# payload_match_reporter

**config.mk**
```make
export PLATFORM = sky130hd
export DESIGN_NAME = payload_match_reporter
export DESIGN_NICKNAME = d
export VERILOG_FILES = /design/src/rtl/payload_match_reporter.sv
export SDC_FILE = /design/constraint.sdc
export NUM_CORES = 1
export LEC_CHECK = 0
export ABC_AREA = 1
export ABC_CLOCK_PERIOD_IN_PS = 6650
export CAP_MARGIN = 20
export CORE_MARGIN = 1
export CORE_UTILIZATION = 55
export CTS_BUF_LIST = sky130_fd_sc_hd__clkbuf_16
export CTS_CLUSTER_SIZE = 30
export DETAILED_ROUTE_END_ITERATION = 7
export PLACE_DENSITY = 0.86
export SYNTH_ARGS = -nofsm -noshare
export SYNTH_HDL_FRONTEND = slang
export SYNTH_SLANG_ARGS = --single-unit
```
**constraint.sdc**
```tcl
create_clock -name clk -period 6.65 [get_ports clk]
set_clock_uncertainty 0.2 [all_clocks]
set_input_delay 0.665 -clock clk [delete_from_list [all_inputs] [get_ports clk]]
set_output_delay 0.665 -clock clk [all_outputs]
set_load 0.02 [all_outputs]
```
**src/rtl/payload_match_reporter.sv**
```systemverilog
// Snapshots the engine match flags one cycle after end of payload and streams
// the set bits out as rule IDs, lowest first, with one shadow snapshot buffered.
module payload_match_reporter #(
  parameter int NUM_ENGINES = 64,
  parameter int ID_WIDTH    = 6,
  parameter int CNT_WIDTH   = 16
) (
  input  logic                   clk,
  input  logic                   rst,
  input  logic                   en,
  input  logic                   eod,
  input  logic [NUM_ENGINES-1:0] match_in,
  output logic                   rpt_valid,
  input  logic                   rpt_ready,
  output logic [ID_WIDTH-1:0]    rpt_id,
  output logic                   rpt_none,
  output logic                   rpt_last,
  output logic [CNT_WIDTH-1:0]   pkt_count,
  output logic [CNT_WIDTH-1:0]   drop_count,
  output logic                   overflow
);

  typedef enum logic {IDLE, SEND} state_t;

  localparam logic [NUM_ENGINES-1:0] ONE = NUM_ENGINES'(1);

  state_t                 state_reg, state_next;
  logic                   cap_reg;
  logic [NUM_ENGINES-1:0] act_reg, act_next;
  logic [NUM_ENGINES-1:0] shd_reg, shd_next;
  logic                   shd_v_reg, shd_v_next;
  logic [CNT_WIDTH-1:0]   pkt_count_reg, drop_count_reg;
  logic                   overflow_reg;

  logic                   act_v;
  logic [NUM_ENGINES-1:0] act_rest;
  logic [ID_WIDTH-1:0]    low_id;
  logic                   fire, act_free, drop;

  assign act_v    = (state_reg == SEND);
  // act with its lowest set bit cleared; zero means this is the final beat
  assign act_rest = act_reg & (act_reg - ONE);
  assign fire     = act_v & rpt_ready;
  assign act_free = ~act_v | (fire & rpt_last);

  always_comb begin
    low_id = '0;
    for (int i = NUM_ENGINES - 1; i >= 0; i--) begin
      if (act_reg[i]) low_id = ID_WIDTH'(i);
    end
  end

  assign rpt_valid  = act_v;
  assign rpt_id     = low_id;
  assign rpt_none   = act_v & (act_reg == '0);
  assign rpt_last   = act_v & (act_rest == '0);
  assign pkt_count  = pkt_count_reg;
  assign drop_count = drop_count_reg;
  assign overflow   = overflow_reg;

  always_comb begin
    state_next = state_reg;
    act_next   = act_reg;
    shd_next   = shd_reg;
    shd_v_next = shd_v_reg;
    drop       = 1'b0;
    if (fire) act_next = act_rest;
    if (act_free) begin
      // the older shadow packet always goes out before a newly captured one
      if (shd_v_reg) begin
        act_next   = shd_reg;
        state_next = SEND;
        shd_v_next = cap_reg;
        if (cap_reg) shd_next = match_in;
      end else if (cap_reg) begin
        act_next   = match_in;
        state_next = SEND;
      end else begin
        state_next = IDLE;
      end
    end else if (cap_reg) begin
      if (!shd_v_reg) begin
        shd_next   = match_in;
        shd_v_next = 1'b1;
      end else begin
        drop = 1'b1;
      end
    end
  end

  always_ff @(posedge clk or posedge rst) begin
    if (rst) begin
      state_reg      <= IDLE;
      cap_reg        <= 1'b0;
      act_reg        <= '0;
      shd_reg        <= '0;
      shd_v_reg      <= 1'b0;
      pkt_count_reg  <= '0;
      drop_count_reg <= '0;
      overflow_reg   <= 1'b0;
    end else begin
      state_reg <= state_next;
      cap_reg   <= eod & en;
      act_reg   <= act_next;
      shd_reg   <= shd_next;
      shd_v_reg <= shd_v_next;
      if (cap_reg) pkt_count_reg <= pkt_count_reg + 1'b1;
      if (drop) begin
        overflow_reg <= 1'b1;
        if (drop_count_reg != '1) drop_count_reg <= drop_count_reg + 1'b1;
      end
    end
  end

endmodule

```
# hist_train_sched

[config.mk]
export PLATFORM = sky130hd
export DESIGN_NAME = hist_train_sched
export DESIGN_NICKNAME = d
export VERILOG_FILES = /design/src/rtl/hist_train_pkg.sv /design/src/rtl/hist_phase_timer.sv /design/src/rtl/hist_train_sched.sv
export SDC_FILE = /design/constraint.sdc
export NUM_CORES = 1
export LEC_CHECK = 0
export ABC_AREA = 1
export CAP_MARGIN = 20
export CORE_MARGIN = 2
export CORE_UTILIZATION = 53
export CTS_CLUSTER_SIZE = 28
export DETAILED_ROUTE_END_ITERATION = 6
export PLACE_DENSITY_LB_ADDON = 0.08
export SYNTH_ARGS = -nofsm -noshare
export SYNTH_HDL_FRONTEND = slang
export SYNTH_SLANG_ARGS = --single-unit
[constraint.sdc]
create_clock -name clk -period 1.74 [get_ports clk]
set_input_delay 0.348 -clock clk [delete_from_list [all_inputs] [get_ports clk]]
set_output_delay 0.348 -clock clk [all_outputs]
set_load 0.05 [all_outputs]
[src/rtl/hist_train_pkg.sv]
// Shared types and constants for the training-histogram port sequencer.
// Latency: n/a (declarations only).
// Backpressure: n/a.
package hist_train_pkg;

  // Pass sequencer states; encoding is fixed so debug taps read consistently.
  typedef enum logic [2:0] {
    ST_IDLE    = 3'd0,
    ST_HCU_RUN = 3'd1,
    ST_SWITCH  = 3'd2,
    ST_DCU_RUN = 3'd3,
    ST_FINISH  = 3'd4
  } state_e;

  // Train-port mux select encoding; also reused as the err_phase encoding.
  localparam logic SEL_HCU = 1'b0;
  localparam logic SEL_DCU = 1'b1;

  localparam int unsigned GUARD_DEFAULT   = 2;
  localparam int unsigned TIMEOUT_DEFAULT = 2097152;
  localparam int unsigned CNT_W_DEFAULT   = 22;

  // The DCU owns the port from the guard bubble until the pass closes.
  function automatic logic sel_for(input state_e s);
    return ((s == ST_SWITCH) || (s == ST_DCU_RUN) || (s == ST_FINISH)) ? SEL_DCU : SEL_HCU;
  endfunction

endpackage

[src/rtl/hist_phase_timer.sv]
// Per-phase cycle counter with saturation and watchdog expiry compare.
// Latency: count visible the cycle after clr/en; expired is a decode of the registered count.
// Backpressure: none; counts whenever en is high, clr has priority.
module hist_phase_timer
  import hist_train_pkg::*;
#(
  parameter int unsigned CNT_W   = CNT_W_DEFAULT,
  parameter int unsigned TIMEOUT = TIMEOUT_DEFAULT
) (
  input  logic             clk,
  input  logic             rst_n,
  input  logic             clr,
  input  logic             en,
  output logic [CNT_W-1:0] cnt,
  output logic             expired
);

  // TIMEOUT of zero turns the watchdog off entirely.
  localparam bit               WD_EN = (TIMEOUT != 0);
  localparam logic [CNT_W-1:0] LAST  = CNT_W'(TIMEOUT - 1);

  logic [CNT_W-1:0] cnt_q;
  logic [CNT_W-1:0] cnt_d;

  // Clear wins over count; the count sticks at all-ones instead of wrapping.
  always_comb begin
    cnt_d = cnt_q;
    if (clr) begin
      cnt_d = '0;
    end else if (en && (cnt_q != '1)) begin
      cnt_d = cnt_q + 1'b1;
    end
  end

  // Counter register.
  always_ff @(posedge clk or negedge rst_n) begin
    if (!rst_n) begin
      cnt_q <= '0;
    end else begin
      cnt_q <= cnt_d;
    end
  end

  assign cnt     = cnt_q;
  assign expired = WD_EN && (cnt_q == LAST);

endmodule

[src/rtl/hist_train_sched.sv]
// Sequences one training pass: HCU build, guard bubble, DCU readout, done/err report.
// Latency: hcu_start one cycle after start; dcu_start GUARD cycles after the edge that takes hcu_done.
// Backpressure: none; start is dropped while busy, abort forces IDLE on the next edge.
module hist_train_sched
  import hist_train_pkg::*;
#(
  parameter int unsigned GUARD   = GUARD_DEFAULT,   // 1..15 idle cycles at the handover
  parameter int unsigned TIMEOUT = TIMEOUT_DEFAULT, // 0 disables the watchdog
  parameter int unsigned CNT_W   = CNT_W_DEFAULT    // must be wide enough for TIMEOUT
) (
  input  logic             clk,
  input  logic             rst_n,
  input  logic             start,
  input  logic             abort,
  input  logic             hcu_done,
  input  logic             dcu_done,
  output logic             sel,
  output logic             hcu_start,
  output logic             dcu_start,
  output logic             busy,
  output logic             done,
  output logic             err,
  output logic             err_phase,
  output logic [CNT_W-1:0] phase_cnt
);

  // Guard counter loads GUARD-1 so that SWITCH lasts exactly GUARD cycles.
  localparam logic [3:0] GUARD_M1 = 4'(GUARD - 1);

  state_e     state_q, state_d;
  logic [3:0] guard_q, guard_d;
  logic       sel_q, sel_d;
  logic       hcu_start_q, hcu_start_d;
  logic       dcu_start_q, dcu_start_d;
  logic       busy_q, busy_d;
  logic       done_q, done_d;
  logic       err_q, err_d;
  logic       err_phase_q, err_phase_d;

  logic       timer_clr;
  logic       timer_en;
  logic       timer_expired;

  hist_phase_timer #(
    .CNT_W   (CNT_W),
    .TIMEOUT (TIMEOUT)
  ) u_timer (
    .clk     (clk),
    .rst_n   (rst_n),
    .clr     (timer_clr),
    .en      (timer_en),
    .cnt     (phase_cnt),
    .expired (timer_expired)
  );

  // Next-state and next-output decode; abort overrides every transition,
  // and a phase's own done input beats its watchdog in the same cycle.
  always_comb begin
    state_d     = state_q;
    guard_d     = guard_q;
    err_d       = err_q;
    err_phase_d = err_phase_q;
    hcu_start_d = 1'b0;
    dcu_start_d = 1'b0;
    timer_clr   = 1'b0;
    timer_en    = 1'b0;

    if (abort) begin
      state_d = ST_IDLE;
    end else begin
      unique case (state_q)
        ST_IDLE: begin
          if (start) begin
            state_d     = ST_HCU_RUN;
            hcu_start_d = 1'b1;
            err_d       = 1'b0;
            timer_clr   = 1'b1;
          end
        end
        ST_HCU_RUN: begin
          timer_en = 1'b1;
          if (hcu_done) begin
            state_d = ST_SWITCH;
            guard_d = GUARD_M1;
          end else if (timer_expired) begin
            state_d     = ST_IDLE;
            err_d       = 1'b1;
            err_phase_d = SEL_HCU;
          end
        end
        ST_SWITCH: begin
          // Port is quiet here; stray done pulses from either unit are ignored.
          if (guard_q == 4'd0) begin
            state_d     = ST_DCU_RUN;
            dcu_start_d = 1'b1;
            timer_clr   = 1'b1;
          end else begin
            guard_d = guard_q - 4'd1;
          end
        end
        ST_DCU_RUN: begin
          timer_en = 1'b1;
          if (dcu_done) begin
            state_d = ST_FINISH;
          end else if (timer_expired) begin
            state_d     = ST_IDLE;
            err_d       = 1'b1;
            err_phase_d = SEL_DCU;
          end
        end
        ST_FINISH: begin
          state_d = ST_IDLE;
        end
        default: begin
          state_d = ST_IDLE;
        end
      endcase
    end

    // Registered outputs follow the state being entered, so they line up with it.
    sel_d  = sel_for(state_d);
    busy_d = (state_d != ST_IDLE);
    done_d = (state_d == ST_FINISH);
  end

  // State and output registers; reset hands the port back to the HCU.
  always_ff @(posedge clk or negedge rst_n) begin
    if (!rst_n) begin
      state_q     <= ST_IDLE;
      guard_q     <= 4'd0;
      sel_q       <= SEL_HCU;
      hcu_start_q <= 1'b0;
      dcu_start_q <= 1'b0;
      busy_q      <= 1'b0;
      done_q      <= 1'b0;
      err_q       <= 1'b0;
      err_phase_q <= 1'b0;
    end else begin
      state_q     <= state_d;
      guard_q     <= guard_d;
      sel_q       <= sel_d;
      hcu_start_q <= hcu_start_d;
      dcu_start_q <= dcu_start_d;
      busy_q      <= busy_d;
      done_q      <= done_d;
      err_q       <= err_d;
      err_phase_q <= err_phase_d;
    end
  end

  assign sel       = sel_q;
  assign hcu_start = hcu_start_q;
  assign dcu_start = dcu_start_q;
  assign busy      = busy_q;
  assign done      = done_q;
  assign err       = err_q;
  assign err_phase = err_phase_q;

endmodule

# bcd_uart_ascii_tx

**config.mk**
```make
export PLATFORM = sky130hd
export DESIGN_NAME = bcd_uart_ascii_tx
export DESIGN_NICKNAME = d
export VERILOG_FILES = /design/src/rtl/bcd_uart_ascii_tx.sv
export SDC_FILE = /design/constraint.sdc
export NUM_CORES = 1
export LEC_CHECK = 0
export CAP_MARGIN = 25
export CORE_ASPECT_RATIO = 0.5
export CORE_UTILIZATION = 62
export DETAILED_ROUTE_END_ITERATION = 10
export GPL_TIMING_DRIVEN = 0
export PLACE_DENSITY = 0.86
export SYNTH_ARGS = -nofsm -noshare
export SYNTH_HDL_FRONTEND = slang
export SYNTH_SLANG_ARGS = --single-unit
```
**constraint.sdc**
```tcl
create_clock -name clock -period 5.7 [get_ports clock]
set_input_delay 1.14 -clock clock [delete_from_list [all_inputs] [get_ports clock]]
set_output_delay 1.14 -clock clock [all_outputs]
set_load 0.02 [all_outputs]
```
**src/rtl/bcd_uart_ascii_tx.sv**
```systemverilog
`default_nettype none
// ============================================================================
// Module      : bcd_uart_ascii_tx
// Description : Sends a packed BCD value as ASCII decimal text over an 8N1
//               UART line, with optional leading-zero suppression and CR LF.
// Revision    : 1.0 - initial release
// ============================================================================
module bcd_uart_ascii_tx #(
    parameter int BCD_DIGITS             = 3,
    parameter int CLOCKS_PER_BIT         = 104,
    parameter bit SUPPRESS_LEADING_ZEROS = 1'b1,
    parameter bit APPEND_CRLF            = 1'b1
) (
    input  logic                    clock,
    input  logic                    reset,
    input  logic [4*BCD_DIGITS-1:0] bcd_in,
    input  logic                    start,
    output logic                    busy,
    output logic                    done,
    output logic                    tx
);

    localparam int c_BAUD_W   = $clog2(CLOCKS_PER_BIT);
    localparam int c_IDX_W    = $clog2(BCD_DIGITS + 2);
    localparam int c_LAST_IDX = APPEND_CRLF ? BCD_DIGITS + 1 : BCD_DIGITS - 1;

    localparam logic [c_BAUD_W-1:0] c_BAUD_LAST = c_BAUD_W'(CLOCKS_PER_BIT - 1);
    localparam logic [c_BAUD_W-1:0] c_BAUD_DONE = c_BAUD_W'(CLOCKS_PER_BIT - 2);
    localparam logic [c_IDX_W-1:0]  c_IDX_LAST  = c_IDX_W'(c_LAST_IDX);

    localparam logic [1:0] c_ST_IDLE  = 2'd0;
    localparam logic [1:0] c_ST_START = 2'd1;
    localparam logic [1:0] c_ST_DATA  = 2'd2;
    localparam logic [1:0] c_ST_STOP  = 2'd3;

    logic [1:0]              r_state,  w_state_nxt;
    logic [c_BAUD_W-1:0]     r_baud,   w_baud_nxt;
    logic [2:0]              r_bit,    w_bit_nxt;
    logic [c_IDX_W-1:0]      r_idx,    w_idx_nxt;
    logic [7:0]              r_shift,  w_shift_nxt;
    logic [4*BCD_DIGITS-1:0] r_digits, w_digits_nxt;
    logic                    r_tx,     w_tx_nxt;
    logic                    r_busy,   w_busy_nxt;
    logic                    r_done,   w_done_nxt;

    logic [c_IDX_W-1:0]      w_first_idx;
    logic [c_IDX_W-1:0]      w_idx_inc;
    logic                    w_lead;

    // Character slots: 0..BCD_DIGITS-1 are digits MS first, then CR, then LF.
    function automatic logic [7:0] char_at(input logic [4*BCD_DIGITS-1:0] digits,
                                           input logic [c_IDX_W-1:0]      idx);
        logic [7:0] ch;
        logic [3:0] nyb;
        ch  = 8'h0A;
        nyb = 4'h0;
        if (int'(idx) == BCD_DIGITS) begin
            ch = 8'h0D;
        end else if (int'(idx) < BCD_DIGITS) begin
            for (int d = 0; d < BCD_DIGITS; d++) begin
                if (int'(idx) == BCD_DIGITS - 1 - d) nyb = digits[4*d +: 4];
            end
            ch = (nyb > 4'd9) ? 8'h3F : {4'h3, nyb};
        end
        return ch;
    endfunction

    // Skipped leading zeros are resolved to a starting slot at acceptance.
    always_comb begin
        w_first_idx = '0;
        w_lead      = SUPPRESS_LEADING_ZEROS;
        for (int d = BCD_DIGITS - 1; d >= 1; d--) begin
            if (w_lead && (bcd_in[4*d +: 4] == 4'h0)) begin
                w_first_idx = w_first_idx + 1'b1;
            end else begin
                w_lead = 1'b0;
            end
        end
    end

    assign w_idx_inc = r_idx + 1'b1;

    always_comb begin
        w_state_nxt  = r_state;
        w_baud_nxt   = r_baud;
        w_bit_nxt    = r_bit;
        w_idx_nxt    = r_idx;
        w_shift_nxt  = r_shift;
        w_digits_nxt = r_digits;
        w_tx_nxt     = r_tx;
        w_busy_nxt   = r_busy;
        w_done_nxt   = 1'b0;
        case (r_state)
            c_ST_IDLE: begin
                w_tx_nxt   = 1'b1;
                w_busy_nxt = 1'b0;
                if (start) begin
                    w_state_nxt  = c_ST_START;
                    w_digits_nxt = bcd_in;
                    w_idx_nxt    = w_first_idx;
                    w_shift_nxt  = char_at(bcd_in, w_first_idx);
                    w_baud_nxt   = '0;
                    w_tx_nxt     = 1'b0;
                    w_busy_nxt   = 1'b1;
                end
            end
            c_ST_START: begin
                if (r_baud == c_BAUD_LAST) begin
                    w_baud_nxt  = '0;
                    w_bit_nxt   = '0;
                    w_state_nxt = c_ST_DATA;
                    w_tx_nxt    = r_shift[0];
                end else begin
                    w_baud_nxt = r_baud + 1'b1;
                end
            end
            c_ST_DATA: begin
                if (r_baud == c_BAUD_LAST) begin
                    w_baud_nxt = '0;
                    if (r_bit == 3'd7) begin
                        w_state_nxt = c_ST_STOP;
                        w_tx_nxt    = 1'b1;
                    end else begin
                        w_bit_nxt   = r_bit + 1'b1;
                        w_shift_nxt = r_shift >> 1;
                        w_tx_nxt    = r_shift[1];
                    end
                end else begin
                    w_baud_nxt = r_baud + 1'b1;
                end
            end
            c_ST_STOP: begin
                // The final stop bit's last cycle is the idle/done cycle, so a
                // start accepted there keeps messages back-to-back.
                if (r_idx == c_IDX_LAST) begin
                    if (r_baud == c_BAUD_DONE) begin
                        w_state_nxt = c_ST_IDLE;
                        w_baud_nxt  = '0;
                        w_busy_nxt  = 1'b0;
                        w_done_nxt  = 1'b1;
                    end else begin
                        w_baud_nxt = r_baud + 1'b1;
                    end
                end else if (r_baud == c_BAUD_LAST) begin
                    w_state_nxt = c_ST_START;
                    w_baud_nxt  = '0;
                    w_idx_nxt   = w_idx_inc;
                    w_shift_nxt = char_at(r_digits, w_idx_inc);
                    w_tx_nxt    = 1'b0;
                end else begin
                    w_baud_nxt = r_baud + 1'b1;
                end
            end
            default: begin
                w_state_nxt = c_ST_IDLE;
            end
        endcase
    end

    always_ff @(posedge clock) begin
        if (reset) begin
            r_state  <= c_ST_IDLE;
            r_baud   <= '0;
            r_bit    <= '0;
            r_idx    <= '0;
            r_shift  <= '0;
            r_digits <= '0;
            r_tx     <= 1'b1;
            r_busy   <= 1'b0;
            r_done   <= 1'b0;
        end else begin
            r_state  <= w_state_nxt;
            r_baud   <= w_baud_nxt;
            r_bit    <= w_bit_nxt;
            r_idx    <= w_idx_nxt;
            r_shift  <= w_shift_nxt;
            r_digits <= w_digits_nxt;
            r_tx     <= w_tx_nxt;
            r_busy   <= w_busy_nxt;
            r_done   <= w_done_nxt;
        end
    end

    assign tx   = r_tx;
    assign busy = r_busy;
    assign done = r_done;

endmodule
`default_nettype wire
```
# harmonic_sum_engine

===== src/rtl/harmonic_sum_engine.sv =====
// rtl/harmonic_sum_engine.sv - harmonic / alternating harmonic series accumulator
// Reciprocals 2^FRAC_W/k come from a restoring divider, one quotient bit per cycle.
module harmonic_sum_engine #(
  parameter int N_W    = 5,
  parameter int FRAC_W = 16,
  parameter int INT_W  = 4
) (
  input  logic                    clk,
  input  logic                    rst,
  input  logic                    start,
  input  logic [N_W-1:0]          n_in,
  input  logic                    mode,
  input  logic                    clear,
  output logic                    busy,
  output logic                    done,
  output logic [INT_W+FRAC_W-1:0] sum,
  output logic                    ovf,
  output logic [N_W-1:0]          term_k
);

  localparam int SUM_W = INT_W + FRAC_W;
  localparam int Q_W   = FRAC_W + 1;
  localparam int CNT_W = $clog2(FRAC_W + 2);
  localparam logic [Q_W-1:0] DIVIDEND = {1'b1, {FRAC_W{1'b0}}};

  typedef enum logic [1:0] {IDLE, DIV, ACC, DONE} state_t;

  state_t             state_q;
  logic [N_W-1:0]     n_q, k_q, rem_q;
  logic               mode_q, busy_q, done_q, ovf_q;
  logic [Q_W-1:0]     dq_q;
  logic [CNT_W-1:0]   cnt_q;
  logic [SUM_W-1:0]   acc_q;

  // One restoring step: shift in the next dividend bit, subtract k if it fits.
  logic [N_W:0]       trial_rem, rem_diff;
  logic               trial_ge;
  logic [N_W-1:0]     rem_d;
  logic [Q_W-1:0]     dq_d;

  assign trial_rem = {rem_q, dq_q[Q_W-1]};
  assign rem_diff  = trial_rem - {1'b0, k_q};
  assign trial_ge  = (trial_rem >= {1'b0, k_q});
  assign rem_d     = trial_ge ? rem_diff[N_W-1:0] : trial_rem[N_W-1:0];
  assign dq_d      = {dq_q[Q_W-2:0], trial_ge};

  // Accumulate with one guard bit so both saturation directions are visible.
  logic [SUM_W:0]     add_res, sub_res;
  logic               sub_en;
  logic [SUM_W-1:0]   acc_d;
  logic               ovf_d;

  assign add_res = {1'b0, acc_q} + (SUM_W+1)'(dq_q);
  assign sub_res = {1'b0, acc_q} - (SUM_W+1)'(dq_q);
  assign sub_en  = mode_q & ~k_q[0];

  always_comb begin
    acc_d = acc_q;
    ovf_d = ovf_q;
    if (sub_en) begin
      if (sub_res[SUM_W]) begin
        acc_d = '0;
        ovf_d = 1'b1;
      end else begin
        acc_d = sub_res[SUM_W-1:0];
      end
    end else begin
      if (add_res[SUM_W]) begin
        acc_d = '1;
        ovf_d = 1'b1;
      end else begin
        acc_d = add_res[SUM_W-1:0];
      end
    end
  end

  always_ff @(posedge clk or posedge rst) begin
    if (rst) begin
      state_q <= IDLE;
      n_q     <= '0;
      k_q     <= '0;
      rem_q   <= '0;
      dq_q    <= '0;
      cnt_q   <= '0;
      mode_q  <= 1'b0;
      busy_q  <= 1'b0;
      done_q  <= 1'b0;
      ovf_q   <= 1'b0;
      acc_q   <= '0;
    end else if (clear) begin
      state_q <= IDLE;
      n_q     <= '0;
      k_q     <= '0;
      rem_q   <= '0;
      dq_q    <= '0;
      cnt_q   <= '0;
      mode_q  <= 1'b0;
      busy_q  <= 1'b0;
      done_q  <= 1'b0;
      ovf_q   <= 1'b0;
      acc_q   <= '0;
    end else begin
      case (state_q)
        IDLE: begin
          done_q <= 1'b0;
          if (start) begin
            acc_q  <= '0;
            ovf_q  <= 1'b0;
            busy_q <= 1'b1;
            if (n_in != '0) begin
              n_q     <= n_in;
              mode_q  <= mode;
              k_q     <= N_W'(1);
              rem_q   <= '0;
              dq_q    <= DIVIDEND;
              cnt_q   <= '0;
              state_q <= DIV;
            end else begin
              n_q     <= '0;
              k_q     <= '0;
              done_q  <= 1'b1;
              state_q <= DONE;
            end
          end
        end
        DIV: begin
          rem_q <= rem_d;
          dq_q  <= dq_d;
          cnt_q <= cnt_q + CNT_W'(1);
          if (cnt_q == CNT_W'(FRAC_W)) state_q <= ACC;
        end
        ACC: begin
          acc_q <= acc_d;
          ovf_q <= ovf_d;
          if (k_q == n_q) begin
            done_q  <= 1'b1;
            state_q <= DONE;
          end else begin
            k_q     <= k_q + N_W'(1);
            rem_q   <= '0;
            dq_q    <= DIVIDEND;
            cnt_q   <= '0;
            state_q <= DIV;
          end
        end
        DONE: begin
          done_q  <= 1'b0;
          busy_q  <= 1'b0;
          k_q     <= '0;
          state_q <= IDLE;
        end
        default: state_q <= IDLE;
      endcase
    end
  end

  assign busy   = busy_q;
  assign done   = done_q;
  assign sum    = acc_q;
  assign ovf    = ovf_q;
  assign term_k = k_q;

endmodule


===== config.mk =====
export PLATFORM = sky130hd
export DESIGN_NAME = harmonic_sum_engine
export DESIGN_NICKNAME = d
export VERILOG_FILES = /design/src/rtl/harmonic_sum_engine.sv
export SDC_FILE = /design/constraint.sdc
export NUM_CORES = 1
export LEC_CHECK = 0
export CAP_MARGIN = 40
export CELL_PAD_IN_SITES_DETAIL_PLACEMENT = 0
export CELL_PAD_IN_SITES_GLOBAL_PLACEMENT = 1
export CORE_UTILIZATION = 49
export DETAILED_ROUTE_END_ITERATION = 10
export PLACE_DENSITY = 0.88
export SKIP_LAST_GASP = 1
export SLEW_MARGIN = 20
export SYNTH_ARGS = -nofsm -noshare
export SYNTH_HDL_FRONTEND = slang
export SYNTH_SLANG_ARGS = --single-unit

===== constraint.sdc =====
create_clock -name clk -period 6.1 [get_ports clk]
set_input_delay 1.22 -clock clk [delete_from_list [all_inputs] [get_ports clk]]
set_output_delay 1.22 -clock clk [all_outputs]
set_load 0.02 [all_outputs]

Fig. 1: hist_train_sched, placed standard cells
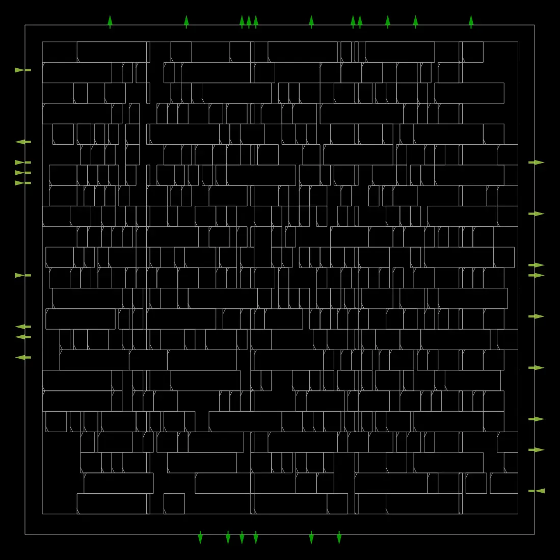
fraction of area in registers: 0.320
flop count: 36

==> results_dict.tcl, hist_train_sched <==
# implementation run metrics
set metrics [dict create \
    synth-compound-area-share 0.0287 \
    finish.net_count 372 \
    finalCritPeriodShare 0.952 \
    syn_avg_cell_area_sq_um 7.18 \
    combPwrFrac 0.240 \
    top_logic_kind "simple AND/OR/NAND/NOR gates" \
    drive_above_1_share 0.225 \
    ant_diodes 0 \
    hold_viol 0 \
    totalWireLength_mm 5.20 \
    max-vdd-ir-drop_v 0.000756 \
    post_cts_resized 2 \
    worst_hold_path.num_cells 1 \
    cts_tree "done" \
    route.met2.wl_mm 2.71 \
    cts_num_sinks 36 \
    synth_largest_type_area_fraction 0.421 \
    internal_power_w 0.00151 \
    cp_data_required_time_ns 1.97 \
    grt_antenna_before_repair 0 \
    clockPowerShare 0.330 \
    synth_sequential_area_ratio 0.421 \
    worstSetupEndpointType "register" \
    worstHoldEndpoint "guard_q[0]$_DFFE_PN0P_" \
    worstPathCellList "ha_4 > inv_2 > nor2_4 > nand2_2 > nor2_4 > a21boi_4 > buf_4 > nand4_1 > nand2_1" \
    cts_hold_buf 1 \
    synth_adder_area_share 0.0176 \
    worst_setup_path_startpoint "u_timer.cnt[1]$_DFFE_PN0P_" \
    maxCapViolCount 0 \
    fill_cells 340 \
    clock_area_frac 0.0380 \
    worst_hold_path_type "register to register" \
    detailroute.wirelength.met3_um 148 \
    worstSetupEndpoint "u_timer.cnt[2]$_DFFE_PN0P_" \
    cp_top_family "flip-flops" \
    worstPathBufferInverterCount 2 \
    num_io_pins 35 \
    pwr_top "sequential cells" \
    area.share.combinational 0.399 \
    status "finished clean" \
    max-clock-path-buffers 2 \
    largest_reg_flops 22 \
    synth_nets 307 \
    final-nonclk-buf-share 0.183 \
    timing.setup.critical_path_class "register to register" \
    crit_path_start_kind "register" \
    cell_rows 23 \
    cts_inserted_buffers 5 \
    grtUsageTotal 0.239 \
    power_clock_w 0.000720 \
    first_global_vias 1835 \
    io_buffer_count 34 \
    edf_count 0 \
]
hist_train_sched: per-stage QoR:
| stage | worst slack, ns | cell area [sq um] | setup TNS (ns) | std cells |
|---|---|---|---|---|
| after floorplan | 0.0127 | 2160 | 0 | 298 |
| after global placement | -0.0111 | 2670 | -0.0429 | 401 |
| after detailed placement | -0.0702 | 2670 | -0.827 | 401 |
| after CTS | 0.0532 | 2800 | 0 | 411 |
| after global routing | -0.0276 | 2830 | -0.107 | 414 |
| final | 0.0838 | 2830 | 0 | 414 |
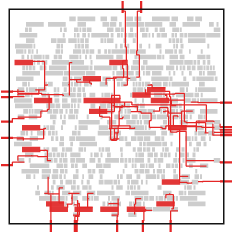
Fig. 2. I/O nets highlighted (harmonic_sum_engine).
(2 px per um)
Red is sum, bits 20, direction output, end cells 20, buffers 20, wire 1,090 um.

==> results_dict.tcl, harmonic_sum_engine <==
# implementation run metrics
set metrics [dict create \
    final_cell_count_no_fill 809 \
    clock_tree.root_cell "sky130_fd_sc_hd__clkbuf_8" \
    worstSetupEndpointType "register" \
    non_clock_inverter_count 47 \
    worstPathCellList "inv_1 > ha_1 > inv_1 > fa_1 > a211oi_2 > o21ai_1 > o211ai_2 > a21boi_2 > o22a_1 > o221ai_1 > a22oi_1 > a211oi_1" \
    grtUsageTotal 0.276 \
    yosys.area_share.xor_xnor 0.00983 \
    top_logic_kind "AND-OR/OR-AND gates" \
    crit_cells 12 \
    ant_diodes 0 \
    r2r-end "sum[3]$_DFFE_PP0P_" \
    status "finished clean" \
    global_route.overflow_total 0 \
    yosys_area_sq_um 5350 \
    drt-initial-drc-count 414 \
    cell_area_after_placement_sq_um 5770 \
    groute.layer.met3.usage 0.0300 \
    cts_hold_buf 0 \
    clock_area_frac 0.0405 \
    edf_count 0 \
    num_io_pins 38 \
    area.share.sequential 0.260 \
    finalCritPeriodShare 0.584 \
    global_route.peak_usage_layer "met2" \
    combinationalPower_w 0.00163 \
    dominantRegCellSynth "sky130_fd_sc_hd__dfrtp_1" \
    p_leak_nw 2.62 \
    drt-wirelength-per-cell_um 18.2 \
    clock_pin_slew_of_the_registers_on_the_worst_case_setup_and_hold_paths_ns 0.08 \
    clockPowerShare 0.174 \
    yosys_register_bits 63 \
    synth_adder_area_share 0.119 \
    n_sequential_cell 63 \
    route.met2.wl_mm 6.73 \
    setup-violations-final 0 \
    totalWireLength_mm 14.7 \
    rsz0062_at_grt "false" \
]
[harmonic_sum_engine: layout by cell type, fill, tap and decap left out, drive strengths merged, types with 10 or more instances in the layout]
cell / synthesis / routed
nor2: 66 / 66
dfrtp: 63 / 63
nand2: 59 / 59
a21oi: 56 / 56
inv: 47 / 48
ha: 46 / 46
o21ai: 44 / 44
clkdlybuf4s50: 0 / 37
o31ai: 22 / 22
nor3: 19 / 19
nand3: 16 / 16
a211oi: 12 / 12
o211ai: 12 / 12
clkbuf: 20 / 12
nor2b: 11 / 11
nand2b: 10 / 10
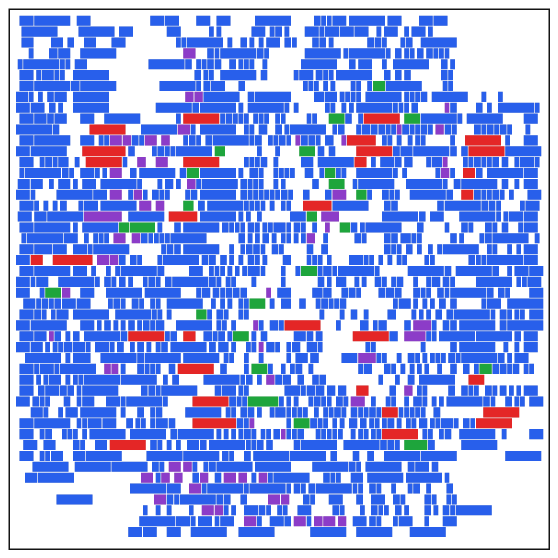
Fig. 3. Sizing map (payload_match_reporter).
(4 px per um)
Blue is _0 and _1 cells, cells 1,303. Red is _6 and larger, cells 31. Green is _3 and _4 cells, cells 24. Purple is _2 cells, cells 67.

Fig. 4: payload_match_reporter, I/O nets highlighted
(2 px per um)
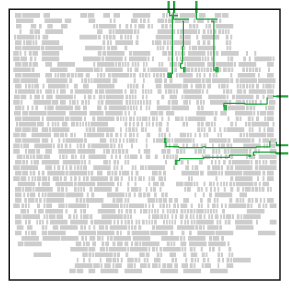
Green is rpt_id, bits 6, direction output, end cells 6, buffers 6, wire 267 um.
number of primary I/O pins: 111
# port buffers: 110

==> results_dict.tcl, payload_match_reporter <==
# implementation run metrics
set metrics [dict create \
    design_area_sq_um 11500 \
    part_of_the_power_in_registers 0.326 \
    grt_antenna_before_repair 0 \
    combPwrFrac 0.485 \
    top_logic_kind "simple AND/OR/NAND/NOR gates" \
    firstDrtPassIters 5 \
    edf_count 0 \
    non_clock_inverter_count 218 \
    die_x_um 135 \
    worst_slack_ns 0.557 \
    detailroute.wirelength.met3_mm 1.44 \
    r2r-end "act_reg[19]$_DFF_PP0_" \
    synth-cells-yosys 1318 \
    netlist.top_cell.by_area "sky130_fd_sc_hd__dfrtp_1" \
    worstSetupEndpointType "output port" \
    cts_num_sinks 164 \
    setup_tns_ns 0 \
    pwr.group.sequential_w 0.00173 \
    clock_tree.htree_level_count 4 \
    status "finished clean" \
    groute.layer.met3.usage 0.0631 \
    cts_inserted_buffers 17 \
    worst_setup_path_startpoint "act_reg[0]$_DFF_PP0_" \
    slowest_stage "sky130_fd_sc_hd__clkdlybuf4s50_1" \
    topRoutingLayerUsed "met4" \
    synthMostInstantiatedCell "sky130_fd_sc_hd__nand2_1" \
]
[payload_match_reporter: kinds of logic (layout without fill, tap and decap cells)]
family / Yosys count / after routing
AOI/OAI and AO/OA: 315 / 315
adders and majority gates: 2 / 2
xor gates and xnor gates: 28 / 28
buffers and inverters: 264 / 371
DFF: 164 / 164
and+or+nand+nor: 545 / 545
[payload_match_reporter: worst max-delay path, delay by kind of cell, from the launching register on]
family,cells,cell delay [ns]
flip-flops,1,0.42
AND/OR/NAND/NOR,18,2.72
AND-OR/OR-AND,1,0.19
buffers and inverters,12,1.43
Fig. 5: bcd_uart_ascii_tx, placed standard cells
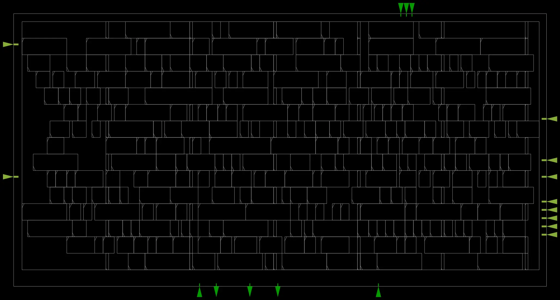
Cell Rows: 15
end-of-flow core utilization: 0.756
core area: 3470 sq um
flop count: 36
fraction of area in registers: 0.274

==> results_dict.tcl, bcd_uart_ascii_tx <==
# implementation run metrics
set metrics [dict create \
    status "finished clean" \
    rsz0062_at_grt "false" \
    part_of_the_power_in_registers 0.327 \
    clock_area_frac 0.0481 \
    worst_hold_path_type "register to register" \
    maxCapViolCount 0 \
    totalWireLength_mm 5.76 \
    worstHoldStart "r_digits[7]$_SDFFE_PP0P_" \
    final_layout_top_logic_cells "sky130_fd_sc_hd__nand2_1, sky130_fd_sc_hd__dfxtp_1, sky130_fd_sc_hd__a21oi_1" \
    syn_avg_cell_area_sq_um 8.13 \
    worstRegToRegCells 8 \
    fin_hold_ws_ns 0.474 \
    clock_tree.root_cell "sky130_fd_sc_hd__clkbuf_8" \
    dominantRegCellSynth "sky130_fd_sc_hd__dfxtp_1" \
    post_synth_top_cells "sky130_fd_sc_hd__nand2_1, sky130_fd_sc_hd__dfxtp_1, sky130_fd_sc_hd__a21oi_1, sky130_fd_sc_hd__o21ai_0, sky130_fd_sc_hd__ha_1" \
]
==> bcd_uart_ascii_tx: logic make-up after synthesis <==
| family | count (synthesis) | synth area share |
|---|---|---|
| adder cells (fa/ha/maj) | 14 | 0.0770 |
| AND-OR/OR-AND | 93 | 0.291 |
| flip-flops | 36 | 0.317 |
| buffers and inverters | 22 | 0.0434 |
| multiplexers | 1 | 0.00440 |
| XOR/XNOR | 2 | 0.00770 |
| AND/OR/NAND/NOR | 112 | 0.260 |

# fetch_queue

Fig. 6: fetch_queue, signal wires by layer
(2 px per um) Only two layers are drawn.
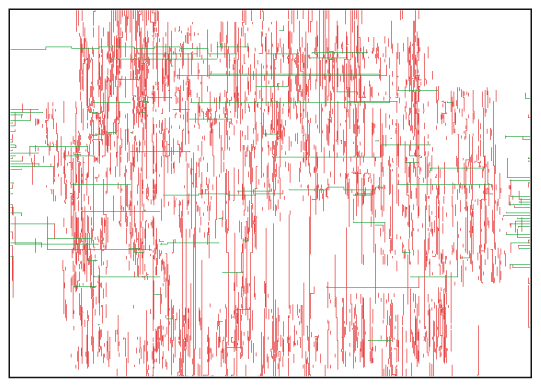

## src/rtl/fetch_queue.sv

```systemverilog
// fetch_queue: instruction prefetch buffer between the fetch-address
// generator and decode.
//
// Issues sequential fetch requests, tracks the PC of every in-flight request
// in an in-order tag FIFO, and buffers returned words until decode consumes
// them. A redirect flushes the buffer and enters DRAIN until every request
// still in flight has returned and been thrown away.
//
// Ports:
//   clk, rst_n                      clock, async active-low reset
//   mem_req_valid/ready/addr        fetch request handshake and address
//   mem_resp_valid/data             in-order response strobe and word
//   redirect_valid/pc               branch/jump redirect
//   inst_valid/ready/data/pc        head of the buffer towards decode
//   count                           occupied buffer entries
module fetch_queue #(
   parameter int             XLEN     = 32,
   parameter int             DEPTH    = 4,
   parameter int             MAX_OUT  = 2,
   parameter logic [XLEN-1:0] RESET_PC = 'h0100_0000
) (
   input  logic                     clk,
   input  logic                     rst_n,
   output logic                     mem_req_valid,
   input  logic                     mem_req_ready,
   output logic [XLEN-1:0]          mem_req_addr,
   input  logic                     mem_resp_valid,
   input  logic [XLEN-1:0]          mem_resp_data,
   input  logic                     redirect_valid,
   input  logic [XLEN-1:0]          redirect_pc,
   output logic                     inst_valid,
   input  logic                     inst_ready,
   output logic [XLEN-1:0]          inst_data,
   output logic [XLEN-1:0]          inst_pc,
   output logic [$clog2(DEPTH):0]   count
);

   localparam int AW = $clog2(DEPTH);
   localparam int CW = AW + 1;
   localparam int TW = (MAX_OUT > 1) ? $clog2(MAX_OUT) : 1;
   localparam int OW = $clog2(MAX_OUT + 1);

   typedef enum logic {RUN, DRAIN} state_t;

   state_t          state;
   logic [XLEN-1:0] fetch_pc;
   logic [OW-1:0]   outstanding;
   logic [OW-1:0]   discard;

   logic [XLEN-1:0] q_data [DEPTH];
   logic [XLEN-1:0] q_pc   [DEPTH];
   logic [AW-1:0]   head, tail;

   logic [XLEN-1:0] tag_pc [MAX_OUT];
   logic [TW-1:0]   tag_rd, tag_wr;

   logic            issue_ok, fire, resp_hit, push, pop;
   logic [OW-1:0]   out_next;

   function automatic logic [TW-1:0] tag_inc(input logic [TW-1:0] p);
      return (p == TW'(MAX_OUT - 1)) ? '0 : p + 1'b1;
   endfunction

   // Reserving buffer space for every outstanding request means a response
   // can always be written, so the response side needs no backpressure.
   assign issue_ok = (state == RUN)
                   && (int'(count) + int'(outstanding) < DEPTH)
                   && (int'(outstanding) < MAX_OUT);
   assign mem_req_valid = rst_n && issue_ok;
   assign mem_req_addr  = fetch_pc;
   assign fire          = mem_req_valid && mem_req_ready;

   // A response with nothing outstanding cannot belong to us (memory was
   // reset along with this block) and is ignored.
   assign resp_hit = mem_resp_valid && (outstanding != '0);
   assign push     = (state == RUN) && resp_hit && !redirect_valid;
   assign pop      = inst_valid && inst_ready && !redirect_valid;

   // In-flight count after this cycle's issue and return.
   assign out_next = outstanding + OW'(fire) - OW'(resp_hit);

   assign inst_valid = (count != '0);
   assign inst_data  = q_data[head];
   assign inst_pc    = q_pc[head];

   always_ff @(posedge clk or negedge rst_n) begin
      if (!rst_n) begin
         state       <= RUN;
         fetch_pc    <= RESET_PC;
         outstanding <= '0;
         discard     <= '0;
         count       <= '0;
         head        <= '0;
         tail        <= '0;
         tag_rd      <= '0;
         tag_wr      <= '0;
         for (int i = 0; i < DEPTH; i++) begin
            q_data[i] <= '0;
            q_pc[i]   <= '0;
         end
         for (int i = 0; i < MAX_OUT; i++) tag_pc[i] <= '0;
      end else begin
         outstanding <= out_next;
         if (fire) fetch_pc <= fetch_pc + XLEN'(4);
         // A request issued in the redirect cycle is already stale: it is
         // counted for discard but gets no tag.
         if (fire && !redirect_valid) begin
            tag_pc[tag_wr] <= fetch_pc;
            tag_wr         <= tag_inc(tag_wr);
         end
         if (push) begin
            q_data[tail] <= mem_resp_data;
            q_pc[tail]   <= tag_pc[tag_rd];
            tail         <= tail + 1'b1;
            tag_rd       <= tag_inc(tag_rd);
         end
         if (pop) head <= head + 1'b1;
         count <= count + CW'(push) - CW'(pop);

         if (redirect_valid) begin
            fetch_pc <= redirect_pc;
            head     <= '0;
            tail     <= '0;
            count    <= '0;
            tag_rd   <= '0;
            tag_wr   <= '0;
            discard  <= out_next;
            state    <= (out_next != '0) ? DRAIN : RUN;
         end else if (state == DRAIN) begin
            // Every request in flight is stale while draining.
            discard <= discard - OW'(resp_hit);
            if (discard - OW'(resp_hit) == '0) state <= RUN;
         end
      end
   end

endmodule

```

## config.mk

```make
export PLATFORM = sky130hd
export DESIGN_NAME = fetch_queue
export DESIGN_NICKNAME = d
export VERILOG_FILES = /design/src/rtl/fetch_queue.sv
export SDC_FILE = /design/constraint.sdc
export NUM_CORES = 1
export LEC_CHECK = 0
export CORE_ASPECT_RATIO = 0.7
export CORE_MARGIN = 2
export CORE_UTILIZATION = 35
export CTS_CLUSTER_DIAMETER = 120
export DETAILED_ROUTE_END_ITERATION = 6
export PLACE_DENSITY = 0.58
export SLEW_MARGIN = 5
export SYNTH_ARGS = -nofsm -noshare
export SYNTH_HDL_FRONTEND = slang
export SYNTH_SLANG_ARGS = --single-unit
```

## constraint.sdc

```tcl
create_clock -name clk -period 8.1 [get_ports clk]
set_input_delay 1.62 -clock clk [delete_from_list [all_inputs] [get_ports clk]]
set_output_delay 1.62 -clock clk [all_outputs]
set_load 0.02 [all_outputs]
```

# conv_layer_sequencer

**src/rtl/cnn_ctrl_pkg.sv**
```systemverilog
// Shared control definitions for the CNN layer sequencers: sequencer states,
// default layer geometry and helpers deriving per-layer output counts.
package cnn_ctrl_pkg;

    localparam int NUM_COLS      = 12;
    localparam int KERNEL_SIZE   = 3;
    localparam int WARMUP_CYCLES = 4;

    typedef enum logic [2:0] {
        ST_WARMUP = 3'd0,
        ST_IDLE   = 3'd1,
        ST_FETCH  = 3'd2,
        ST_WAIT   = 3'd3,
        ST_DRAIN  = 3'd4,
        ST_DONE   = 3'd5
    } seq_state_e;

    // Columns produced by a valid (unpadded) convolution across the image width.
    function automatic int conv_out_cols(input int num_cols, input int kernel_size);
        return num_cols - kernel_size + 1;
    endfunction

    // Pair-wise pooling halves the conv output, dropping an odd trailing column.
    function automatic int pool_out_cols(input int num_cols, input int kernel_size);
        return (num_cols - kernel_size + 1) / 2;
    endfunction

endpackage

```
**src/rtl/conv_layer_sequencer.sv**
```systemverilog
// Walks one image column by column from the column buffer into the first conv
// layer, then waits for the conv and pooled outputs to drain before completing.
module conv_layer_sequencer #(
    parameter int NUM_COLS      = cnn_ctrl_pkg::NUM_COLS,
    parameter int KERNEL_SIZE   = cnn_ctrl_pkg::KERNEL_SIZE,
    parameter int WARMUP_CYCLES = cnn_ctrl_pkg::WARMUP_CYCLES,
    parameter int ADDR_WIDTH    = 4
) (
    input  logic                  clk,
    input  logic                  rst,
    input  logic                  start,
    input  logic                  out_ready,
    output logic                  col_rd_en,
    output logic [ADDR_WIDTH-1:0] col_rd_addr,
    input  logic                  col_rd_valid,
    output logic                  conv_valid_in,
    input  logic                  conv_column_valid,
    input  logic                  conv_pool_valid,
    output logic                  busy,
    output logic                  done
);
    import cnn_ctrl_pkg::*;

    localparam int CNT_W  = $clog2(NUM_COLS + 1);
    localparam int WARM_W = (WARMUP_CYCLES > 1) ? $clog2(WARMUP_CYCLES) : 1;

    localparam logic [CNT_W-1:0]  LAST_COL     = CNT_W'(NUM_COLS - 1);
    localparam logic [CNT_W-1:0]  FETCH_TARGET = CNT_W'(NUM_COLS);
    localparam logic [CNT_W-1:0]  COL_TARGET   = CNT_W'(conv_out_cols(NUM_COLS, KERNEL_SIZE));
    localparam logic [CNT_W-1:0]  POOL_TARGET  = CNT_W'(pool_out_cols(NUM_COLS, KERNEL_SIZE));
    localparam logic [WARM_W-1:0] WARM_LAST    = WARM_W'(WARMUP_CYCLES - 1);

    seq_state_e        state_q, state_d;
    logic [WARM_W-1:0] warm_cnt_q, warm_cnt_d;
    logic [CNT_W-1:0]  fetch_cnt_q, fetch_cnt_d;
    logic [CNT_W-1:0]  col_cnt_q, col_cnt_d;
    logic [CNT_W-1:0]  pool_cnt_q, pool_cnt_d;
    logic              busy_q, busy_d;
    logic              done_q, done_d;
    logic              rd_en_s;
    logic              conv_valid_s;
    logic              counting_s;

    // Next-state, counter and strobe logic for the image walk.
    always_comb begin
        state_d      = state_q;
        warm_cnt_d   = warm_cnt_q;
        fetch_cnt_d  = fetch_cnt_q;
        col_cnt_d    = col_cnt_q;
        pool_cnt_d   = pool_cnt_q;
        rd_en_s      = 1'b0;
        conv_valid_s = 1'b0;

        case (state_q)
            ST_WARMUP: begin
                if (warm_cnt_q == WARM_LAST) begin
                    state_d = ST_IDLE;
                end else begin
                    warm_cnt_d = warm_cnt_q + WARM_W'(1);
                end
            end
            ST_IDLE: begin
                if (start) begin
                    state_d     = ST_FETCH;
                    fetch_cnt_d = '0;
                    col_cnt_d   = '0;
                    pool_cnt_d  = '0;
                end else begin
                    state_d = ST_IDLE;
                end
            end
            ST_FETCH: begin
                if (out_ready) begin
                    rd_en_s = 1'b1;
                    state_d = ST_WAIT;
                end else begin
                    state_d = ST_FETCH;
                end
            end
            ST_WAIT: begin
                // Data is forwarded in the cycle it returns so a 1-cycle buffer sustains a column every 2 cycles.
                if (col_rd_valid) begin
                    conv_valid_s = 1'b1;
                    state_d      = (fetch_cnt_q < LAST_COL) ? ST_FETCH : ST_DRAIN;
                    if (fetch_cnt_q != FETCH_TARGET) begin
                        fetch_cnt_d = fetch_cnt_q + CNT_W'(1);
                    end else begin
                        fetch_cnt_d = fetch_cnt_q;
                    end
                end else begin
                    state_d = ST_WAIT;
                end
            end
            ST_DRAIN: begin
                if ((pool_cnt_q == POOL_TARGET) && (col_cnt_q == COL_TARGET)) begin
                    state_d = ST_DONE;
                end else begin
                    state_d = ST_DRAIN;
                end
            end
            ST_DONE: begin
                state_d = ST_IDLE;
            end
            default: begin
                state_d = ST_WARMUP;
            end
        endcase

        // Layer output pulses are tallied while an image is in flight and clamp at their targets.
        if (counting_s && conv_column_valid && (col_cnt_q != COL_TARGET)) begin
            col_cnt_d = col_cnt_q + CNT_W'(1);
        end else begin
            col_cnt_d = col_cnt_d;
        end
        if (counting_s && conv_pool_valid && (pool_cnt_q != POOL_TARGET)) begin
            pool_cnt_d = pool_cnt_q + CNT_W'(1);
        end else begin
            pool_cnt_d = pool_cnt_d;
        end

        busy_d = (state_d != ST_WARMUP) && (state_d != ST_IDLE);
        done_d = (state_d == ST_DONE);
    end

    assign counting_s = (state_q == ST_FETCH) || (state_q == ST_WAIT) || (state_q == ST_DRAIN);

    // State and counter registers.
    always_ff @(posedge clk or posedge rst) begin
        if (rst) begin
            state_q     <= ST_WARMUP;
            warm_cnt_q  <= '0;
            fetch_cnt_q <= '0;
            col_cnt_q   <= '0;
            pool_cnt_q  <= '0;
            busy_q      <= 1'b0;
            done_q      <= 1'b0;
        end else begin
            state_q     <= state_d;
            warm_cnt_q  <= warm_cnt_d;
            fetch_cnt_q <= fetch_cnt_d;
            col_cnt_q   <= col_cnt_d;
            pool_cnt_q  <= pool_cnt_d;
            busy_q      <= busy_d;
            done_q      <= done_d;
        end
    end

    assign col_rd_en     = rd_en_s;
    assign col_rd_addr   = ADDR_WIDTH'(fetch_cnt_q);
    assign conv_valid_in = conv_valid_s;
    assign busy          = busy_q;
    assign done          = done_q;

endmodule

```
**config.mk**
```make
export PLATFORM = sky130hd
export DESIGN_NAME = conv_layer_sequencer
export DESIGN_NICKNAME = d
export VERILOG_FILES = /design/src/rtl/cnn_ctrl_pkg.sv /design/src/rtl/conv_layer_sequencer.sv
export SDC_FILE = /design/constraint.sdc
export NUM_CORES = 1
export LEC_CHECK = 0
export CAP_MARGIN = 20
export CORE_ASPECT_RATIO = 1.25
export CORE_UTILIZATION = 30
export CTS_CLUSTER_DIAMETER = 200
export CTS_CLUSTER_SIZE = 12
export DETAILED_ROUTE_END_ITERATION = 8
export DONT_BUFFER_PORTS = 1
export HOLD_SLACK_MARGIN = 0.05
export PLACE_DENSITY_LB_ADDON = 0.05
export SYNTH_ARGS = -nofsm -noshare
export SYNTH_HDL_FRONTEND = slang
export SYNTH_SLANG_ARGS = --single-unit
export TNS_END_PERCENT = 100
```
**constraint.sdc**
```tcl
create_clock -name clk -period 1.7 [get_ports clk]
set_input_delay 0.17 -clock clk [delete_from_list [all_inputs] [get_ports clk]]
set_output_delay 0.17 -clock clk [all_outputs]
set_load 0.01 [all_outputs]
```
# mgnt_reg_hub

===== config.mk =====
export PLATFORM = sky130hd
export DESIGN_NAME = mgnt_reg_hub
export DESIGN_NICKNAME = d
export VERILOG_FILES = /design/src/rtl/mgnt_reg_hub.sv
export SDC_FILE = /design/constraint.sdc
export NUM_CORES = 1
export LEC_CHECK = 0
export ABC_CLOCK_PERIOD_IN_PS = 2100
export CAP_MARGIN = 5
export CORE_MARGIN = 3
export CORE_UTILIZATION = 51
export CTS_CLUSTER_SIZE = 30
export DETAILED_ROUTE_END_ITERATION = 10
export PLACE_DENSITY = 0.76
export SLEW_MARGIN = 30
export SYNTH_ARGS = -nofsm -noshare
export SYNTH_HDL_FRONTEND = slang
export SYNTH_SLANG_ARGS = --single-unit
export TNS_END_PERCENT = 50

===== constraint.sdc =====
create_clock -name clk -period 2.1 [get_ports clk]
set_clock_uncertainty 0.15 [all_clocks]
set_input_delay 0.21 -clock clk [delete_from_list [all_inputs] [get_ports clk]]
set_output_delay 0.21 -clock clk [all_outputs]
set_load 0.02 [all_outputs]

===== src/rtl/mgnt_reg_hub.sv =====
// mgnt_reg_hub: SPI-to-management register hub.
//   SPI side : spi_wr/spi_op/spi_din write strobes into PTR, WDATA_LO and WDATA_HI;
//              spi_ack (comb copy of spi_wr), spi_busy, spi_dout (last result).
//   Mgmt side: sys_req_valid (one-hot device select), sys_req_wr, sys_req_addr (comb),
//              sys_req_data/_valid write beats MSB first; sys_req_ack and
//              sys_resp_data/_valid read bytes MSB first.
// Optional feature: define MGNT_REG_HUB_TIMEOUT_EN for per-request timeout supervision.
module mgnt_reg_hub #(
  parameter int unsigned NUM_DEV     = 7,
  parameter int unsigned REG_WIDTH   = 32,
  parameter int unsigned TIMEOUT_CYC = 1024,
  parameter logic [15:0] HUB_ID      = 16'h1235
) (
  input  logic               clk,
  input  logic               rst,
  input  logic               spi_wr,
  input  logic [6:0]         spi_op,
  input  logic [15:0]        spi_din,
  output logic               spi_ack,
  output logic               spi_busy,
  output logic [15:0]        spi_dout,
  output logic [NUM_DEV-1:0] sys_req_valid,
  output logic               sys_req_wr,
  output logic [7:0]         sys_req_addr,
  input  logic               sys_req_ack,
  output logic [7:0]         sys_req_data,
  output logic               sys_req_data_valid,
  input  logic [7:0]         sys_resp_data,
  input  logic               sys_resp_data_valid
);

  localparam int unsigned NBYTES = REG_WIDTH / 8;

  typedef enum logic [5:0] {
    S_IDLE     = 6'b000001,
    S_DECODE   = 6'b000010,
    S_XFER     = 6'b000100,
    S_WAIT_ACK = 6'b001000,
    S_LOCAL    = 6'b010000,
    S_DONE     = 6'b100000
  } state_t;

  state_t      state;
  logic [15:0] ptr;
  logic [15:0] wdata_lo;
  logic [15:0] wdata_hi;
  logic [31:0] rdata;
  logic [15:0] status;
  logic [15:0] status_nxt;
  logic [31:0] sh;
  logic [31:0] sh_init;
  logic [2:0]  bcnt;
  logic        ack_pend;
  logic        ack_now;
  logic [15:0] result;
  logic [15:0] loc_rd;
  logic        ptr_wr;
  logic        dev_ok;
  logic        dev_local;
  logic        expire;

  assign spi_ack      = spi_wr;
  assign sys_req_addr = ptr[7:0];
  assign ptr_wr       = spi_wr && (spi_op == 7'h00);
  assign dev_ok       = ptr[14:8] < 7'(NUM_DEV);
  assign dev_local    = ptr[14:8] == 7'h7F;
  assign ack_now      = sys_req_ack || ack_pend;
  // Write beats leave from the top byte of a left-shifting register.
  assign sh_init      = (REG_WIDTH == 32) ? {wdata_hi, wdata_lo} : {wdata_lo, 16'h0000};

`ifdef MGNT_REG_HUB_TIMEOUT_EN
  logic [31:0] tcnt;
  // An ack seen in WAIT_ACK on the expiry cycle completes normally.
  assign expire = ((state == S_XFER) || ((state == S_WAIT_ACK) && !ack_now)) &&
                  (tcnt == 32'(TIMEOUT_CYC));
`else
  assign expire = 1'b0;
`endif

  always_comb begin
    loc_rd = '0;
    case (ptr[7:0])
      8'h00:   loc_rd = wdata_lo;
      8'h01:   loc_rd = (REG_WIDTH == 32) ? wdata_hi : '0;
      8'h02:   loc_rd = (REG_WIDTH == 32) ? rdata[31:16] : '0;
      8'h03:   loc_rd = status;
      8'h80:   loc_rd = HUB_ID;
      default: loc_rd = '0;
    endcase
  end

  always_comb begin
    status_nxt = status;
    if ((state == S_LOCAL) && ptr[15] && (ptr[7:0] == 8'h03))
      status_nxt = status & ~wdata_lo;
    if ((state == S_DECODE) && !dev_ok && !dev_local)
      status_nxt[15] = 1'b1;
    if (ptr_wr && (state != S_IDLE))
      status_nxt[14] = 1'b1;
`ifdef MGNT_REG_HUB_TIMEOUT_EN
    if (expire)
      status_nxt[NUM_DEV-1:0] = status_nxt[NUM_DEV-1:0] | sys_req_valid;
`endif
  end

  always_ff @(posedge clk) begin
    if (rst) begin
      state              <= S_IDLE;
      ptr                <= '0;
      wdata_lo           <= '0;
      wdata_hi           <= '0;
      rdata              <= '0;
      status             <= '0;
      sh                 <= '0;
      bcnt               <= '0;
      ack_pend           <= 1'b0;
      result             <= '0;
      spi_busy           <= 1'b0;
      spi_dout           <= '0;
      sys_req_valid      <= '0;
      sys_req_wr         <= 1'b0;
      sys_req_data       <= '0;
      sys_req_data_valid <= 1'b0;
`ifdef MGNT_REG_HUB_TIMEOUT_EN
      tcnt               <= '0;
`endif
    end else begin
      if (spi_wr && (spi_op == 7'h01)) wdata_lo <= spi_din;
      if (spi_wr && (spi_op == 7'h02)) wdata_hi <= spi_din;
      status <= status_nxt;
`ifdef MGNT_REG_HUB_TIMEOUT_EN
      tcnt <= tcnt + 32'd1;
`endif
      case (state)
        S_IDLE: begin
          if (ptr_wr) begin
            ptr      <= spi_din;
            spi_busy <= 1'b1;
            state    <= S_DECODE;
          end
        end
        S_DECODE: begin
          if (dev_ok) begin
            sys_req_valid <= NUM_DEV'(1) << ptr[14:8];
            sys_req_wr    <= ptr[15];
            ack_pend      <= 1'b0;
            bcnt          <= '0;
`ifdef MGNT_REG_HUB_TIMEOUT_EN
            tcnt          <= 32'd1;
`endif
            if (ptr[15]) begin
              sys_req_data       <= sh_init[31:24];
              sys_req_data_valid <= 1'b1;
              sh                 <= sh_init << 8;
              bcnt               <= 3'd1;
            end
            state <= S_XFER;
          end else if (dev_local) begin
            state <= S_LOCAL;
          end else begin
            result <= 16'hDEAD;
            state  <= S_DONE;
          end
        end
        S_XFER: begin
          if (sys_req_ack) ack_pend <= 1'b1;
          if (sys_req_wr) begin
            if (bcnt < 3'(NBYTES)) begin
              sys_req_data <= sh[31:24];
              sh           <= sh << 8;
              bcnt         <= bcnt + 3'd1;
            end else begin
              sys_req_data_valid <= 1'b0;
              state              <= S_WAIT_ACK;
            end
          end else begin
            if (bcnt == 3'(NBYTES)) begin
              state <= S_WAIT_ACK;
            end else if (sys_resp_data_valid) begin
              rdata <= {rdata[23:0], sys_resp_data};
              bcnt  <= bcnt + 3'd1;
            end
          end
        end
        S_WAIT_ACK: begin
          if (ack_now) begin
            sys_req_valid <= '0;
            sys_req_wr    <= 1'b0;
            ack_pend      <= 1'b0;
            result        <= sys_req_wr ? 16'h0000 : rdata[15:0];
            state         <= S_DONE;
          end
        end
        S_LOCAL: begin
          result <= loc_rd;
          state  <= S_DONE;
        end
        S_DONE: begin
          spi_dout <= result;
          spi_busy <= 1'b0;
          state    <= S_IDLE;
        end
        default: state <= S_IDLE;
      endcase
      if (expire) begin
        sys_req_valid      <= '0;
        sys_req_wr         <= 1'b0;
        sys_req_data_valid <= 1'b0;
        ack_pend           <= 1'b0;
        result             <= 16'hDEAD;
        state              <= S_DONE;
      end
    end
  end

endmodule


# regfile_dump

## src/rtl/regfile_dump.sv

```systemverilog
// 2-read/1-write register file with registered reads, write-to-read bypass and optional zero register.
// A valid/ready dump engine streams every register, in index order, to the debug/trace unit.
module regfile_dump #(
  parameter int DATA_W   = 32,
  parameter int ADDR_W   = 5,
  parameter bit ZERO_REG = 1'b1
) (
  input  logic              i_clk,
  input  logic              i_rst,
  input  logic              i_we,
  input  logic [ADDR_W-1:0] i_wa,
  input  logic [DATA_W-1:0] i_wd,
  input  logic [ADDR_W-1:0] i_ra1,
  input  logic [ADDR_W-1:0] i_ra2,
  output logic [DATA_W-1:0] o_rd1,
  output logic [DATA_W-1:0] o_rd2,
  input  logic              i_dump_start,
  output logic              o_dump_busy,
  output logic              o_dump_valid,
  input  logic              i_dump_ready,
  output logic [ADDR_W-1:0] o_dump_idx,
  output logic [DATA_W-1:0] o_dump_data,
  output logic              o_dump_done
);
  localparam int DEPTH = 2**ADDR_W;
  localparam logic [ADDR_W-1:0] LAST_IDX = ADDR_W'(DEPTH - 1);

  typedef enum logic [1:0] {IDLE, SCAN, DONE} state_t;

  state_t            r_state;
  state_t            w_state_nxt;
  logic [DATA_W-1:0] r_regs [DEPTH];
  logic [ADDR_W-1:0] r_dump_idx;
  logic [ADDR_W-1:0] w_dump_idx_nxt;
  logic [DATA_W-1:0] w_rd1_nxt;
  logic [DATA_W-1:0] w_rd2_nxt;
  logic              w_wr_en;

  assign w_wr_en = i_we && !(ZERO_REG && (i_wa == '0));

  always_ff @(posedge i_clk or posedge i_rst) begin
    if (i_rst) begin
      for (int i = 0; i < DEPTH; i++) r_regs[i] <= '0;
    end else if (w_wr_en) begin
      r_regs[i_wa] <= i_wd;
    end
  end

  // Bypass lets a read in the same cycle as the write see the new value.
  always_comb begin
    w_rd1_nxt = r_regs[i_ra1];
    if (w_wr_en && (i_wa == i_ra1)) w_rd1_nxt = i_wd;
    if (ZERO_REG && (i_ra1 == '0))  w_rd1_nxt = '0;
  end

  always_comb begin
    w_rd2_nxt = r_regs[i_ra2];
    if (w_wr_en && (i_wa == i_ra2)) w_rd2_nxt = i_wd;
    if (ZERO_REG && (i_ra2 == '0))  w_rd2_nxt = '0;
  end

  always_ff @(posedge i_clk or posedge i_rst) begin
    if (i_rst) begin
      o_rd1 <= '0;
      o_rd2 <= '0;
    end else begin
      o_rd1 <= w_rd1_nxt;
      o_rd2 <= w_rd2_nxt;
    end
  end

  always_ff @(posedge i_clk or posedge i_rst) begin
    if (i_rst) begin
      r_state    <= IDLE;
      r_dump_idx <= '0;
    end else begin
      r_state    <= w_state_nxt;
      r_dump_idx <= w_dump_idx_nxt;
    end
  end

  always_comb begin
    w_state_nxt    = r_state;
    w_dump_idx_nxt = r_dump_idx;
    case (r_state)
      IDLE: begin
        if (i_dump_start) begin
          w_state_nxt    = SCAN;
          w_dump_idx_nxt = '0;
        end
      end
      SCAN: begin
        if (i_dump_ready) begin
          if (r_dump_idx == LAST_IDX) w_state_nxt = DONE;
          else                        w_dump_idx_nxt = r_dump_idx + ADDR_W'(1);
        end
      end
      DONE: begin
        w_state_nxt    = IDLE;
        w_dump_idx_nxt = '0;
      end
      default: begin
        w_state_nxt    = IDLE;
        w_dump_idx_nxt = '0;
      end
    endcase
  end

  always_comb begin
    o_dump_valid = (r_state == SCAN);
    o_dump_done  = (r_state == DONE);
    o_dump_busy  = (r_state != IDLE);
  end

  // Dump data reads the live array, so a stalled beat follows later writes.
  assign o_dump_idx  = r_dump_idx;
  assign o_dump_data = (ZERO_REG && (r_dump_idx == '0)) ? '0 : r_regs[r_dump_idx];

endmodule
```

## config.mk

```make
export PLATFORM = sky130hd
export DESIGN_NAME = regfile_dump
export DESIGN_NICKNAME = d
export VERILOG_FILES = /design/src/rtl/regfile_dump.sv
export SDC_FILE = /design/constraint.sdc
export NUM_CORES = 2
export LEC_CHECK = 0
export CORE_ASPECT_RATIO = 1.5
export CORE_MARGIN = 3
export CORE_UTILIZATION = 63
export DETAILED_ROUTE_END_ITERATION = 16
export DONT_BUFFER_PORTS = 1
export GPL_ROUTABILITY_DRIVEN = 0
export PLACE_DENSITY = 0.82
export SYNTH_ARGS = -nofsm -noshare
export SYNTH_HDL_FRONTEND = slang
export SYNTH_SLANG_ARGS = --single-unit
```

## constraint.sdc

```tcl
create_clock -name i_clk -period 46.7 [get_ports i_clk]
set_clock_uncertainty 0.1 [all_clocks]
set_input_delay 7.005 -clock i_clk [delete_from_list [all_inputs] [get_ports i_clk]]
set_output_delay 7.005 -clock i_clk [all_outputs]
set_load 0.02 [all_outputs]
```

Fig. 7: regfile_dump, placed standard cells
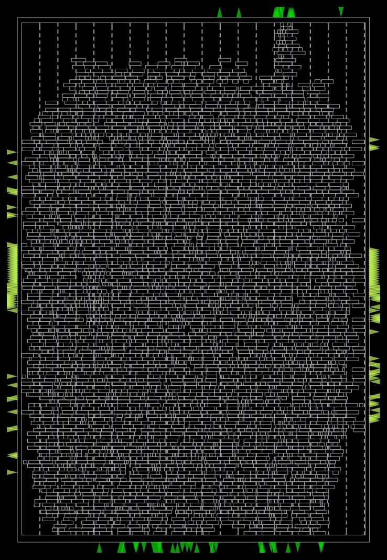
filler cell count: 7,029
end-of-flow core utilization: 0.675
flop count: 1,095

Fig. 8: regfile_dump, I/O nets highlighted
(1 px per um)
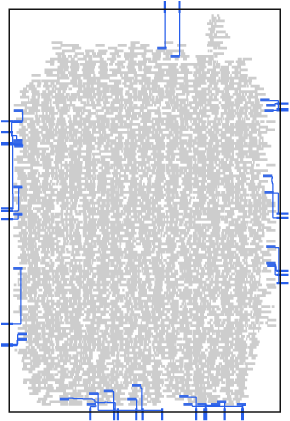
Blue is o_rd1, bits 32, direction output, end cells 32, buffers 0, wire 926 um.

==> results_dict.tcl, regfile_dump <==
# implementation run metrics
set metrics [dict create \
    worstPathCellList "buf_12 > buf_12 > mux4_2 > mux4_2 > inv_1 > o21ai_0 > buf_4" \
    critPathArrivalTime_ns 4.97 \
    slowest_stage "sky130_fd_sc_hd__dfrtp_4" \
    postRouteAntennaNets 0 \
    report.final.slew_viol_count 57 \
    most_common_library_cell_in_the_layout_ignoring_fill_and_taps "sky130_fd_sc_hd__dfrtp_1" \
    finish.net_count 4324 \
    total_number_of_vias 46100 \
    dominantRegCellSynth "sky130_fd_sc_hd__dfrtp_1" \
    yosys_register_bits 1095 \
    clock_tree.htree_level_count 3 \
    status "complete, but fails checks" \
    cts_tree "done" \
    r2r-end "o_dump_idx[3]$_DFFE_PP0P_" \
    worst_slack_ns 34.62 \
    synth-warning-count 0 \
    worst_hold_path.num_cells 0 \
    synth.area.mux_share 0.456 \
    post_cts.repair.setup_buffers 0 \
    failing_checks "max-slew violations" \
    grt_antenna_before_repair 11 \
    yosys_area_sq_um 65600 \
]
==> regfile_dump: worst max-delay path by stage <==
stage                                 to  slack (ns)  depth (start not counted)
2_1_floorplan  o_dump_idx[0]$_DFFE_PP0P_        8.77                          1
3_3_place_gp             o_dump_data[28]       35.37                          7
3_5_place_dp             o_dump_data[28]       35.35                          7
4_1_cts                  o_dump_data[28]       34.58                          7
5_1_grt                  o_dump_data[28]       34.34                          7
6_report                 o_dump_data[28]       34.62                          7
==> regfile_dump: state kept, by name, indices dropped and copies added, names as in the netlist <==
register and cells:
r_regs 1024, o_rd1 32, o_rd2 32, o_dump_idx 5
r_state 2
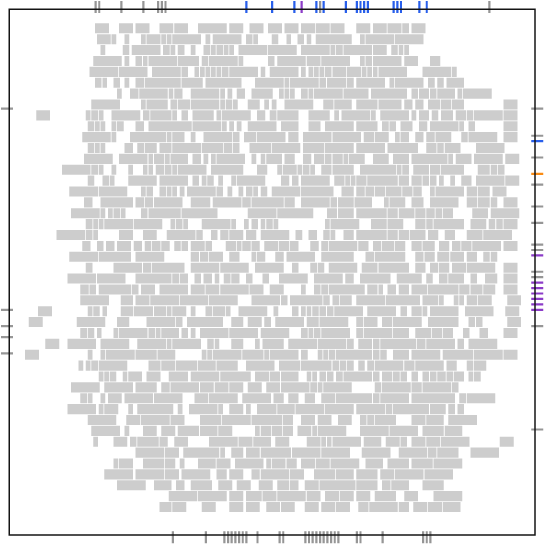
Fig. 9. Pin placement (mgnt_reg_hub).
(4 px per um) Pins as bars across the die edge, other pins in gray.
Blue is spi_dout, pins 16, direction output, edge 15 top, 1 right. Purple is sys_req_addr, pins 8, direction output, edge 7 right, 1 top. Orange is sys_resp_data_valid, pins 1, direction input, edge right.
All pins by edge: 28 bottom, 25 top, 21 right, 5 left.
die height: 131 um
# port buffers: 78
Die X: 131 um

==> results_dict.tcl, mgnt_reg_hub <==
# implementation run metrics
set metrics [dict create \
    status "complete, but fails checks" \
    failing_checks "negative setup slack" \
    slowest_stage "sky130_fd_sc_hd__or4_4" \
    clock_tree.root_cell "sky130_fd_sc_hd__clkbuf_16" \
    maximum_number_of_pins_on_one_net_before_global_route_repair 86 \
    setup-violations-final 36 \
    groute.layer.met3.usage 0.0539 \
    rsz0062_at_grt "true" \
    max_slew_margin 0.712 \
    ant_diodes 0 \
    cp_top_family "AND-OR/OR-AND gates" \
    crit_cells 5 \
    finish.net_count 1019 \
    area.share.combinational 0.415 \
    design.die.area_sq_um 17200 \
    nonClockBufferCount 163 \
    part_of_the_power_in_registers 0.500 \
    p_total_w 0.00684 \
    hold_viol 0 \
    drt-initial-drc-count 777 \
    detailroute.wirelength.met3_mm 1.46 \
    cts_hold_buf 1 \
    pwr_top "sequential cells" \
    n_sequential_cell 180 \
    worst_slack_ns -0.0646 \
    grt_antenna_before_repair 0 \
    syn_inst 882 \
    timing.fmax_ghz 0.462 \
    clock_area_frac 0.0555 \
    reg_area_sq_um 3610 \
    global_route_met1_utilization 0.354 \
    first_global_vias 6795 \
    detailed_place_hpwl_mm 15.5 \
    edf_count 0 \
    fill_cells 1078 \
    crit_path_start_kind "register" \
]
## mgnt_reg_hub: logic make-up (layout without fill, tap and decap cells)
family / Yosys count / in the layout / share of synthesized area
muxes: 62 / 62 / 0.0935
adders and majority gates: 2 / 2 / 0.00314
AOI/OAI and AO/OA: 253 / 253 / 0.216
DFF: 180 / 180 / 0.452
and+or+nand+nor: 287 / 287 / 0.181
buffers and inverters: 98 / 210 / 0.0555
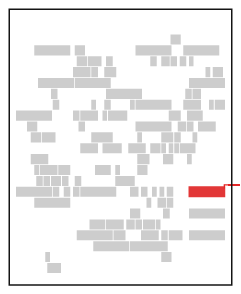
Fig. 10. I/O nets highlighted (conv_layer_sequencer).
(4 px per um)
Red is busy, bits 1, direction output, end cells 1, buffers 0, wire 2.00 um.

==> results_dict.tcl, conv_layer_sequencer <==
# implementation run metrics
set metrics [dict create \
    maximum_number_of_pins_on_one_net_before_global_route_repair 20 \
    post-route-min-period_ns 1.59 \
    transition_time_at_the_pin_with_the_least_slew_margin_ns 0.747 \
    synth-warning-count 0 \
    setup_tns_ns 0 \
    timing.setup.critical_path_class "register to register" \
    report.final.slew_viol_count 0 \
    cts_tree "done" \
    worst_setup_path_startpoint "col_cnt_q[0]$_DFFE_PP0P_" \
    die_x_um 55.3 \
    postRouteAntennaNets 0 \
    crit_path_start_kind "register" \
    clock_latency_ns 0.25 \
    total_number_of_vias 767 \
    worstRegToRegCells 6 \
    design_area_sq_um 1190 \
    synth.distinct_cells 32 \
    critPathArrivalTime_ns 1.76 \
    drive_above_1_share 0.179 \
    status "finished clean" \
    reg_area_sq_um 477 \
    most_common_library_cell_in_the_layout_ignoring_fill_and_taps "sky130_fd_sc_hd__dfrtp_1" \
    worst_hold_path.num_cells 2 \
]
[conv_layer_sequencer: cells by family after synthesis]
kind of cell / synth area share
buf+inv: 0.0494
flops: 0.447
compound gates: 0.129
mux: 0.0600
simple gates: 0.199
xor+xnor: 0.0329
fa+ha+maj: 0.0823
[conv_layer_sequencer: power breakdown]
group / total [W] / switching, W / internal [W] / leakage (nW)
Sequential: 0.000822 / 0.000202 / 0.000620 / 0.235
Clock: 0.000308 / 0.000142 / 0.000166 / 0.0228
Combinational: 0.000610 / 0.000312 / 0.000298 / 0.275
Total: 0.00174 / 0.000656 / 0.00108 / 0.534
Fig. 11: fetch_queue, placed standard cells
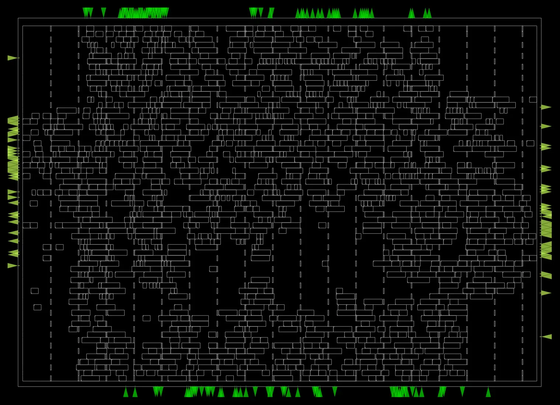
final non-filler cell total: 2,001
total number of tap cells: 603
fraction of area in registers: 0.466

Notes on Fig. 6 above:
Red is metal 2, wire length 17,800 um. Green is metal 3, wire length 1,950 um.
total number of vias: 10,300
total detailed-routing wirelength: 39.0 mm
Global Route Usage Sum: 0.168
wire length per cell: 19.5 um

==> results_dict.tcl, fetch_queue <==
# implementation run metrics
set metrics [dict create \
    p_leak_nw 8.45 \
    number_of_placed_cells_counting_well_taps 1930 \
    clock-skew-final_ns 0.0197 \
    post_cts.repair.setup_buffers 0 \
    top_cells_by_area "sky130_fd_sc_hd__dfrtp_1, sky130_fd_sc_hd__mux2_2, sky130_fd_sc_hd__mux4_2" \
    layout.clock_buffers 57 \
    rsz0062_at_grt "false" \
    ant_diodes 0 \
    cell_area_after_placement_sq_um 18300 \
    synth_nets 1310 \
    floorplan.initialDensity 0.356 \
    p_per_area_nw_per_um2 355 \
    worst_setup_path_startpoint "head[0]$_DFFE_PN0P_" \
    p_total_w 0.00697 \
    io_buffer_count 170 \
    design.die.area_sq_um 47700 \
    area.share.combinational 0.333 \
    post_synth_top_cells "sky130_fd_sc_hd__dfrtp_1, sky130_fd_sc_hd__mux2_2, sky130_fd_sc_hd__nor2_1, sky130_fd_sc_hd__a21oi_1, sky130_fd_sc_hd__mux4_2" \
    clockPowerShare 0.270 \
    post_cts_resized 0 \
    synthesis.area_sq_um 16100 \
    worstSetupEndpointType "output port" \
    global_route_wire_length_before_repair_mm 62.3 \
    clock_tree.htree_level_count 2 \
    drt_drc_violations_left 0 \
    synthMostInstantiatedCell "sky130_fd_sc_hd__dfrtp_1" \
    internal_power_w 0.00473 \
    drt-initial-drc-count 575 \
    global_route.overflow_total 0 \
    number_of_warnings_in_the_stage_logs 29 \
    design_area_sq_um 19700 \
    worst-r2r-setup-slack_ns 4.66 \
    dominantRegCellSynth "sky130_fd_sc_hd__dfrtp_1" \
    synth_largest_type_area_fraction 0.568 \
    report.final.slew_viol_count 0 \
    status "finished clean" \
    clock_tree.root_cell "sky130_fd_sc_hd__clkbuf_16" \
]
fetch_queue: power groups by stage:
stage,combinational [W],clock [W],sequential (W)
global route,0.00257,0.00202,0.00278
floorplan,0.00155,0,0.00259
detailed placement,0.00242,0,0.00274
global placement,0.00237,0,0.00272
CTS,0.00242,0.00194,0.00271
finish,0.00239,0.00188,0.00270

# atm_cell_tx

Fig. 12: atm_cell_tx, placed standard cells
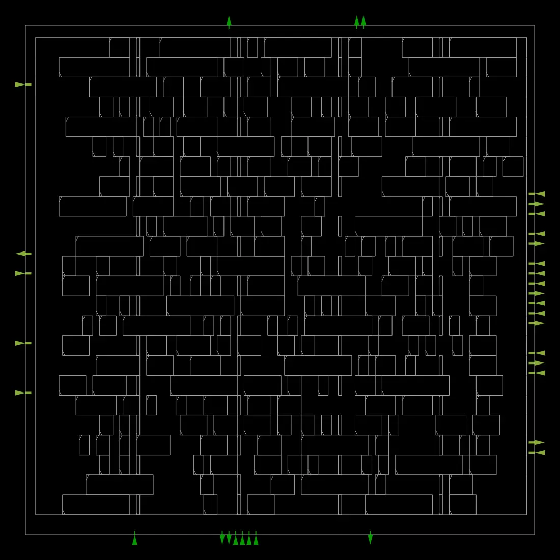

File: src/rtl/atm_cell_tx.sv
// atm_cell_tx: ATM cell transmitter. It builds 53-byte cells: 5 header bytes
// (GFC/VPI zero, VCI = CID_BASE + port + 1, PTI, CLP, HEC), then 48 payload
// bytes. User cells stream payload from pay_*. When idle_en is set and no
// request is pending, idle cells are emitted with a fixed header and
// IDLE_PAYLOAD filler.
//
// Ports:
//   clk, rst          clock, asynchronous active-high reset
//   req_valid/ready   cell request handshake; req_port, req_pti, req_clp
//   idle_en           allow idle cells when no request is pending
//   pay_data/valid    payload byte stream in; pay_ready consumes a byte
//   tx_data/valid     outgoing cell bytes; tx_ready accepts a byte
//   tx_sof / tx_eof   mark cell byte 0 / cell byte 52
//
// state | meaning
// IDLE  | between cells, accepts a request or starts an idle cell
// HDR   | emitting header bytes H0..H4 (count 0..4)
// PAY   | emitting payload bytes (count 5..52)

module atm_cell_tx #(
    parameter logic [15:0] CID_BASE     = 16'h1000,
    parameter logic [7:0]  IDLE_PAYLOAD = 8'h6A
) (
    input  logic       clk,
    input  logic       rst,
    input  logic       req_valid,
    input  logic [1:0] req_port,
    input  logic [2:0] req_pti,
    input  logic       req_clp,
    output logic       req_ready,
    input  logic       idle_en,
    input  logic [7:0] pay_data,
    input  logic       pay_valid,
    output logic       pay_ready,
    output logic [7:0] tx_data,
    output logic       tx_valid,
    input  logic       tx_ready,
    output logic       tx_sof,
    output logic       tx_eof
);

    typedef enum logic [1:0] {
        IDLE = 2'd0,
        HDR  = 2'd1,
        PAY  = 2'd2
    } state_t;

    localparam logic [5:0] LAST_HDR  = 6'd4;
    localparam logic [5:0] LAST_BYTE = 6'd52;

    state_t     state;
    logic [5:0] count;
    logic       idle_cell;
    logic [7:0] hdr1;
    logic [7:0] hdr2;
    logic [7:0] hdr3;
    logic [7:0] hec;

    // CRC-8 (x^8+x^2+x+1, init 0) over H0..H3 fed MSB-first, bit-serial form.
    function automatic logic [7:0] crc8_hdr(input logic [31:0] d);
        logic [7:0] c;
        logic       fb;
        c = 8'h00;
        for (int i = 31; i >= 0; i--) begin
            fb = c[7] ^ d[i];
            c  = {c[6:0], 1'b0} ^ (fb ? 8'h07 : 8'h00);
        end
        return c;
    endfunction

    logic [15:0] vci;
    logic [7:0]  new_h1;
    logic [7:0]  new_h2;
    logic [7:0]  new_h3;

    always_comb begin
        vci    = CID_BASE + {14'd0, req_port} + 16'd1;
        new_h1 = {4'h0, vci[15:12]};
        new_h2 = vci[11:4];
        new_h3 = {vci[3:0], req_pti, req_clp};
    end

    // A byte leaves on a tx handshake; in a user payload it must also be a
    // payload handshake, which is the same condition because pay_ready=tx_ready.
    logic advance;
    assign advance = tx_valid & tx_ready;

    always_ff @(posedge clk or posedge rst) begin
        if (rst) begin
            state     <= IDLE;
            count     <= 6'd0;
            idle_cell <= 1'b0;
            hdr1      <= 8'h00;
            hdr2      <= 8'h00;
            hdr3      <= 8'h00;
            hec       <= 8'h00;
        end else begin
            case (state)
                IDLE: begin
                    count <= 6'd0;
                    if (req_valid) begin
                        hdr1      <= new_h1;
                        hdr2      <= new_h2;
                        hdr3      <= new_h3;
                        hec       <= crc8_hdr({8'h00, new_h1, new_h2, new_h3}) ^ 8'h55;
                        idle_cell <= 1'b0;
                        state     <= HDR;
                    end else if (idle_en) begin
                        hdr1      <= 8'h00;
                        hdr2      <= 8'h00;
                        hdr3      <= 8'h01;
                        hec       <= crc8_hdr(32'h0000_0001) ^ 8'h55;
                        idle_cell <= 1'b1;
                        state     <= HDR;
                    end
                end
                HDR: begin
                    if (advance) begin
                        count <= count + 6'd1;
                        if (count == LAST_HDR) begin
                            state <= PAY;
                        end
                    end
                end
                PAY: begin
                    if (advance) begin
                        if (count == LAST_BYTE) begin
                            count <= 6'd0;
                            state <= IDLE;
                        end else begin
                            count <= count + 6'd1;
                        end
                    end
                end
                default: begin
                    state <= IDLE;
                    count <= 6'd0;
                end
            endcase
        end
    end

    // Outputs derive only from registered state (plus the payload stream in
    // user PAY), so they hold while the downstream stalls.
    always_comb begin
        tx_valid  = 1'b0;
        tx_data   = 8'h00;
        pay_ready = 1'b0;
        case (state)
            HDR: begin
                tx_valid = 1'b1;
                case (count)
                    6'd0:    tx_data = 8'h00;
                    6'd1:    tx_data = hdr1;
                    6'd2:    tx_data = hdr2;
                    6'd3:    tx_data = hdr3;
                    default: tx_data = hec;
                endcase
            end
            PAY: begin
                if (idle_cell) begin
                    tx_valid = 1'b1;
                    tx_data  = IDLE_PAYLOAD;
                end else begin
                    tx_valid  = pay_valid;
                    tx_data   = pay_data;
                    pay_ready = tx_ready;
                end
            end
            default: ;
        endcase
    end

    assign req_ready = (state == IDLE) & ~rst;
    assign tx_sof    = (state == HDR) & (count == 6'd0);
    assign tx_eof    = (state == PAY) & (count == LAST_BYTE) & tx_valid;

endmodule

File: config.mk
export PLATFORM = sky130hd
export DESIGN_NAME = atm_cell_tx
export DESIGN_NICKNAME = d
export VERILOG_FILES = /design/src/rtl/atm_cell_tx.sv
export SDC_FILE = /design/constraint.sdc
export NUM_CORES = 1
export LEC_CHECK = 0
export CELL_PAD_IN_SITES_DETAIL_PLACEMENT = 1
export CELL_PAD_IN_SITES_GLOBAL_PLACEMENT = 1
export CORE_MARGIN = 1
export CORE_UTILIZATION = 35
export DETAILED_ROUTE_END_ITERATION = 12
export GPL_TIMING_DRIVEN = 0
export PLACE_DENSITY_LB_ADDON = 0.15
export SLEW_MARGIN = 15
export SYNTH_ARGS = -nofsm -noshare
export SYNTH_HDL_FRONTEND = slang
export SYNTH_SLANG_ARGS = --single-unit
File: constraint.sdc
create_clock -name clk -period 1.9 [get_ports clk]
set_input_delay 0.475 -clock clk [delete_from_list [all_inputs] [get_ports clk]]
set_output_delay 0.475 -clock clk [all_outputs]
set_load 0.005 [all_outputs]
# microwave_timer_ctrl

**src/rtl/microwave_timer_ctrl.sv**
```systemverilog
// Microwave cook-time controller: keypad digit entry into an MM:SS BCD register,
// then a prescaled countdown with an IDLE/COOK/PAUSE/DONE state machine.
module microwave_timer_ctrl #(
  parameter int CLK_PER_SEC = 10,
  parameter int PRESCALE_W  = 16
) (
  input  logic       clk,
  input  logic       rst,
  input  logic       key_valid,
  input  logic [3:0] digit,
  input  logic       start,
  input  logic       stop_clear,
  input  logic       door_closed,
  output logic [3:0] min_tens,
  output logic [3:0] min_ones,
  output logic [3:0] sec_tens,
  output logic [3:0] sec_ones,
  output logic       mag_on,
  output logic       done,
  output logic [1:0] state
);

  localparam logic [1:0] S_IDLE  = 2'd0;
  localparam logic [1:0] S_COOK  = 2'd1;
  localparam logic [1:0] S_PAUSE = 2'd2;
  localparam logic [1:0] S_DONE  = 2'd3;

  localparam logic [PRESCALE_W-1:0] PRE_MAX = PRESCALE_W'(CLK_PER_SEC - 1);

  logic [1:0]            state_q, state_d;
  logic [3:0]            mt_q, mt_d, mo_q, mo_d, st_q, st_d, so_q, so_d;
  logic [PRESCALE_W-1:0] pre_q, pre_d;
  logic                  mag_on_q, done_q;

  logic [3:0] dec_mt, dec_mo, dec_st, dec_so;
  logic       time_zero, dec_zero;

  assign time_zero = (mt_q == 4'd0) && (mo_q == 4'd0) && (st_q == 4'd0) && (so_q == 4'd0);

  // One-second BCD decrement; seconds tens may exceed 5 when typed in (e.g. 75).
  always_comb begin
    dec_mt = mt_q;
    dec_mo = mo_q;
    dec_st = st_q;
    dec_so = so_q;
    if (st_q != 4'd0 || so_q != 4'd0) begin
      if (so_q == 4'd0) begin
        dec_so = 4'd9;
        dec_st = st_q - 4'd1;
      end else begin
        dec_so = so_q - 4'd1;
      end
    end else begin
      dec_st = 4'd5;
      dec_so = 4'd9;
      if (mo_q == 4'd0) begin
        dec_mo = 4'd9;
        dec_mt = mt_q - 4'd1;
      end else begin
        dec_mo = mo_q - 4'd1;
      end
    end
    dec_zero = (dec_mt == 4'd0) && (dec_mo == 4'd0) && (dec_st == 4'd0) && (dec_so == 4'd0);
  end

  always_comb begin
    state_d = state_q;
    mt_d    = mt_q;
    mo_d    = mo_q;
    st_d    = st_q;
    so_d    = so_q;
    pre_d   = pre_q;
    case (state_q)
      S_IDLE: begin
        if (stop_clear) begin
          {mt_d, mo_d, st_d, so_d} = 16'h0000;
        end else if (!door_closed) begin
          // Door open: start is refused; digit entry is still allowed.
          if (!start && key_valid && digit <= 4'd9) begin
            {mt_d, mo_d, st_d, so_d} = {mo_q, st_q, so_q, digit};
          end
        end else if (start) begin
          if (!time_zero) begin
            state_d = S_COOK;
            pre_d   = '0;
          end
        end else if (key_valid && digit <= 4'd9) begin
          {mt_d, mo_d, st_d, so_d} = {mo_q, st_q, so_q, digit};
        end
      end
      S_COOK: begin
        if (stop_clear || !door_closed) begin
          state_d = S_PAUSE;
        end else if (pre_q == PRE_MAX) begin
          pre_d = '0;
          {mt_d, mo_d, st_d, so_d} = {dec_mt, dec_mo, dec_st, dec_so};
          if (dec_zero) state_d = S_DONE;
        end else begin
          pre_d = pre_q + PRESCALE_W'(1);
        end
      end
      S_PAUSE: begin
        if (stop_clear) begin
          state_d = S_IDLE;
          {mt_d, mo_d, st_d, so_d} = 16'h0000;
        end else if (door_closed && start) begin
          state_d = S_COOK;
        end
      end
      default: begin
        if (key_valid || stop_clear || start || !door_closed) state_d = S_IDLE;
      end
    endcase
  end

  always_ff @(posedge clk) begin
    if (rst) begin
      state_q  <= S_IDLE;
      mt_q     <= 4'd0;
      mo_q     <= 4'd0;
      st_q     <= 4'd0;
      so_q     <= 4'd0;
      pre_q    <= '0;
      mag_on_q <= 1'b0;
      done_q   <= 1'b0;
    end else begin
      state_q  <= state_d;
      mt_q     <= mt_d;
      mo_q     <= mo_d;
      st_q     <= st_d;
      so_q     <= so_d;
      pre_q    <= pre_d;
      mag_on_q <= (state_d == S_COOK);
      done_q   <= (state_d == S_DONE);
    end
  end

  assign min_tens = mt_q;
  assign min_ones = mo_q;
  assign sec_tens = st_q;
  assign sec_ones = so_q;
  assign mag_on   = mag_on_q;
  assign done     = done_q;
  assign state    = state_q;

endmodule
```
**config.mk**
```make
export PLATFORM = sky130hd
export DESIGN_NAME = microwave_timer_ctrl
export DESIGN_NICKNAME = d
export VERILOG_FILES = /design/src/rtl/microwave_timer_ctrl.sv
export SDC_FILE = /design/constraint.sdc
export NUM_CORES = 1
export LEC_CHECK = 0
export CAP_MARGIN = 5
export CORE_ASPECT_RATIO = 0.5
export CORE_MARGIN = 2
export CORE_UTILIZATION = 50
export DETAILED_ROUTE_END_ITERATION = 10
export PLACE_DENSITY = 0.73
export REMOVE_ABC_BUFFERS = 1
export SYNTH_ARGS = -nofsm -noshare
export SYNTH_HDL_FRONTEND = slang
export SYNTH_SLANG_ARGS = --single-unit
```
**constraint.sdc**
```tcl
create_clock -name clk -period 2.62 [get_ports clk]
set_input_delay 0.262 -clock clk [delete_from_list [all_inputs] [get_ports clk]]
set_output_delay 0.262 -clock clk [all_outputs]
set_load 0.02 [all_outputs]
```
# spi_mcu_framer

--- config.mk ---
export PLATFORM = sky130hd
export DESIGN_NAME = spi_mcu_framer
export DESIGN_NICKNAME = d
export VERILOG_FILES = /design/src/rtl/spi_mcu_framer.sv
export SDC_FILE = /design/constraint.sdc
export NUM_CORES = 1
export LEC_CHECK = 0
export CORE_ASPECT_RATIO = 1.4
export CORE_MARGIN = 10
export CORE_UTILIZATION = 50
export DETAILED_ROUTE_END_ITERATION = 8
export PLACE_DENSITY = 0.76
export SLEW_MARGIN = 0
export SYNTH_ARGS = -nofsm -noshare
export SYNTH_HDL_FRONTEND = slang
export SYNTH_SLANG_ARGS = --single-unit
--- constraint.sdc ---
create_clock -name clk -period 3.3 [get_ports clk]
set_clock_uncertainty 0.05 [all_clocks]
set_input_delay 0.33 -clock clk [delete_from_list [all_inputs] [get_ports clk]]
set_output_delay 0.33 -clock clk [all_outputs]
set_load 0.03 [all_outputs]
--- src/rtl/spi_mcu_framer.sv ---
// spi_mcu_framer: MCU serial link framer.
// Deframes interest records from rx_line; frames buffered data packets onto tx_line.
module spi_mcu_framer #(
  parameter int PREFIX_W      = 64,
  parameter int PAYLOAD_BYTES = 32,
  parameter int IFG_BITS      = 2
) (
  input  logic                clk,
  input  logic                rst,
  input  logic                rx_line,
  output logic                tx_line,
  output logic                rx_valid,
  input  logic                rx_ready,
  output logic [5:0]          rx_length,
  output logic [PREFIX_W-1:0] rx_prefix,
  output logic                rx_err,
  output logic [1:0]          rx_err_code,
  output logic                rx_drop,
  input  logic [7:0]          tx_data,
  input  logic                tx_data_valid,
  output logic                tx_data_ready,
  output logic                tx_busy
);

  localparam int RCW = $clog2(PREFIX_W);
  localparam int BW  = 8 * PAYLOAD_BYTES;
  localparam int TCW = $clog2(BW);
  localparam int IFW = (IFG_BITS > 1) ? $clog2(IFG_BITS) : 1;

  typedef enum logic [2:0] {
    R_ARM, R_IDLE, R_HDR, R_PFX, R_END, R_CHECK
  } rx_st_t;

  typedef enum logic [2:0] {
    T_LOAD, T_START, T_HDR, T_BODY, T_END, T_IFG
  } tx_st_t;

  rx_st_t              r_rx_st;
  logic [RCW-1:0]      r_rx_cnt;
  logic [6:0]          r_hdr;
  logic [PREFIX_W-1:0] r_sh;
  logic                r_endb;
  logic                r_rx_valid;
  logic [5:0]          r_rx_len;
  logic [PREFIX_W-1:0] r_rx_pfx;
  logic                r_rx_err;
  logic [1:0]          r_rx_code;
  logic                r_rx_drop;
  logic                w_len_bad;

  tx_st_t              r_tx_st;
  logic [TCW-1:0]      r_tcnt;
  logic [IFW-1:0]      r_ifg;
  logic [TCW-1:0]      r_woff;
  logic [BW-1:0]       r_buf;
  logic                r_line;
  logic                r_trdy;
  logic                r_busy;
  logic [TCW-1:0]      w_bidx;
  logic                w_acc;

  assign w_len_bad = (r_hdr[5:0] == 6'd0) ||
                     ({1'b0, r_hdr[5:0]} > 7'(PREFIX_W / 8));

  always_ff @(posedge clk or negedge rst) begin
    if (!rst) begin
      r_rx_st    <= R_ARM;
      r_rx_cnt   <= '0;
      r_hdr      <= '0;
      r_sh       <= '0;
      r_endb     <= 1'b0;
      r_rx_valid <= 1'b0;
      r_rx_len   <= '0;
      r_rx_pfx   <= '0;
      r_rx_err   <= 1'b0;
      r_rx_code  <= 2'b00;
      r_rx_drop  <= 1'b0;
    end else begin
      r_rx_err  <= 1'b0;
      r_rx_drop <= 1'b0;
      if (r_rx_valid && rx_ready)
        r_rx_valid <= 1'b0;
      unique case (r_rx_st)
        R_ARM: if (rx_line) r_rx_st <= R_IDLE;
        R_IDLE: begin
          if (!rx_line) begin
            r_rx_cnt <= '0;
            r_rx_st  <= R_HDR;
          end
        end
        R_HDR: begin
          r_hdr <= {r_hdr[5:0], rx_line};
          if (r_rx_cnt == RCW'(7)) begin
            r_rx_cnt <= '0;
            r_rx_st  <= R_PFX;
          end else begin
            r_rx_cnt <= r_rx_cnt + 1'b1;
          end
        end
        R_PFX: begin
          r_sh <= {r_sh[PREFIX_W-2:0], rx_line};
          if (r_rx_cnt == RCW'(PREFIX_W - 1))
            r_rx_st <= R_END;
          else
            r_rx_cnt <= r_rx_cnt + 1'b1;
        end
        R_END: begin
          r_endb  <= rx_line;
          r_rx_st <= R_CHECK;
        end
        R_CHECK: begin
          r_rx_st <= R_ARM;
          if (r_endb) begin
            r_rx_err  <= 1'b1;
            r_rx_code <= 2'b11;
          end else if (!r_hdr[6]) begin
            r_rx_err  <= 1'b1;
            r_rx_code <= 2'b01;
          end else if (w_len_bad) begin
            r_rx_err  <= 1'b1;
            r_rx_code <= 2'b10;
          end else if (!r_rx_valid || rx_ready) begin
            // a same-edge consume frees the slot, so the new record loads
            r_rx_len   <= r_hdr[5:0];
            r_rx_pfx   <= r_sh;
            r_rx_valid <= 1'b1;
          end else begin
            r_rx_drop <= 1'b1;
          end
        end
        default: r_rx_st <= R_ARM;
      endcase
    end
  end

  assign w_acc  = tx_data_valid & r_trdy;
  assign w_bidx = TCW'(BW - 2) - r_tcnt;

  // tx_line is registered one cycle ahead: each edge sets the next bit
  always_ff @(posedge clk or negedge rst) begin
    if (!rst) begin
      r_tx_st <= T_LOAD;
      r_tcnt  <= '0;
      r_ifg   <= '0;
      r_woff  <= TCW'(BW - 8);
      r_buf   <= '0;
      r_line  <= 1'b1;
      r_trdy  <= 1'b0;
      r_busy  <= 1'b0;
    end else begin
      unique case (r_tx_st)
        T_LOAD: begin
          r_trdy <= 1'b1;
          if (w_acc) begin
            r_buf[r_woff +: 8] <= tx_data;
            r_busy             <= 1'b1;
            if (r_woff == '0) begin
              r_trdy  <= 1'b0;
              r_line  <= 1'b0;
              r_woff  <= TCW'(BW - 8);
              r_tx_st <= T_START;
            end else begin
              r_woff <= r_woff - TCW'(8);
            end
          end
        end
        T_START: begin
          r_tcnt  <= '0;
          r_tx_st <= T_HDR;
        end
        T_HDR: begin
          if (r_tcnt == TCW'(7)) begin
            r_line  <= r_buf[BW-1];
            r_tcnt  <= '0;
            r_tx_st <= T_BODY;
          end else begin
            r_tcnt <= r_tcnt + 1'b1;
          end
        end
        T_BODY: begin
          if (r_tcnt == TCW'(BW - 1)) begin
            r_line  <= 1'b0;
            r_tx_st <= T_END;
          end else begin
            r_line <= r_buf[w_bidx];
            r_tcnt <= r_tcnt + 1'b1;
          end
        end
        T_END: begin
          r_line  <= 1'b1;
          r_ifg   <= '0;
          r_tx_st <= T_IFG;
        end
        T_IFG: begin
          if (r_ifg == IFW'(IFG_BITS - 1)) begin
            r_busy  <= 1'b0;
            r_trdy  <= 1'b1;
            r_tx_st <= T_LOAD;
          end else begin
            r_ifg <= r_ifg + 1'b1;
          end
        end
        default: r_tx_st <= T_LOAD;
      endcase
    end
  end

  assign rx_valid      = r_rx_valid;
  assign rx_length     = r_rx_len;
  assign rx_prefix     = r_rx_pfx;
  assign rx_err        = r_rx_err;
  assign rx_err_code   = r_rx_code;
  assign rx_drop       = r_rx_drop;
  assign tx_line       = r_line;
  assign tx_data_ready = r_trdy;
  assign tx_busy       = r_busy;

endmodule

Fig. 13: microwave_timer_ctrl, pin placement
(6 px per um) Pins as bars across the die edge, other pins in gray.
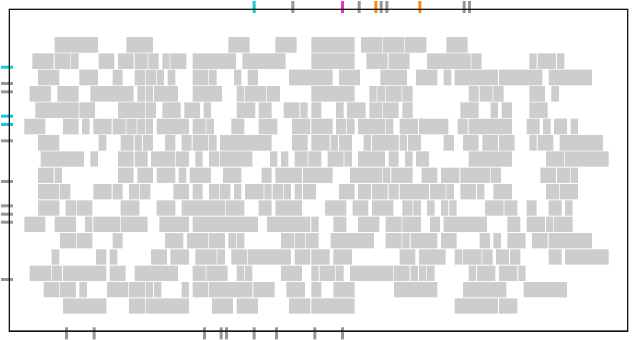
Orange is state, pins 2, direction output, edge top. Cyan is sec_tens, pins 4, direction output, edge 3 left, 1 top. Magenta is key_valid, pins 1, direction input, edge top.
All pins by edge: 11 left, 10 top, 9 bottom.
Die X: 103 um
# port buffers: 29

==> results_dict.tcl, microwave_timer_ctrl <==
# implementation run metrics
set metrics [dict create \
    global_route_wire_length_before_repair_mm 10.7 \
    critical_path.max_stage_delay_ns 0.51 \
    place_ws_ns 0.192 \
    synth-compound-area-share 0.198 \
    top_cells_by_area "sky130_fd_sc_hd__dfxtp_1, sky130_fd_sc_hd__nor2_1, sky130_fd_sc_hd__ha_1" \
    drive_above_1_share 0.0933 \
    cp_top_family "simple AND/OR/NAND/NOR gates" \
    post_synth_top_cells "sky130_fd_sc_hd__nor2_1, sky130_fd_sc_hd__dfxtp_1, sky130_fd_sc_hd__nand2_1, sky130_fd_sc_hd__a21oi_1, sky130_fd_sc_hd__inv_1" \
    number_of_warnings_in_the_stage_logs 32 \
    post_cts.repair.setup_buffers 0 \
    worst_hold_path_type "register to register" \
    netlist.top_cell.by_area "sky130_fd_sc_hd__dfxtp_1" \
    firstDrtPassIters 4 \
    final_layout_top_logic_cells "sky130_fd_sc_hd__nor2_1, sky130_fd_sc_hd__dfxtp_1, sky130_fd_sc_hd__clkdlybuf4s50_1" \
    synth.distinct_cells 51 \
    synth-cells-yosys 307 \
    crit_path_start_kind "register" \
    ant_diodes 0 \
    place.gp.congestion 0.870 \
    report.final.slew_viol_count 0 \
    cts_hold_buf 0 \
    transition_time_at_the_pin_with_the_least_slew_margin_ns 0.484 \
    num_io_pins 30 \
    status "finished clean" \
    combinationalPower_w 0.000795 \
    net-switching-power_w 0.000732 \
    finalCoreUtilization 0.652 \
    pwr.group.sequential_w 0.000674 \
    fin_hold_ws_ns 0.487 \
    cts_inserted_buffers 5 \
    p_leak_nw 1.07 \
    synth-warning-count 0 \
]
-- microwave_timer_ctrl: final cells by class --
class / count / area share
multi-input cells: 239 / 0.536
clock inverters: 2 / 0.0118
repair buffers: 45 / 0.138
well taps: 66 / 0.0278
inverters: 15 / 0.0190
clock buffers: 6 / 0.0245
flip-flops and latches: 36 / 0.243
-- microwave_timer_ctrl: sequential cells by signal (all words and copies together) (netlist names) --
register,flops
done,1
mag_on,1
min_ones,4
min_tens,4
pre_q,16
sec_ones,4
sec_tens,4
state,2
Fig. 14: atm_cell_tx, I/O nets highlighted
(4 px per um)
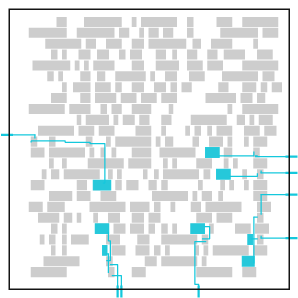
Cyan is tx_data, bits 8, direction output, end cells 8, buffers 8, wire 150 um.
number of primary I/O pins: 33
# port buffers: 32

Fig. 15: atm_cell_tx, pin placement
(6 px per um) Pins as bars across the die edge, other pins in gray.
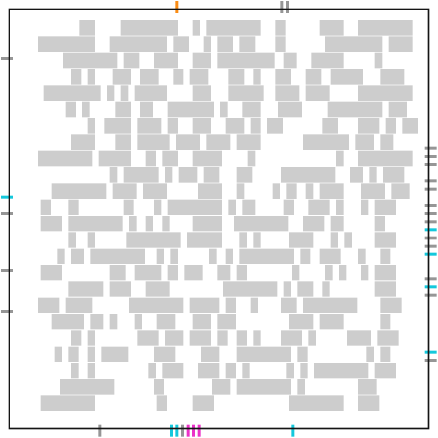
Cyan is tx_data, pins 8, direction output, edge 4 right, 3 bottom, 1 left. Magenta is req_pti, pins 3, direction input, edge bottom. Orange is tx_sof, pins 1, direction output, edge top.

About Fig. 12:
total number of tap cells: 52
filler cell count: 506
fraction of area in registers: 0.270

==> results_dict.tcl, atm_cell_tx <==
# implementation run metrics
set metrics [dict create \
    clock_pin_slew_of_the_registers_on_the_worst_case_setup_and_hold_paths_ns 0.10 \
    area.share.combinational 0.431 \
    core_region_area_sq_um 4380 \
    worst_slack_ns -0.795 \
    worstSetupEndpoint "tx_data[1]" \
    setup-violations-final 12 \
    cts_inserted_buffers 3 \
    syn_avg_cell_area_sq_um 9.36 \
    status "complete, but fails checks" \
    groute.layer.met3.usage 0.0247 \
    cts_num_sinks 25 \
    failing_checks "negative setup slack" \
    layout.clock_buffers 3 \
    yosys.area_share.xor_xnor 0.0657 \
    cp_top_family "simple AND/OR/NAND/NOR gates" \
    design_area_sq_um 2350 \
    synth-compound-area-share 0.181 \
]
==> atm_cell_tx: report_power, final <==
group          switching [W]  internal, W  total, W
Sequential          0.000158     0.000738  0.000896
Clock               0.000185     0.000147  0.000332
Combinational       0.000949     0.000959   0.00191
Total                0.00129      0.00184   0.00314
==> atm_cell_tx: flip-flops by register name, indices dropped and copies added, names as in the netlist <==
signal	cells
state	2
hec	8
hdr1	1
idle_cell	1
count	6
hdr3	7
Fig. 16: spi_mcu_framer, signal wires by layer
(2 px per um) Only two layers are drawn.
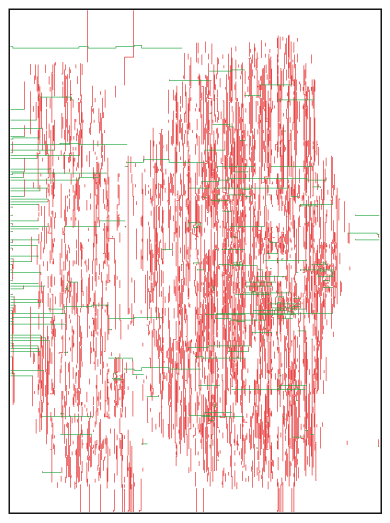
Green is metal 3, wire length 2,210 um. Red is metal 2, wire length 21.8 mm.
total detailed-routing wirelength: 42.6 mm
wire length per cell: 22.5 um
Global Route Usage Sum: 0.188
total number of vias: 11,200

Fig. 17: spi_mcu_framer, pin placement
(2 px per um) Pins as bars across the die edge, other pins in gray.
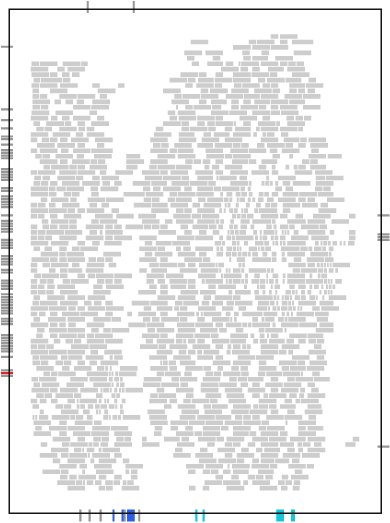
Cyan is tx_data, pins 8, direction input, edge bottom. Red is rx_valid, pins 1, direction output, edge left. Blue is rx_length, pins 6, direction output, edge bottom.
All pins by edge: 65 left, 19 bottom, 5 right, 2 top.

==> results_dict.tcl, spi_mcu_framer <==
# implementation run metrics
set metrics [dict create \
    drt_drc_violations_left 0 \
    status "finished clean" \
    dominantRegCellSynth "sky130_fd_sc_hd__dfrtp_1" \
    syn_avg_cell_area_sq_um 14.9 \
    design.die.area_sq_um 46500 \
    global_route_met1_utilization 0.224 \
    timing.fmax_ghz 0.338 \
    drive_above_1_share 0.444 \
    io_buffer_count 90 \
    number_of_placed_cells_counting_well_taps 1814 \
    synth_nets 1300 \
    area.share.combinational 0.354 \
    synthMostInstantiatedCell "sky130_fd_sc_hd__dfrtp_1" \
    drt-vias-per-instance 5.91 \
    timing.setup.critical_path_class "register to register" \
    synth-warning-count 0 \
    synth-cells-yosys 1283 \
    layout.clock_buffers 64 \
    hold_viol 0 \
    final-nonclk-buf-share 0.0636 \
    flow.area_growth_from_synthesis_pct 16.7 \
    n_sequential_cell 432 \
    synth_sequential_area_ratio 0.566 \
    final_layout_top_logic_cells "sky130_fd_sc_hd__dfrtp_1, sky130_fd_sc_hd__mux2_2, sky130_fd_sc_hd__clkdlybuf4s50_1" \
    layout.area.comb_sq_um 7900 \
    edf_count 0 \
    p_per_area_nw_per_um2 641 \
    total_number_of_tap_cells 473 \
    max-vdd-ir-drop_v 0.000623 \
]
==> spi_mcu_framer: power by group through the flow <==
stage / combinational, W / clock (W) / sequential (W)
after detailed placement: 0.00322 / 0 / 0.00596
after global routing: 0.00343 / 0.00552 / 0.00590
after global placement: 0.00317 / 0 / 0.00594
after CTS: 0.00322 / 0.00532 / 0.00587
final: 0.00321 / 0.00521 / 0.00587
after floorplan: 0.00229 / 0 / 0.00584

==> layout pictures side by side <==
Sizing map.
(a)
(6 px per um)
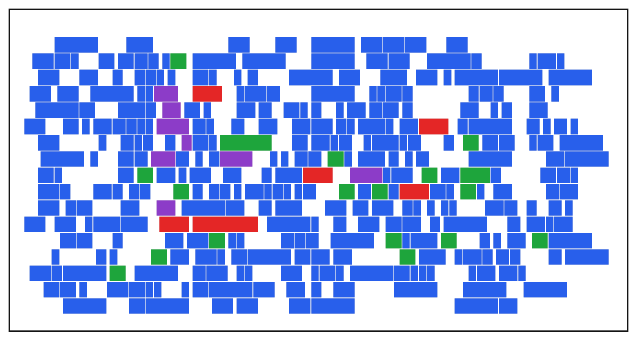
(b)
(2 px per um)
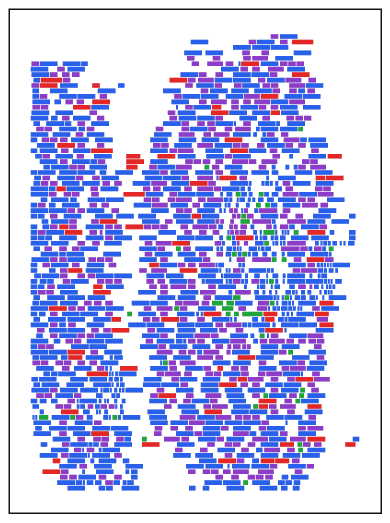
(c)
(6 px per um)
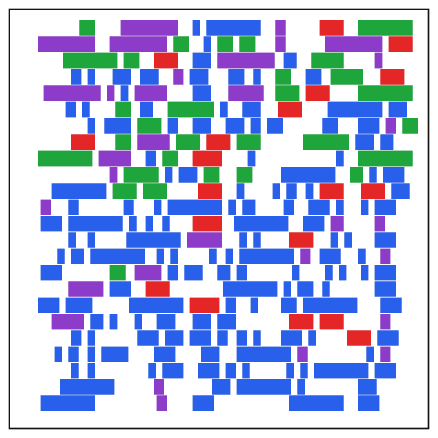
spi_mcu_framer -> (b)
atm_cell_tx -> (c)
microwave_timer_ctrl -> (a)

Key to (a):
Purple is _2 cells, cells 8. Blue is _0 and _1 cells, cells 311. Green is _3 and _4 cells, cells 18. Red is _6 and larger, cells 6.


# autorange_ctrl_flat

Fig. 18: autorange_ctrl_flat, sizing map
(4 px per um)
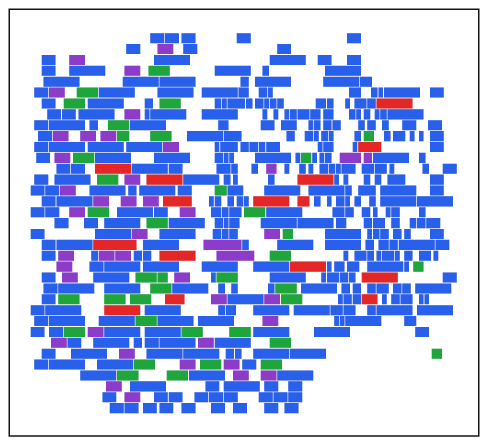
$ cat src/rtl/autorange_ctrl_if.sv
// Bundle between the autorange sequencer, the conversion FSM and the readout/host logic.
// Handshake rules: conv_start_o, conv_done_i and meas_valid_o are single-cycle
// pulses with no back-pressure. conv_count_i/conv_sat_i are meaningful only
// while conv_done_i=1. meas_count_o/meas_range_o/meas_ovr_o change only on the
// edge that raises meas_valid_o, and hold until the next accepted result.
interface autorange_ctrl_if #(
    parameter int RANGE_SEL_WIDTH = 2,
    parameter int COUNT_WIDTH     = 32
);
    logic                       start_i;
    logic                       abort_i;
    logic                       conv_start_o;
    logic                       conv_done_i;
    logic [COUNT_WIDTH-1:0]     conv_count_i;
    logic                       conv_sat_i;
    logic                       conv_error_i;
    logic [RANGE_SEL_WIDTH-1:0] range_sel_o;
    logic                       busy_o;
    logic                       meas_valid_o;
    logic [COUNT_WIDTH-1:0]     meas_count_o;
    logic [RANGE_SEL_WIDTH-1:0] meas_range_o;
    logic                       meas_ovr_o;
    logic                       error_o;
    logic [1:0]                 err_code_o;
    logic [2:0]                 state_o;

    modport master (
        output start_i, abort_i, conv_done_i, conv_count_i, conv_sat_i, conv_error_i,
        input  conv_start_o, range_sel_o, busy_o, meas_valid_o, meas_count_o,
               meas_range_o, meas_ovr_o, error_o, err_code_o, state_o
    );

    modport slave (
        input  start_i, abort_i, conv_done_i, conv_count_i, conv_sat_i, conv_error_i,
        output conv_start_o, range_sel_o, busy_o, meas_valid_o, meas_count_o,
               meas_range_o, meas_ovr_o, error_o, err_code_o, state_o
    );
endinterface

$ cat src/rtl/autorange_ctrl.sv
// Autorange measurement sequencer: runs conversions, steps the front-end range
// until the count lands in the usable window, and reports one result per measurement.
module autorange_ctrl #(
    parameter int RANGE_SEL_WIDTH = 2,
    parameter int NUM_RANGES      = 4,
    parameter int COUNT_WIDTH     = 32,
    parameter int HI_THRESH       = 900,
    parameter int LO_THRESH       = 80,
    parameter int SETTLE_CYCLES   = 8,
    parameter int TIMEOUT_CYCLES  = 65535,
    parameter int MAX_STEPS       = 4
) (
    input logic              clk_i,
    input logic              rst_ni,
    autorange_ctrl_if.slave  bus
);

    localparam int TW = $clog2(TIMEOUT_CYCLES + 1);
    localparam int SW = $clog2(SETTLE_CYCLES + 1);
    localparam int PW = $clog2(MAX_STEPS + 1);
    localparam logic [RANGE_SEL_WIDTH-1:0] TOP_RANGE = RANGE_SEL_WIDTH'(NUM_RANGES - 1);
    localparam logic [COUNT_WIDTH-1:0]     HI        = COUNT_WIDTH'(HI_THRESH);
    localparam logic [COUNT_WIDTH-1:0]     LO        = COUNT_WIDTH'(LO_THRESH);

    typedef enum logic [2:0] {
        S_IDLE   = 3'd0,
        S_SETTLE = 3'd1,
        S_START  = 3'd2,
        S_WAIT   = 3'd3,
        S_EVAL   = 3'd4,
        S_DONE   = 3'd5,
        S_ERROR  = 3'd6
    } state_t;

    state_t                     state_q, state_d;
    logic [SW-1:0]              settle_q, settle_d;
    logic [TW-1:0]              tmo_q, tmo_d;
    logic [PW-1:0]              step_q, step_d;
    logic [RANGE_SEL_WIDTH-1:0] range_q, range_d;
    logic [COUNT_WIDTH-1:0]     cnt_q, cnt_d;
    logic                       sat_q, sat_d;
    logic [COUNT_WIDTH-1:0]     mcount_q, mcount_d;
    logic [RANGE_SEL_WIDTH-1:0] mrange_q, mrange_d;
    logic                       movr_q, movr_d;
    logic                       error_q, error_d;
    logic [1:0]                 code_q, code_d;

    logic                       over;
    logic                       under;
    logic                       step_req;
    logic [RANGE_SEL_WIDTH-1:0] step_range;

    always_comb begin
        state_d    = state_q;
        settle_d   = settle_q;
        tmo_d      = tmo_q;
        step_d     = step_q;
        range_d    = range_q;
        cnt_d      = cnt_q;
        sat_d      = sat_q;
        mcount_d   = mcount_q;
        mrange_d   = mrange_q;
        movr_d     = movr_q;
        error_d    = error_q;
        code_d     = code_q;

        // Range decision from the latched conversion; step-up outranks step-down.
        over       = sat_q | (cnt_q > HI);
        under      = ~sat_q & (cnt_q < LO);
        step_req   = 1'b0;
        step_range = range_q;
        if (over && (range_q != TOP_RANGE)) begin
            step_req   = 1'b1;
            step_range = range_q + 1'b1;
        end else if (under && (range_q != '0)) begin
            step_req   = 1'b1;
            step_range = range_q - 1'b1;
        end

        if (bus.abort_i) begin
            state_d = S_IDLE;
        end else begin
            case (state_q)
                S_IDLE: begin
                    if (bus.start_i) begin
                        state_d  = S_SETTLE;
                        settle_d = '0;
                        step_d   = '0;
                        error_d  = 1'b0;
                        code_d   = 2'b00;
                    end
                end
                S_SETTLE: begin
                    if (settle_q == SW'(SETTLE_CYCLES - 1)) begin
                        state_d = S_START;
                    end else begin
                        settle_d = settle_q + 1'b1;
                    end
                end
                S_START: begin
                    tmo_d   = '0;
                    state_d = S_WAIT;
                end
                S_WAIT: begin
                    if (bus.conv_error_i) begin
                        state_d = S_ERROR;
                        error_d = 1'b1;
                        code_d  = 2'b11;
                    end else if (bus.conv_done_i) begin
                        cnt_d   = bus.conv_count_i;
                        sat_d   = bus.conv_sat_i;
                        state_d = S_EVAL;
                    end else if (tmo_q == TW'(TIMEOUT_CYCLES - 1)) begin
                        state_d = S_ERROR;
                        error_d = 1'b1;
                        code_d  = 2'b01;
                    end else begin
                        tmo_d = tmo_q + 1'b1;
                    end
                end
                S_EVAL: begin
                    if (step_req && (step_q == PW'(MAX_STEPS))) begin
                        state_d = S_ERROR;
                        error_d = 1'b1;
                        code_d  = 2'b10;
                    end else if (step_req) begin
                        range_d  = step_range;
                        step_d   = step_q + 1'b1;
                        settle_d = '0;
                        state_d  = S_SETTLE;
                    end else begin
                        // over can only survive to here on the top range.
                        mcount_d = cnt_q;
                        mrange_d = range_q;
                        movr_d   = over;
                        state_d  = S_DONE;
                    end
                end
                S_DONE: begin
                    if (bus.start_i) begin
                        state_d  = S_SETTLE;
                        settle_d = '0;
                        step_d   = '0;
                    end else begin
                        state_d = S_IDLE;
                    end
                end
                S_ERROR: begin
                    if (!bus.start_i) begin
                        state_d = S_IDLE;
                    end
                end
                default: state_d = S_IDLE;
            endcase
        end
    end

    always_ff @(posedge clk_i or negedge rst_ni) begin
        if (!rst_ni) begin
            state_q  <= S_IDLE;
            settle_q <= '0;
            tmo_q    <= '0;
            step_q   <= '0;
            range_q  <= TOP_RANGE;
            cnt_q    <= '0;
            sat_q    <= 1'b0;
            mcount_q <= '0;
            mrange_q <= '0;
            movr_q   <= 1'b0;
            error_q  <= 1'b0;
            code_q   <= 2'b00;
        end else begin
            state_q  <= state_d;
            settle_q <= settle_d;
            tmo_q    <= tmo_d;
            step_q   <= step_d;
            range_q  <= range_d;
            cnt_q    <= cnt_d;
            sat_q    <= sat_d;
            mcount_q <= mcount_d;
            mrange_q <= mrange_d;
            movr_q   <= movr_d;
            error_q  <= error_d;
            code_q   <= code_d;
        end
    end

    assign bus.conv_start_o = (state_q == S_START) && !bus.abort_i;
    assign bus.busy_o       = (state_q == S_SETTLE) || (state_q == S_START) ||
                              (state_q == S_WAIT)   || (state_q == S_EVAL)  ||
                              (state_q == S_DONE);
    assign bus.meas_valid_o = (state_q == S_DONE);
    assign bus.meas_count_o = mcount_q;
    assign bus.meas_range_o = mrange_q;
    assign bus.meas_ovr_o   = movr_q;
    assign bus.range_sel_o  = range_q;
    assign bus.error_o      = error_q;
    assign bus.err_code_o   = code_q;
    assign bus.state_o      = state_q;

endmodule

$ cat src/flat_wrapper.sv
// flat-port wrapper written by rule: the top's interface ports become plain ports
module autorange_ctrl_flat 
#(
    parameter int RANGE_SEL_WIDTH = 2,
    parameter int NUM_RANGES      = 4,
    parameter int COUNT_WIDTH     = 32,
    parameter int HI_THRESH       = 900,
    parameter int LO_THRESH       = 80,
    parameter int SETTLE_CYCLES   = 8,
    parameter int TIMEOUT_CYCLES  = 65535,
    parameter int MAX_STEPS       = 4
)
  (clk_i, rst_ni, bus_start_i, bus_abort_i, bus_conv_done_i, bus_conv_count_i, bus_conv_sat_i, bus_conv_error_i, bus_conv_start_o, bus_range_sel_o, bus_busy_o, bus_meas_valid_o, bus_meas_count_o, bus_meas_range_o, bus_meas_ovr_o, bus_error_o, bus_err_code_o, bus_state_o);
  autorange_ctrl_if #(.RANGE_SEL_WIDTH(RANGE_SEL_WIDTH), .COUNT_WIDTH(COUNT_WIDTH)) bus_i ();
  input logic clk_i;
  input logic rst_ni;
  input wire logic [$bits(bus_i.start_i)-1:0] bus_start_i;
  input wire logic [$bits(bus_i.abort_i)-1:0] bus_abort_i;
  input wire logic [$bits(bus_i.conv_done_i)-1:0] bus_conv_done_i;
  input wire logic [$bits(bus_i.conv_count_i)-1:0] bus_conv_count_i;
  input wire logic [$bits(bus_i.conv_sat_i)-1:0] bus_conv_sat_i;
  input wire logic [$bits(bus_i.conv_error_i)-1:0] bus_conv_error_i;
  output wire logic [$bits(bus_i.conv_start_o)-1:0] bus_conv_start_o;
  output wire logic [$bits(bus_i.range_sel_o)-1:0] bus_range_sel_o;
  output wire logic [$bits(bus_i.busy_o)-1:0] bus_busy_o;
  output wire logic [$bits(bus_i.meas_valid_o)-1:0] bus_meas_valid_o;
  output wire logic [$bits(bus_i.meas_count_o)-1:0] bus_meas_count_o;
  output wire logic [$bits(bus_i.meas_range_o)-1:0] bus_meas_range_o;
  output wire logic [$bits(bus_i.meas_ovr_o)-1:0] bus_meas_ovr_o;
  output wire logic [$bits(bus_i.error_o)-1:0] bus_error_o;
  output wire logic [$bits(bus_i.err_code_o)-1:0] bus_err_code_o;
  output wire logic [$bits(bus_i.state_o)-1:0] bus_state_o;
  assign bus_i.start_i = bus_start_i;
  assign bus_i.abort_i = bus_abort_i;
  assign bus_i.conv_done_i = bus_conv_done_i;
  assign bus_i.conv_count_i = bus_conv_count_i;
  assign bus_i.conv_sat_i = bus_conv_sat_i;
  assign bus_i.conv_error_i = bus_conv_error_i;
  assign bus_conv_start_o = bus_i.conv_start_o;
  assign bus_range_sel_o = bus_i.range_sel_o;
  assign bus_busy_o = bus_i.busy_o;
  assign bus_meas_valid_o = bus_i.meas_valid_o;
  assign bus_meas_count_o = bus_i.meas_count_o;
  assign bus_meas_range_o = bus_i.meas_range_o;
  assign bus_meas_ovr_o = bus_i.meas_ovr_o;
  assign bus_error_o = bus_i.error_o;
  assign bus_err_code_o = bus_i.err_code_o;
  assign bus_state_o = bus_i.state_o;
  autorange_ctrl #(.RANGE_SEL_WIDTH(RANGE_SEL_WIDTH), .NUM_RANGES(NUM_RANGES), .COUNT_WIDTH(COUNT_WIDTH), .HI_THRESH(HI_THRESH), .LO_THRESH(LO_THRESH), .SETTLE_CYCLES(SETTLE_CYCLES), .TIMEOUT_CYCLES(TIMEOUT_CYCLES), .MAX_STEPS(MAX_STEPS)) u_core (.clk_i(clk_i), .rst_ni(rst_ni), .bus(bus_i));
endmodule
$ cat config.mk
export PLATFORM = sky130hd
export DESIGN_NAME = autorange_ctrl_flat
export DESIGN_NICKNAME = d
export VERILOG_FILES = /design/src/rtl/autorange_ctrl_if.sv /design/src/rtl/autorange_ctrl.sv /design/src/flat_wrapper.sv
export SDC_FILE = /design/constraint.sdc
export NUM_CORES = 1
export LEC_CHECK = 0
export CAP_MARGIN = 20
export CORE_ASPECT_RATIO = 0.9
export CORE_MARGIN = 5
export CORE_UTILIZATION = 45
export CTS_BUF_LIST = sky130_fd_sc_hd__clkbuf_8 sky130_fd_sc_hd__clkbuf_16
export CTS_CLUSTER_SIZE = 28
export DETAILED_ROUTE_END_ITERATION = 8
export GPL_ROUTABILITY_DRIVEN = 0
export PLACE_DENSITY = 0.68
export SETUP_SLACK_MARGIN = 0.05
export SYNTH_ARGS = -nofsm -noshare
export SYNTH_HDL_FRONTEND = slang
export SYNTH_SLANG_ARGS = --single-unit
$ cat constraint.sdc
create_clock -name clk_i -period 4.1 [get_ports clk_i]
set_input_delay 0.41 -clock clk_i [delete_from_list [all_inputs] [get_ports clk_i]]
set_output_delay 0.41 -clock clk_i [all_outputs]
set_load 0.01 [all_outputs]
==> results_dict.tcl <==
# implementation run metrics
set metrics [dict create \
    number_of_warnings_in_the_stage_logs 28 \
    worst_slack_ns 1.05 \
    nonClockBufferCount 89 \
    p_per_area_nw_per_um2 518 \
    netlist.top_cell.by_area "sky130_fd_sc_hd__dfrtp_1" \
    part_of_the_power_in_registers 0.468 \
    cts_hold_buf 0 \
    clock_latency_ns 0.35 \
    post_cts.repair.setup_buffers 0 \
    drive_above_1_share 0.205 \
    regToRegStartpoint "u_core.cnt_q[15]$_DFFE_PN0P_" \
    final_layout_top_logic_cells "sky130_fd_sc_hd__dfrtp_1, sky130_fd_sc_hd__clkdlybuf4s50_1, sky130_fd_sc_hd__mux2_2" \
    maxCapViolCount 0 \
    critPathArrivalTime_ns 3.28 \
    synthMostInstantiatedCell "sky130_fd_sc_hd__dfrtp_1" \
    report.final.slew_viol_count 0 \
    cts_tree "done" \
    number_of_placed_cells_counting_well_taps 580 \
    hold_viol 0 \
    worstPathCellList "nor4_1 > nand4_1 > o31a_1 > or2_4 > or3_2 > buf_12 > mux2_4" \
    first_global_vias 3241 \
    syn_avg_cell_area_sq_um 12.2 \
    route.layer.met1.wl_mm 4.75 \
    totalWireLength_mm 10.1 \
    floorplan.initialDensity 0.457 \
    post-route-min-period_ns 3.05 \
    post_cts_resized 0 \
    clock_tree.root_cell "sky130_fd_sc_hd__clkbuf_16" \
    top_cells_by_area "sky130_fd_sc_hd__dfrtp_1, sky130_fd_sc_hd__mux2_4, sky130_fd_sc_hd__mux2_2" \
    core_region_area_sq_um 10200 \
    n_sequential_cell 99 \
    fin_hold_ws_ns 0.172 \
    top_logic_kind "multiplexers" \
    dominant_cells "flip-flops and latches" \
    multiInputCombCellCount 252 \
    place_ws_ns 0.871 \
    edf_count 0 \
    worstRegToRegCells 7 \
    cp_data_required_time_ns 4.32 \
    synth_sequential_area_ratio 0.535 \
    synth.distinct_cells 47 \
    clock_area_frac 0.0546 \
    cell_rows 35 \
    drt_drc_violations_left 0 \
    detailed_place_hpwl_mm 7.05 \
    status "finished clean" \
]
Notes on Fig. 18 above:
Green is _3 and _4 cells, cells 38. Purple is _2 cells, cells 43. Red is _6 and larger, cells 15. Blue is _0 and _1 cells, cells 372.

critical path, delay by kind of cell, from the launching register on:
| family | cells | cell delay, ns |
|---|---|---|
| AND-OR/OR-AND | 1 | 0.38 |
| buffers and inverters | 1 | 0.26 |
| multiplexers | 1 | 0.31 |
| AND/OR/NAND/NOR | 4 | 1.56 |
| flip-flops | 1 | 0.40 |


==> screenshots <==
Placed standard cells.
Plate I
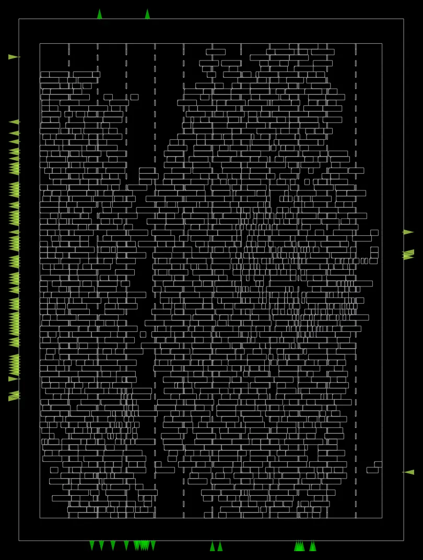
Plate II
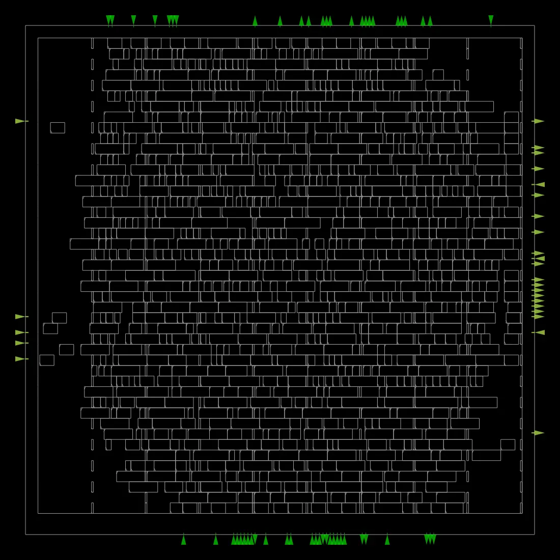
Plate III
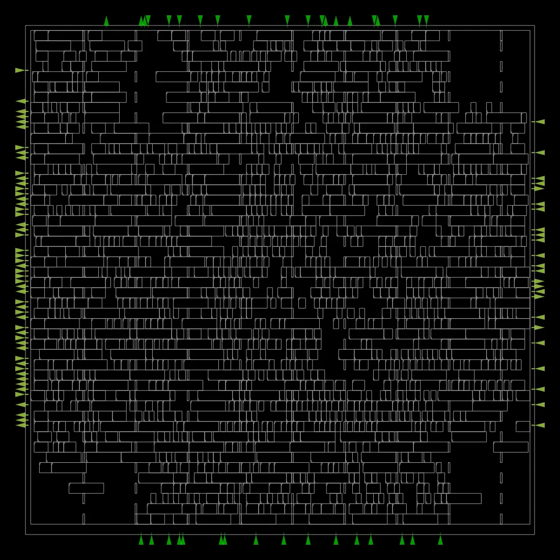
Plate IV
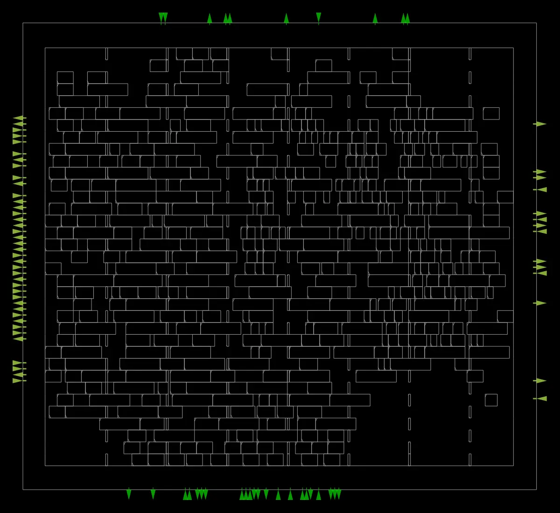
Plate V
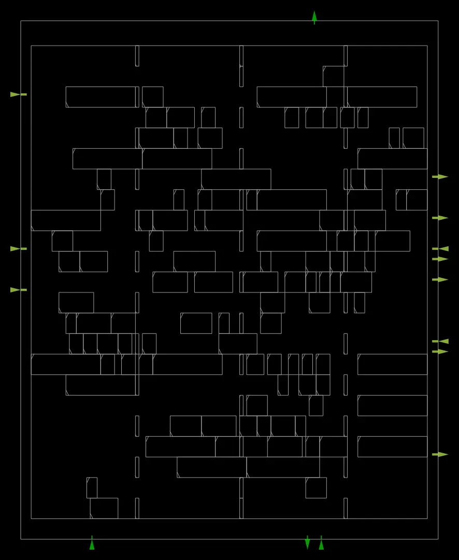
Plate VI
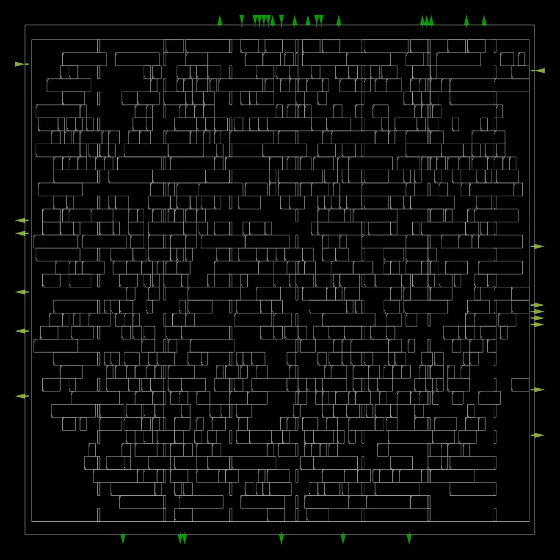
Of these, lowest utilization: Plate V
Of these, most sequential cells: Plate I
autorange_ctrl_flat -> Plate IV
conv_layer_sequencer -> Plate V
harmonic_sum_engine -> Plate VI
payload_match_reporter -> Plate III
spi_mcu_framer -> Plate I
mgnt_reg_hub -> Plate II


==> layout pictures side by side <==
I/O nets highlighted.
panel A
(4 px per um)
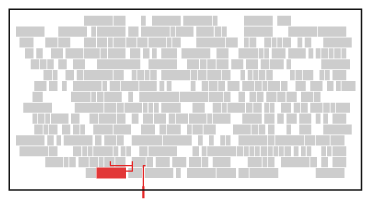
panel B
(1 px per um)
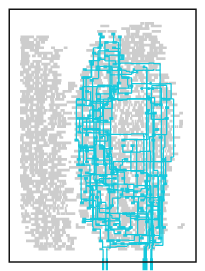
panel C
(4 px per um)
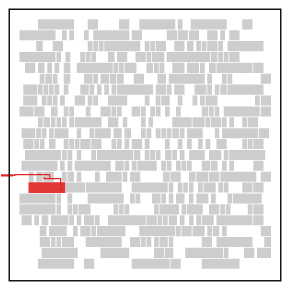
panel D
(4 px per um)
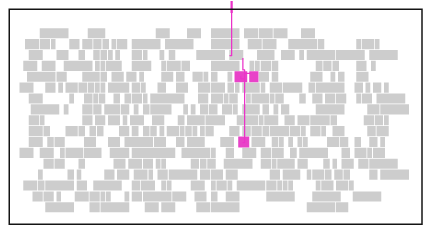
panel E
(2 px per um)
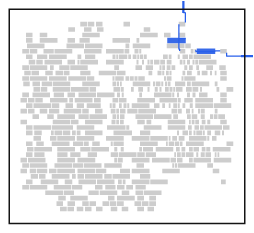
panel F
(2 px per um)
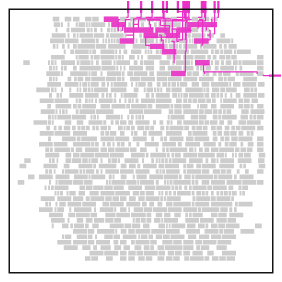
panel E -> autorange_ctrl_flat
panel B -> spi_mcu_framer
panel A -> bcd_uart_ascii_tx
panel F -> mgnt_reg_hub
panel D -> microwave_timer_ctrl
panel C -> hist_train_sched
Of these, smallest die: panel A
Of these, most cells: panel B

Key to panel D:
Magenta is key_valid, bits 1, direction input, end cells 3, buffers 1, wire 36.6 um.

Power is estimated from default activity; no workload was simulated.
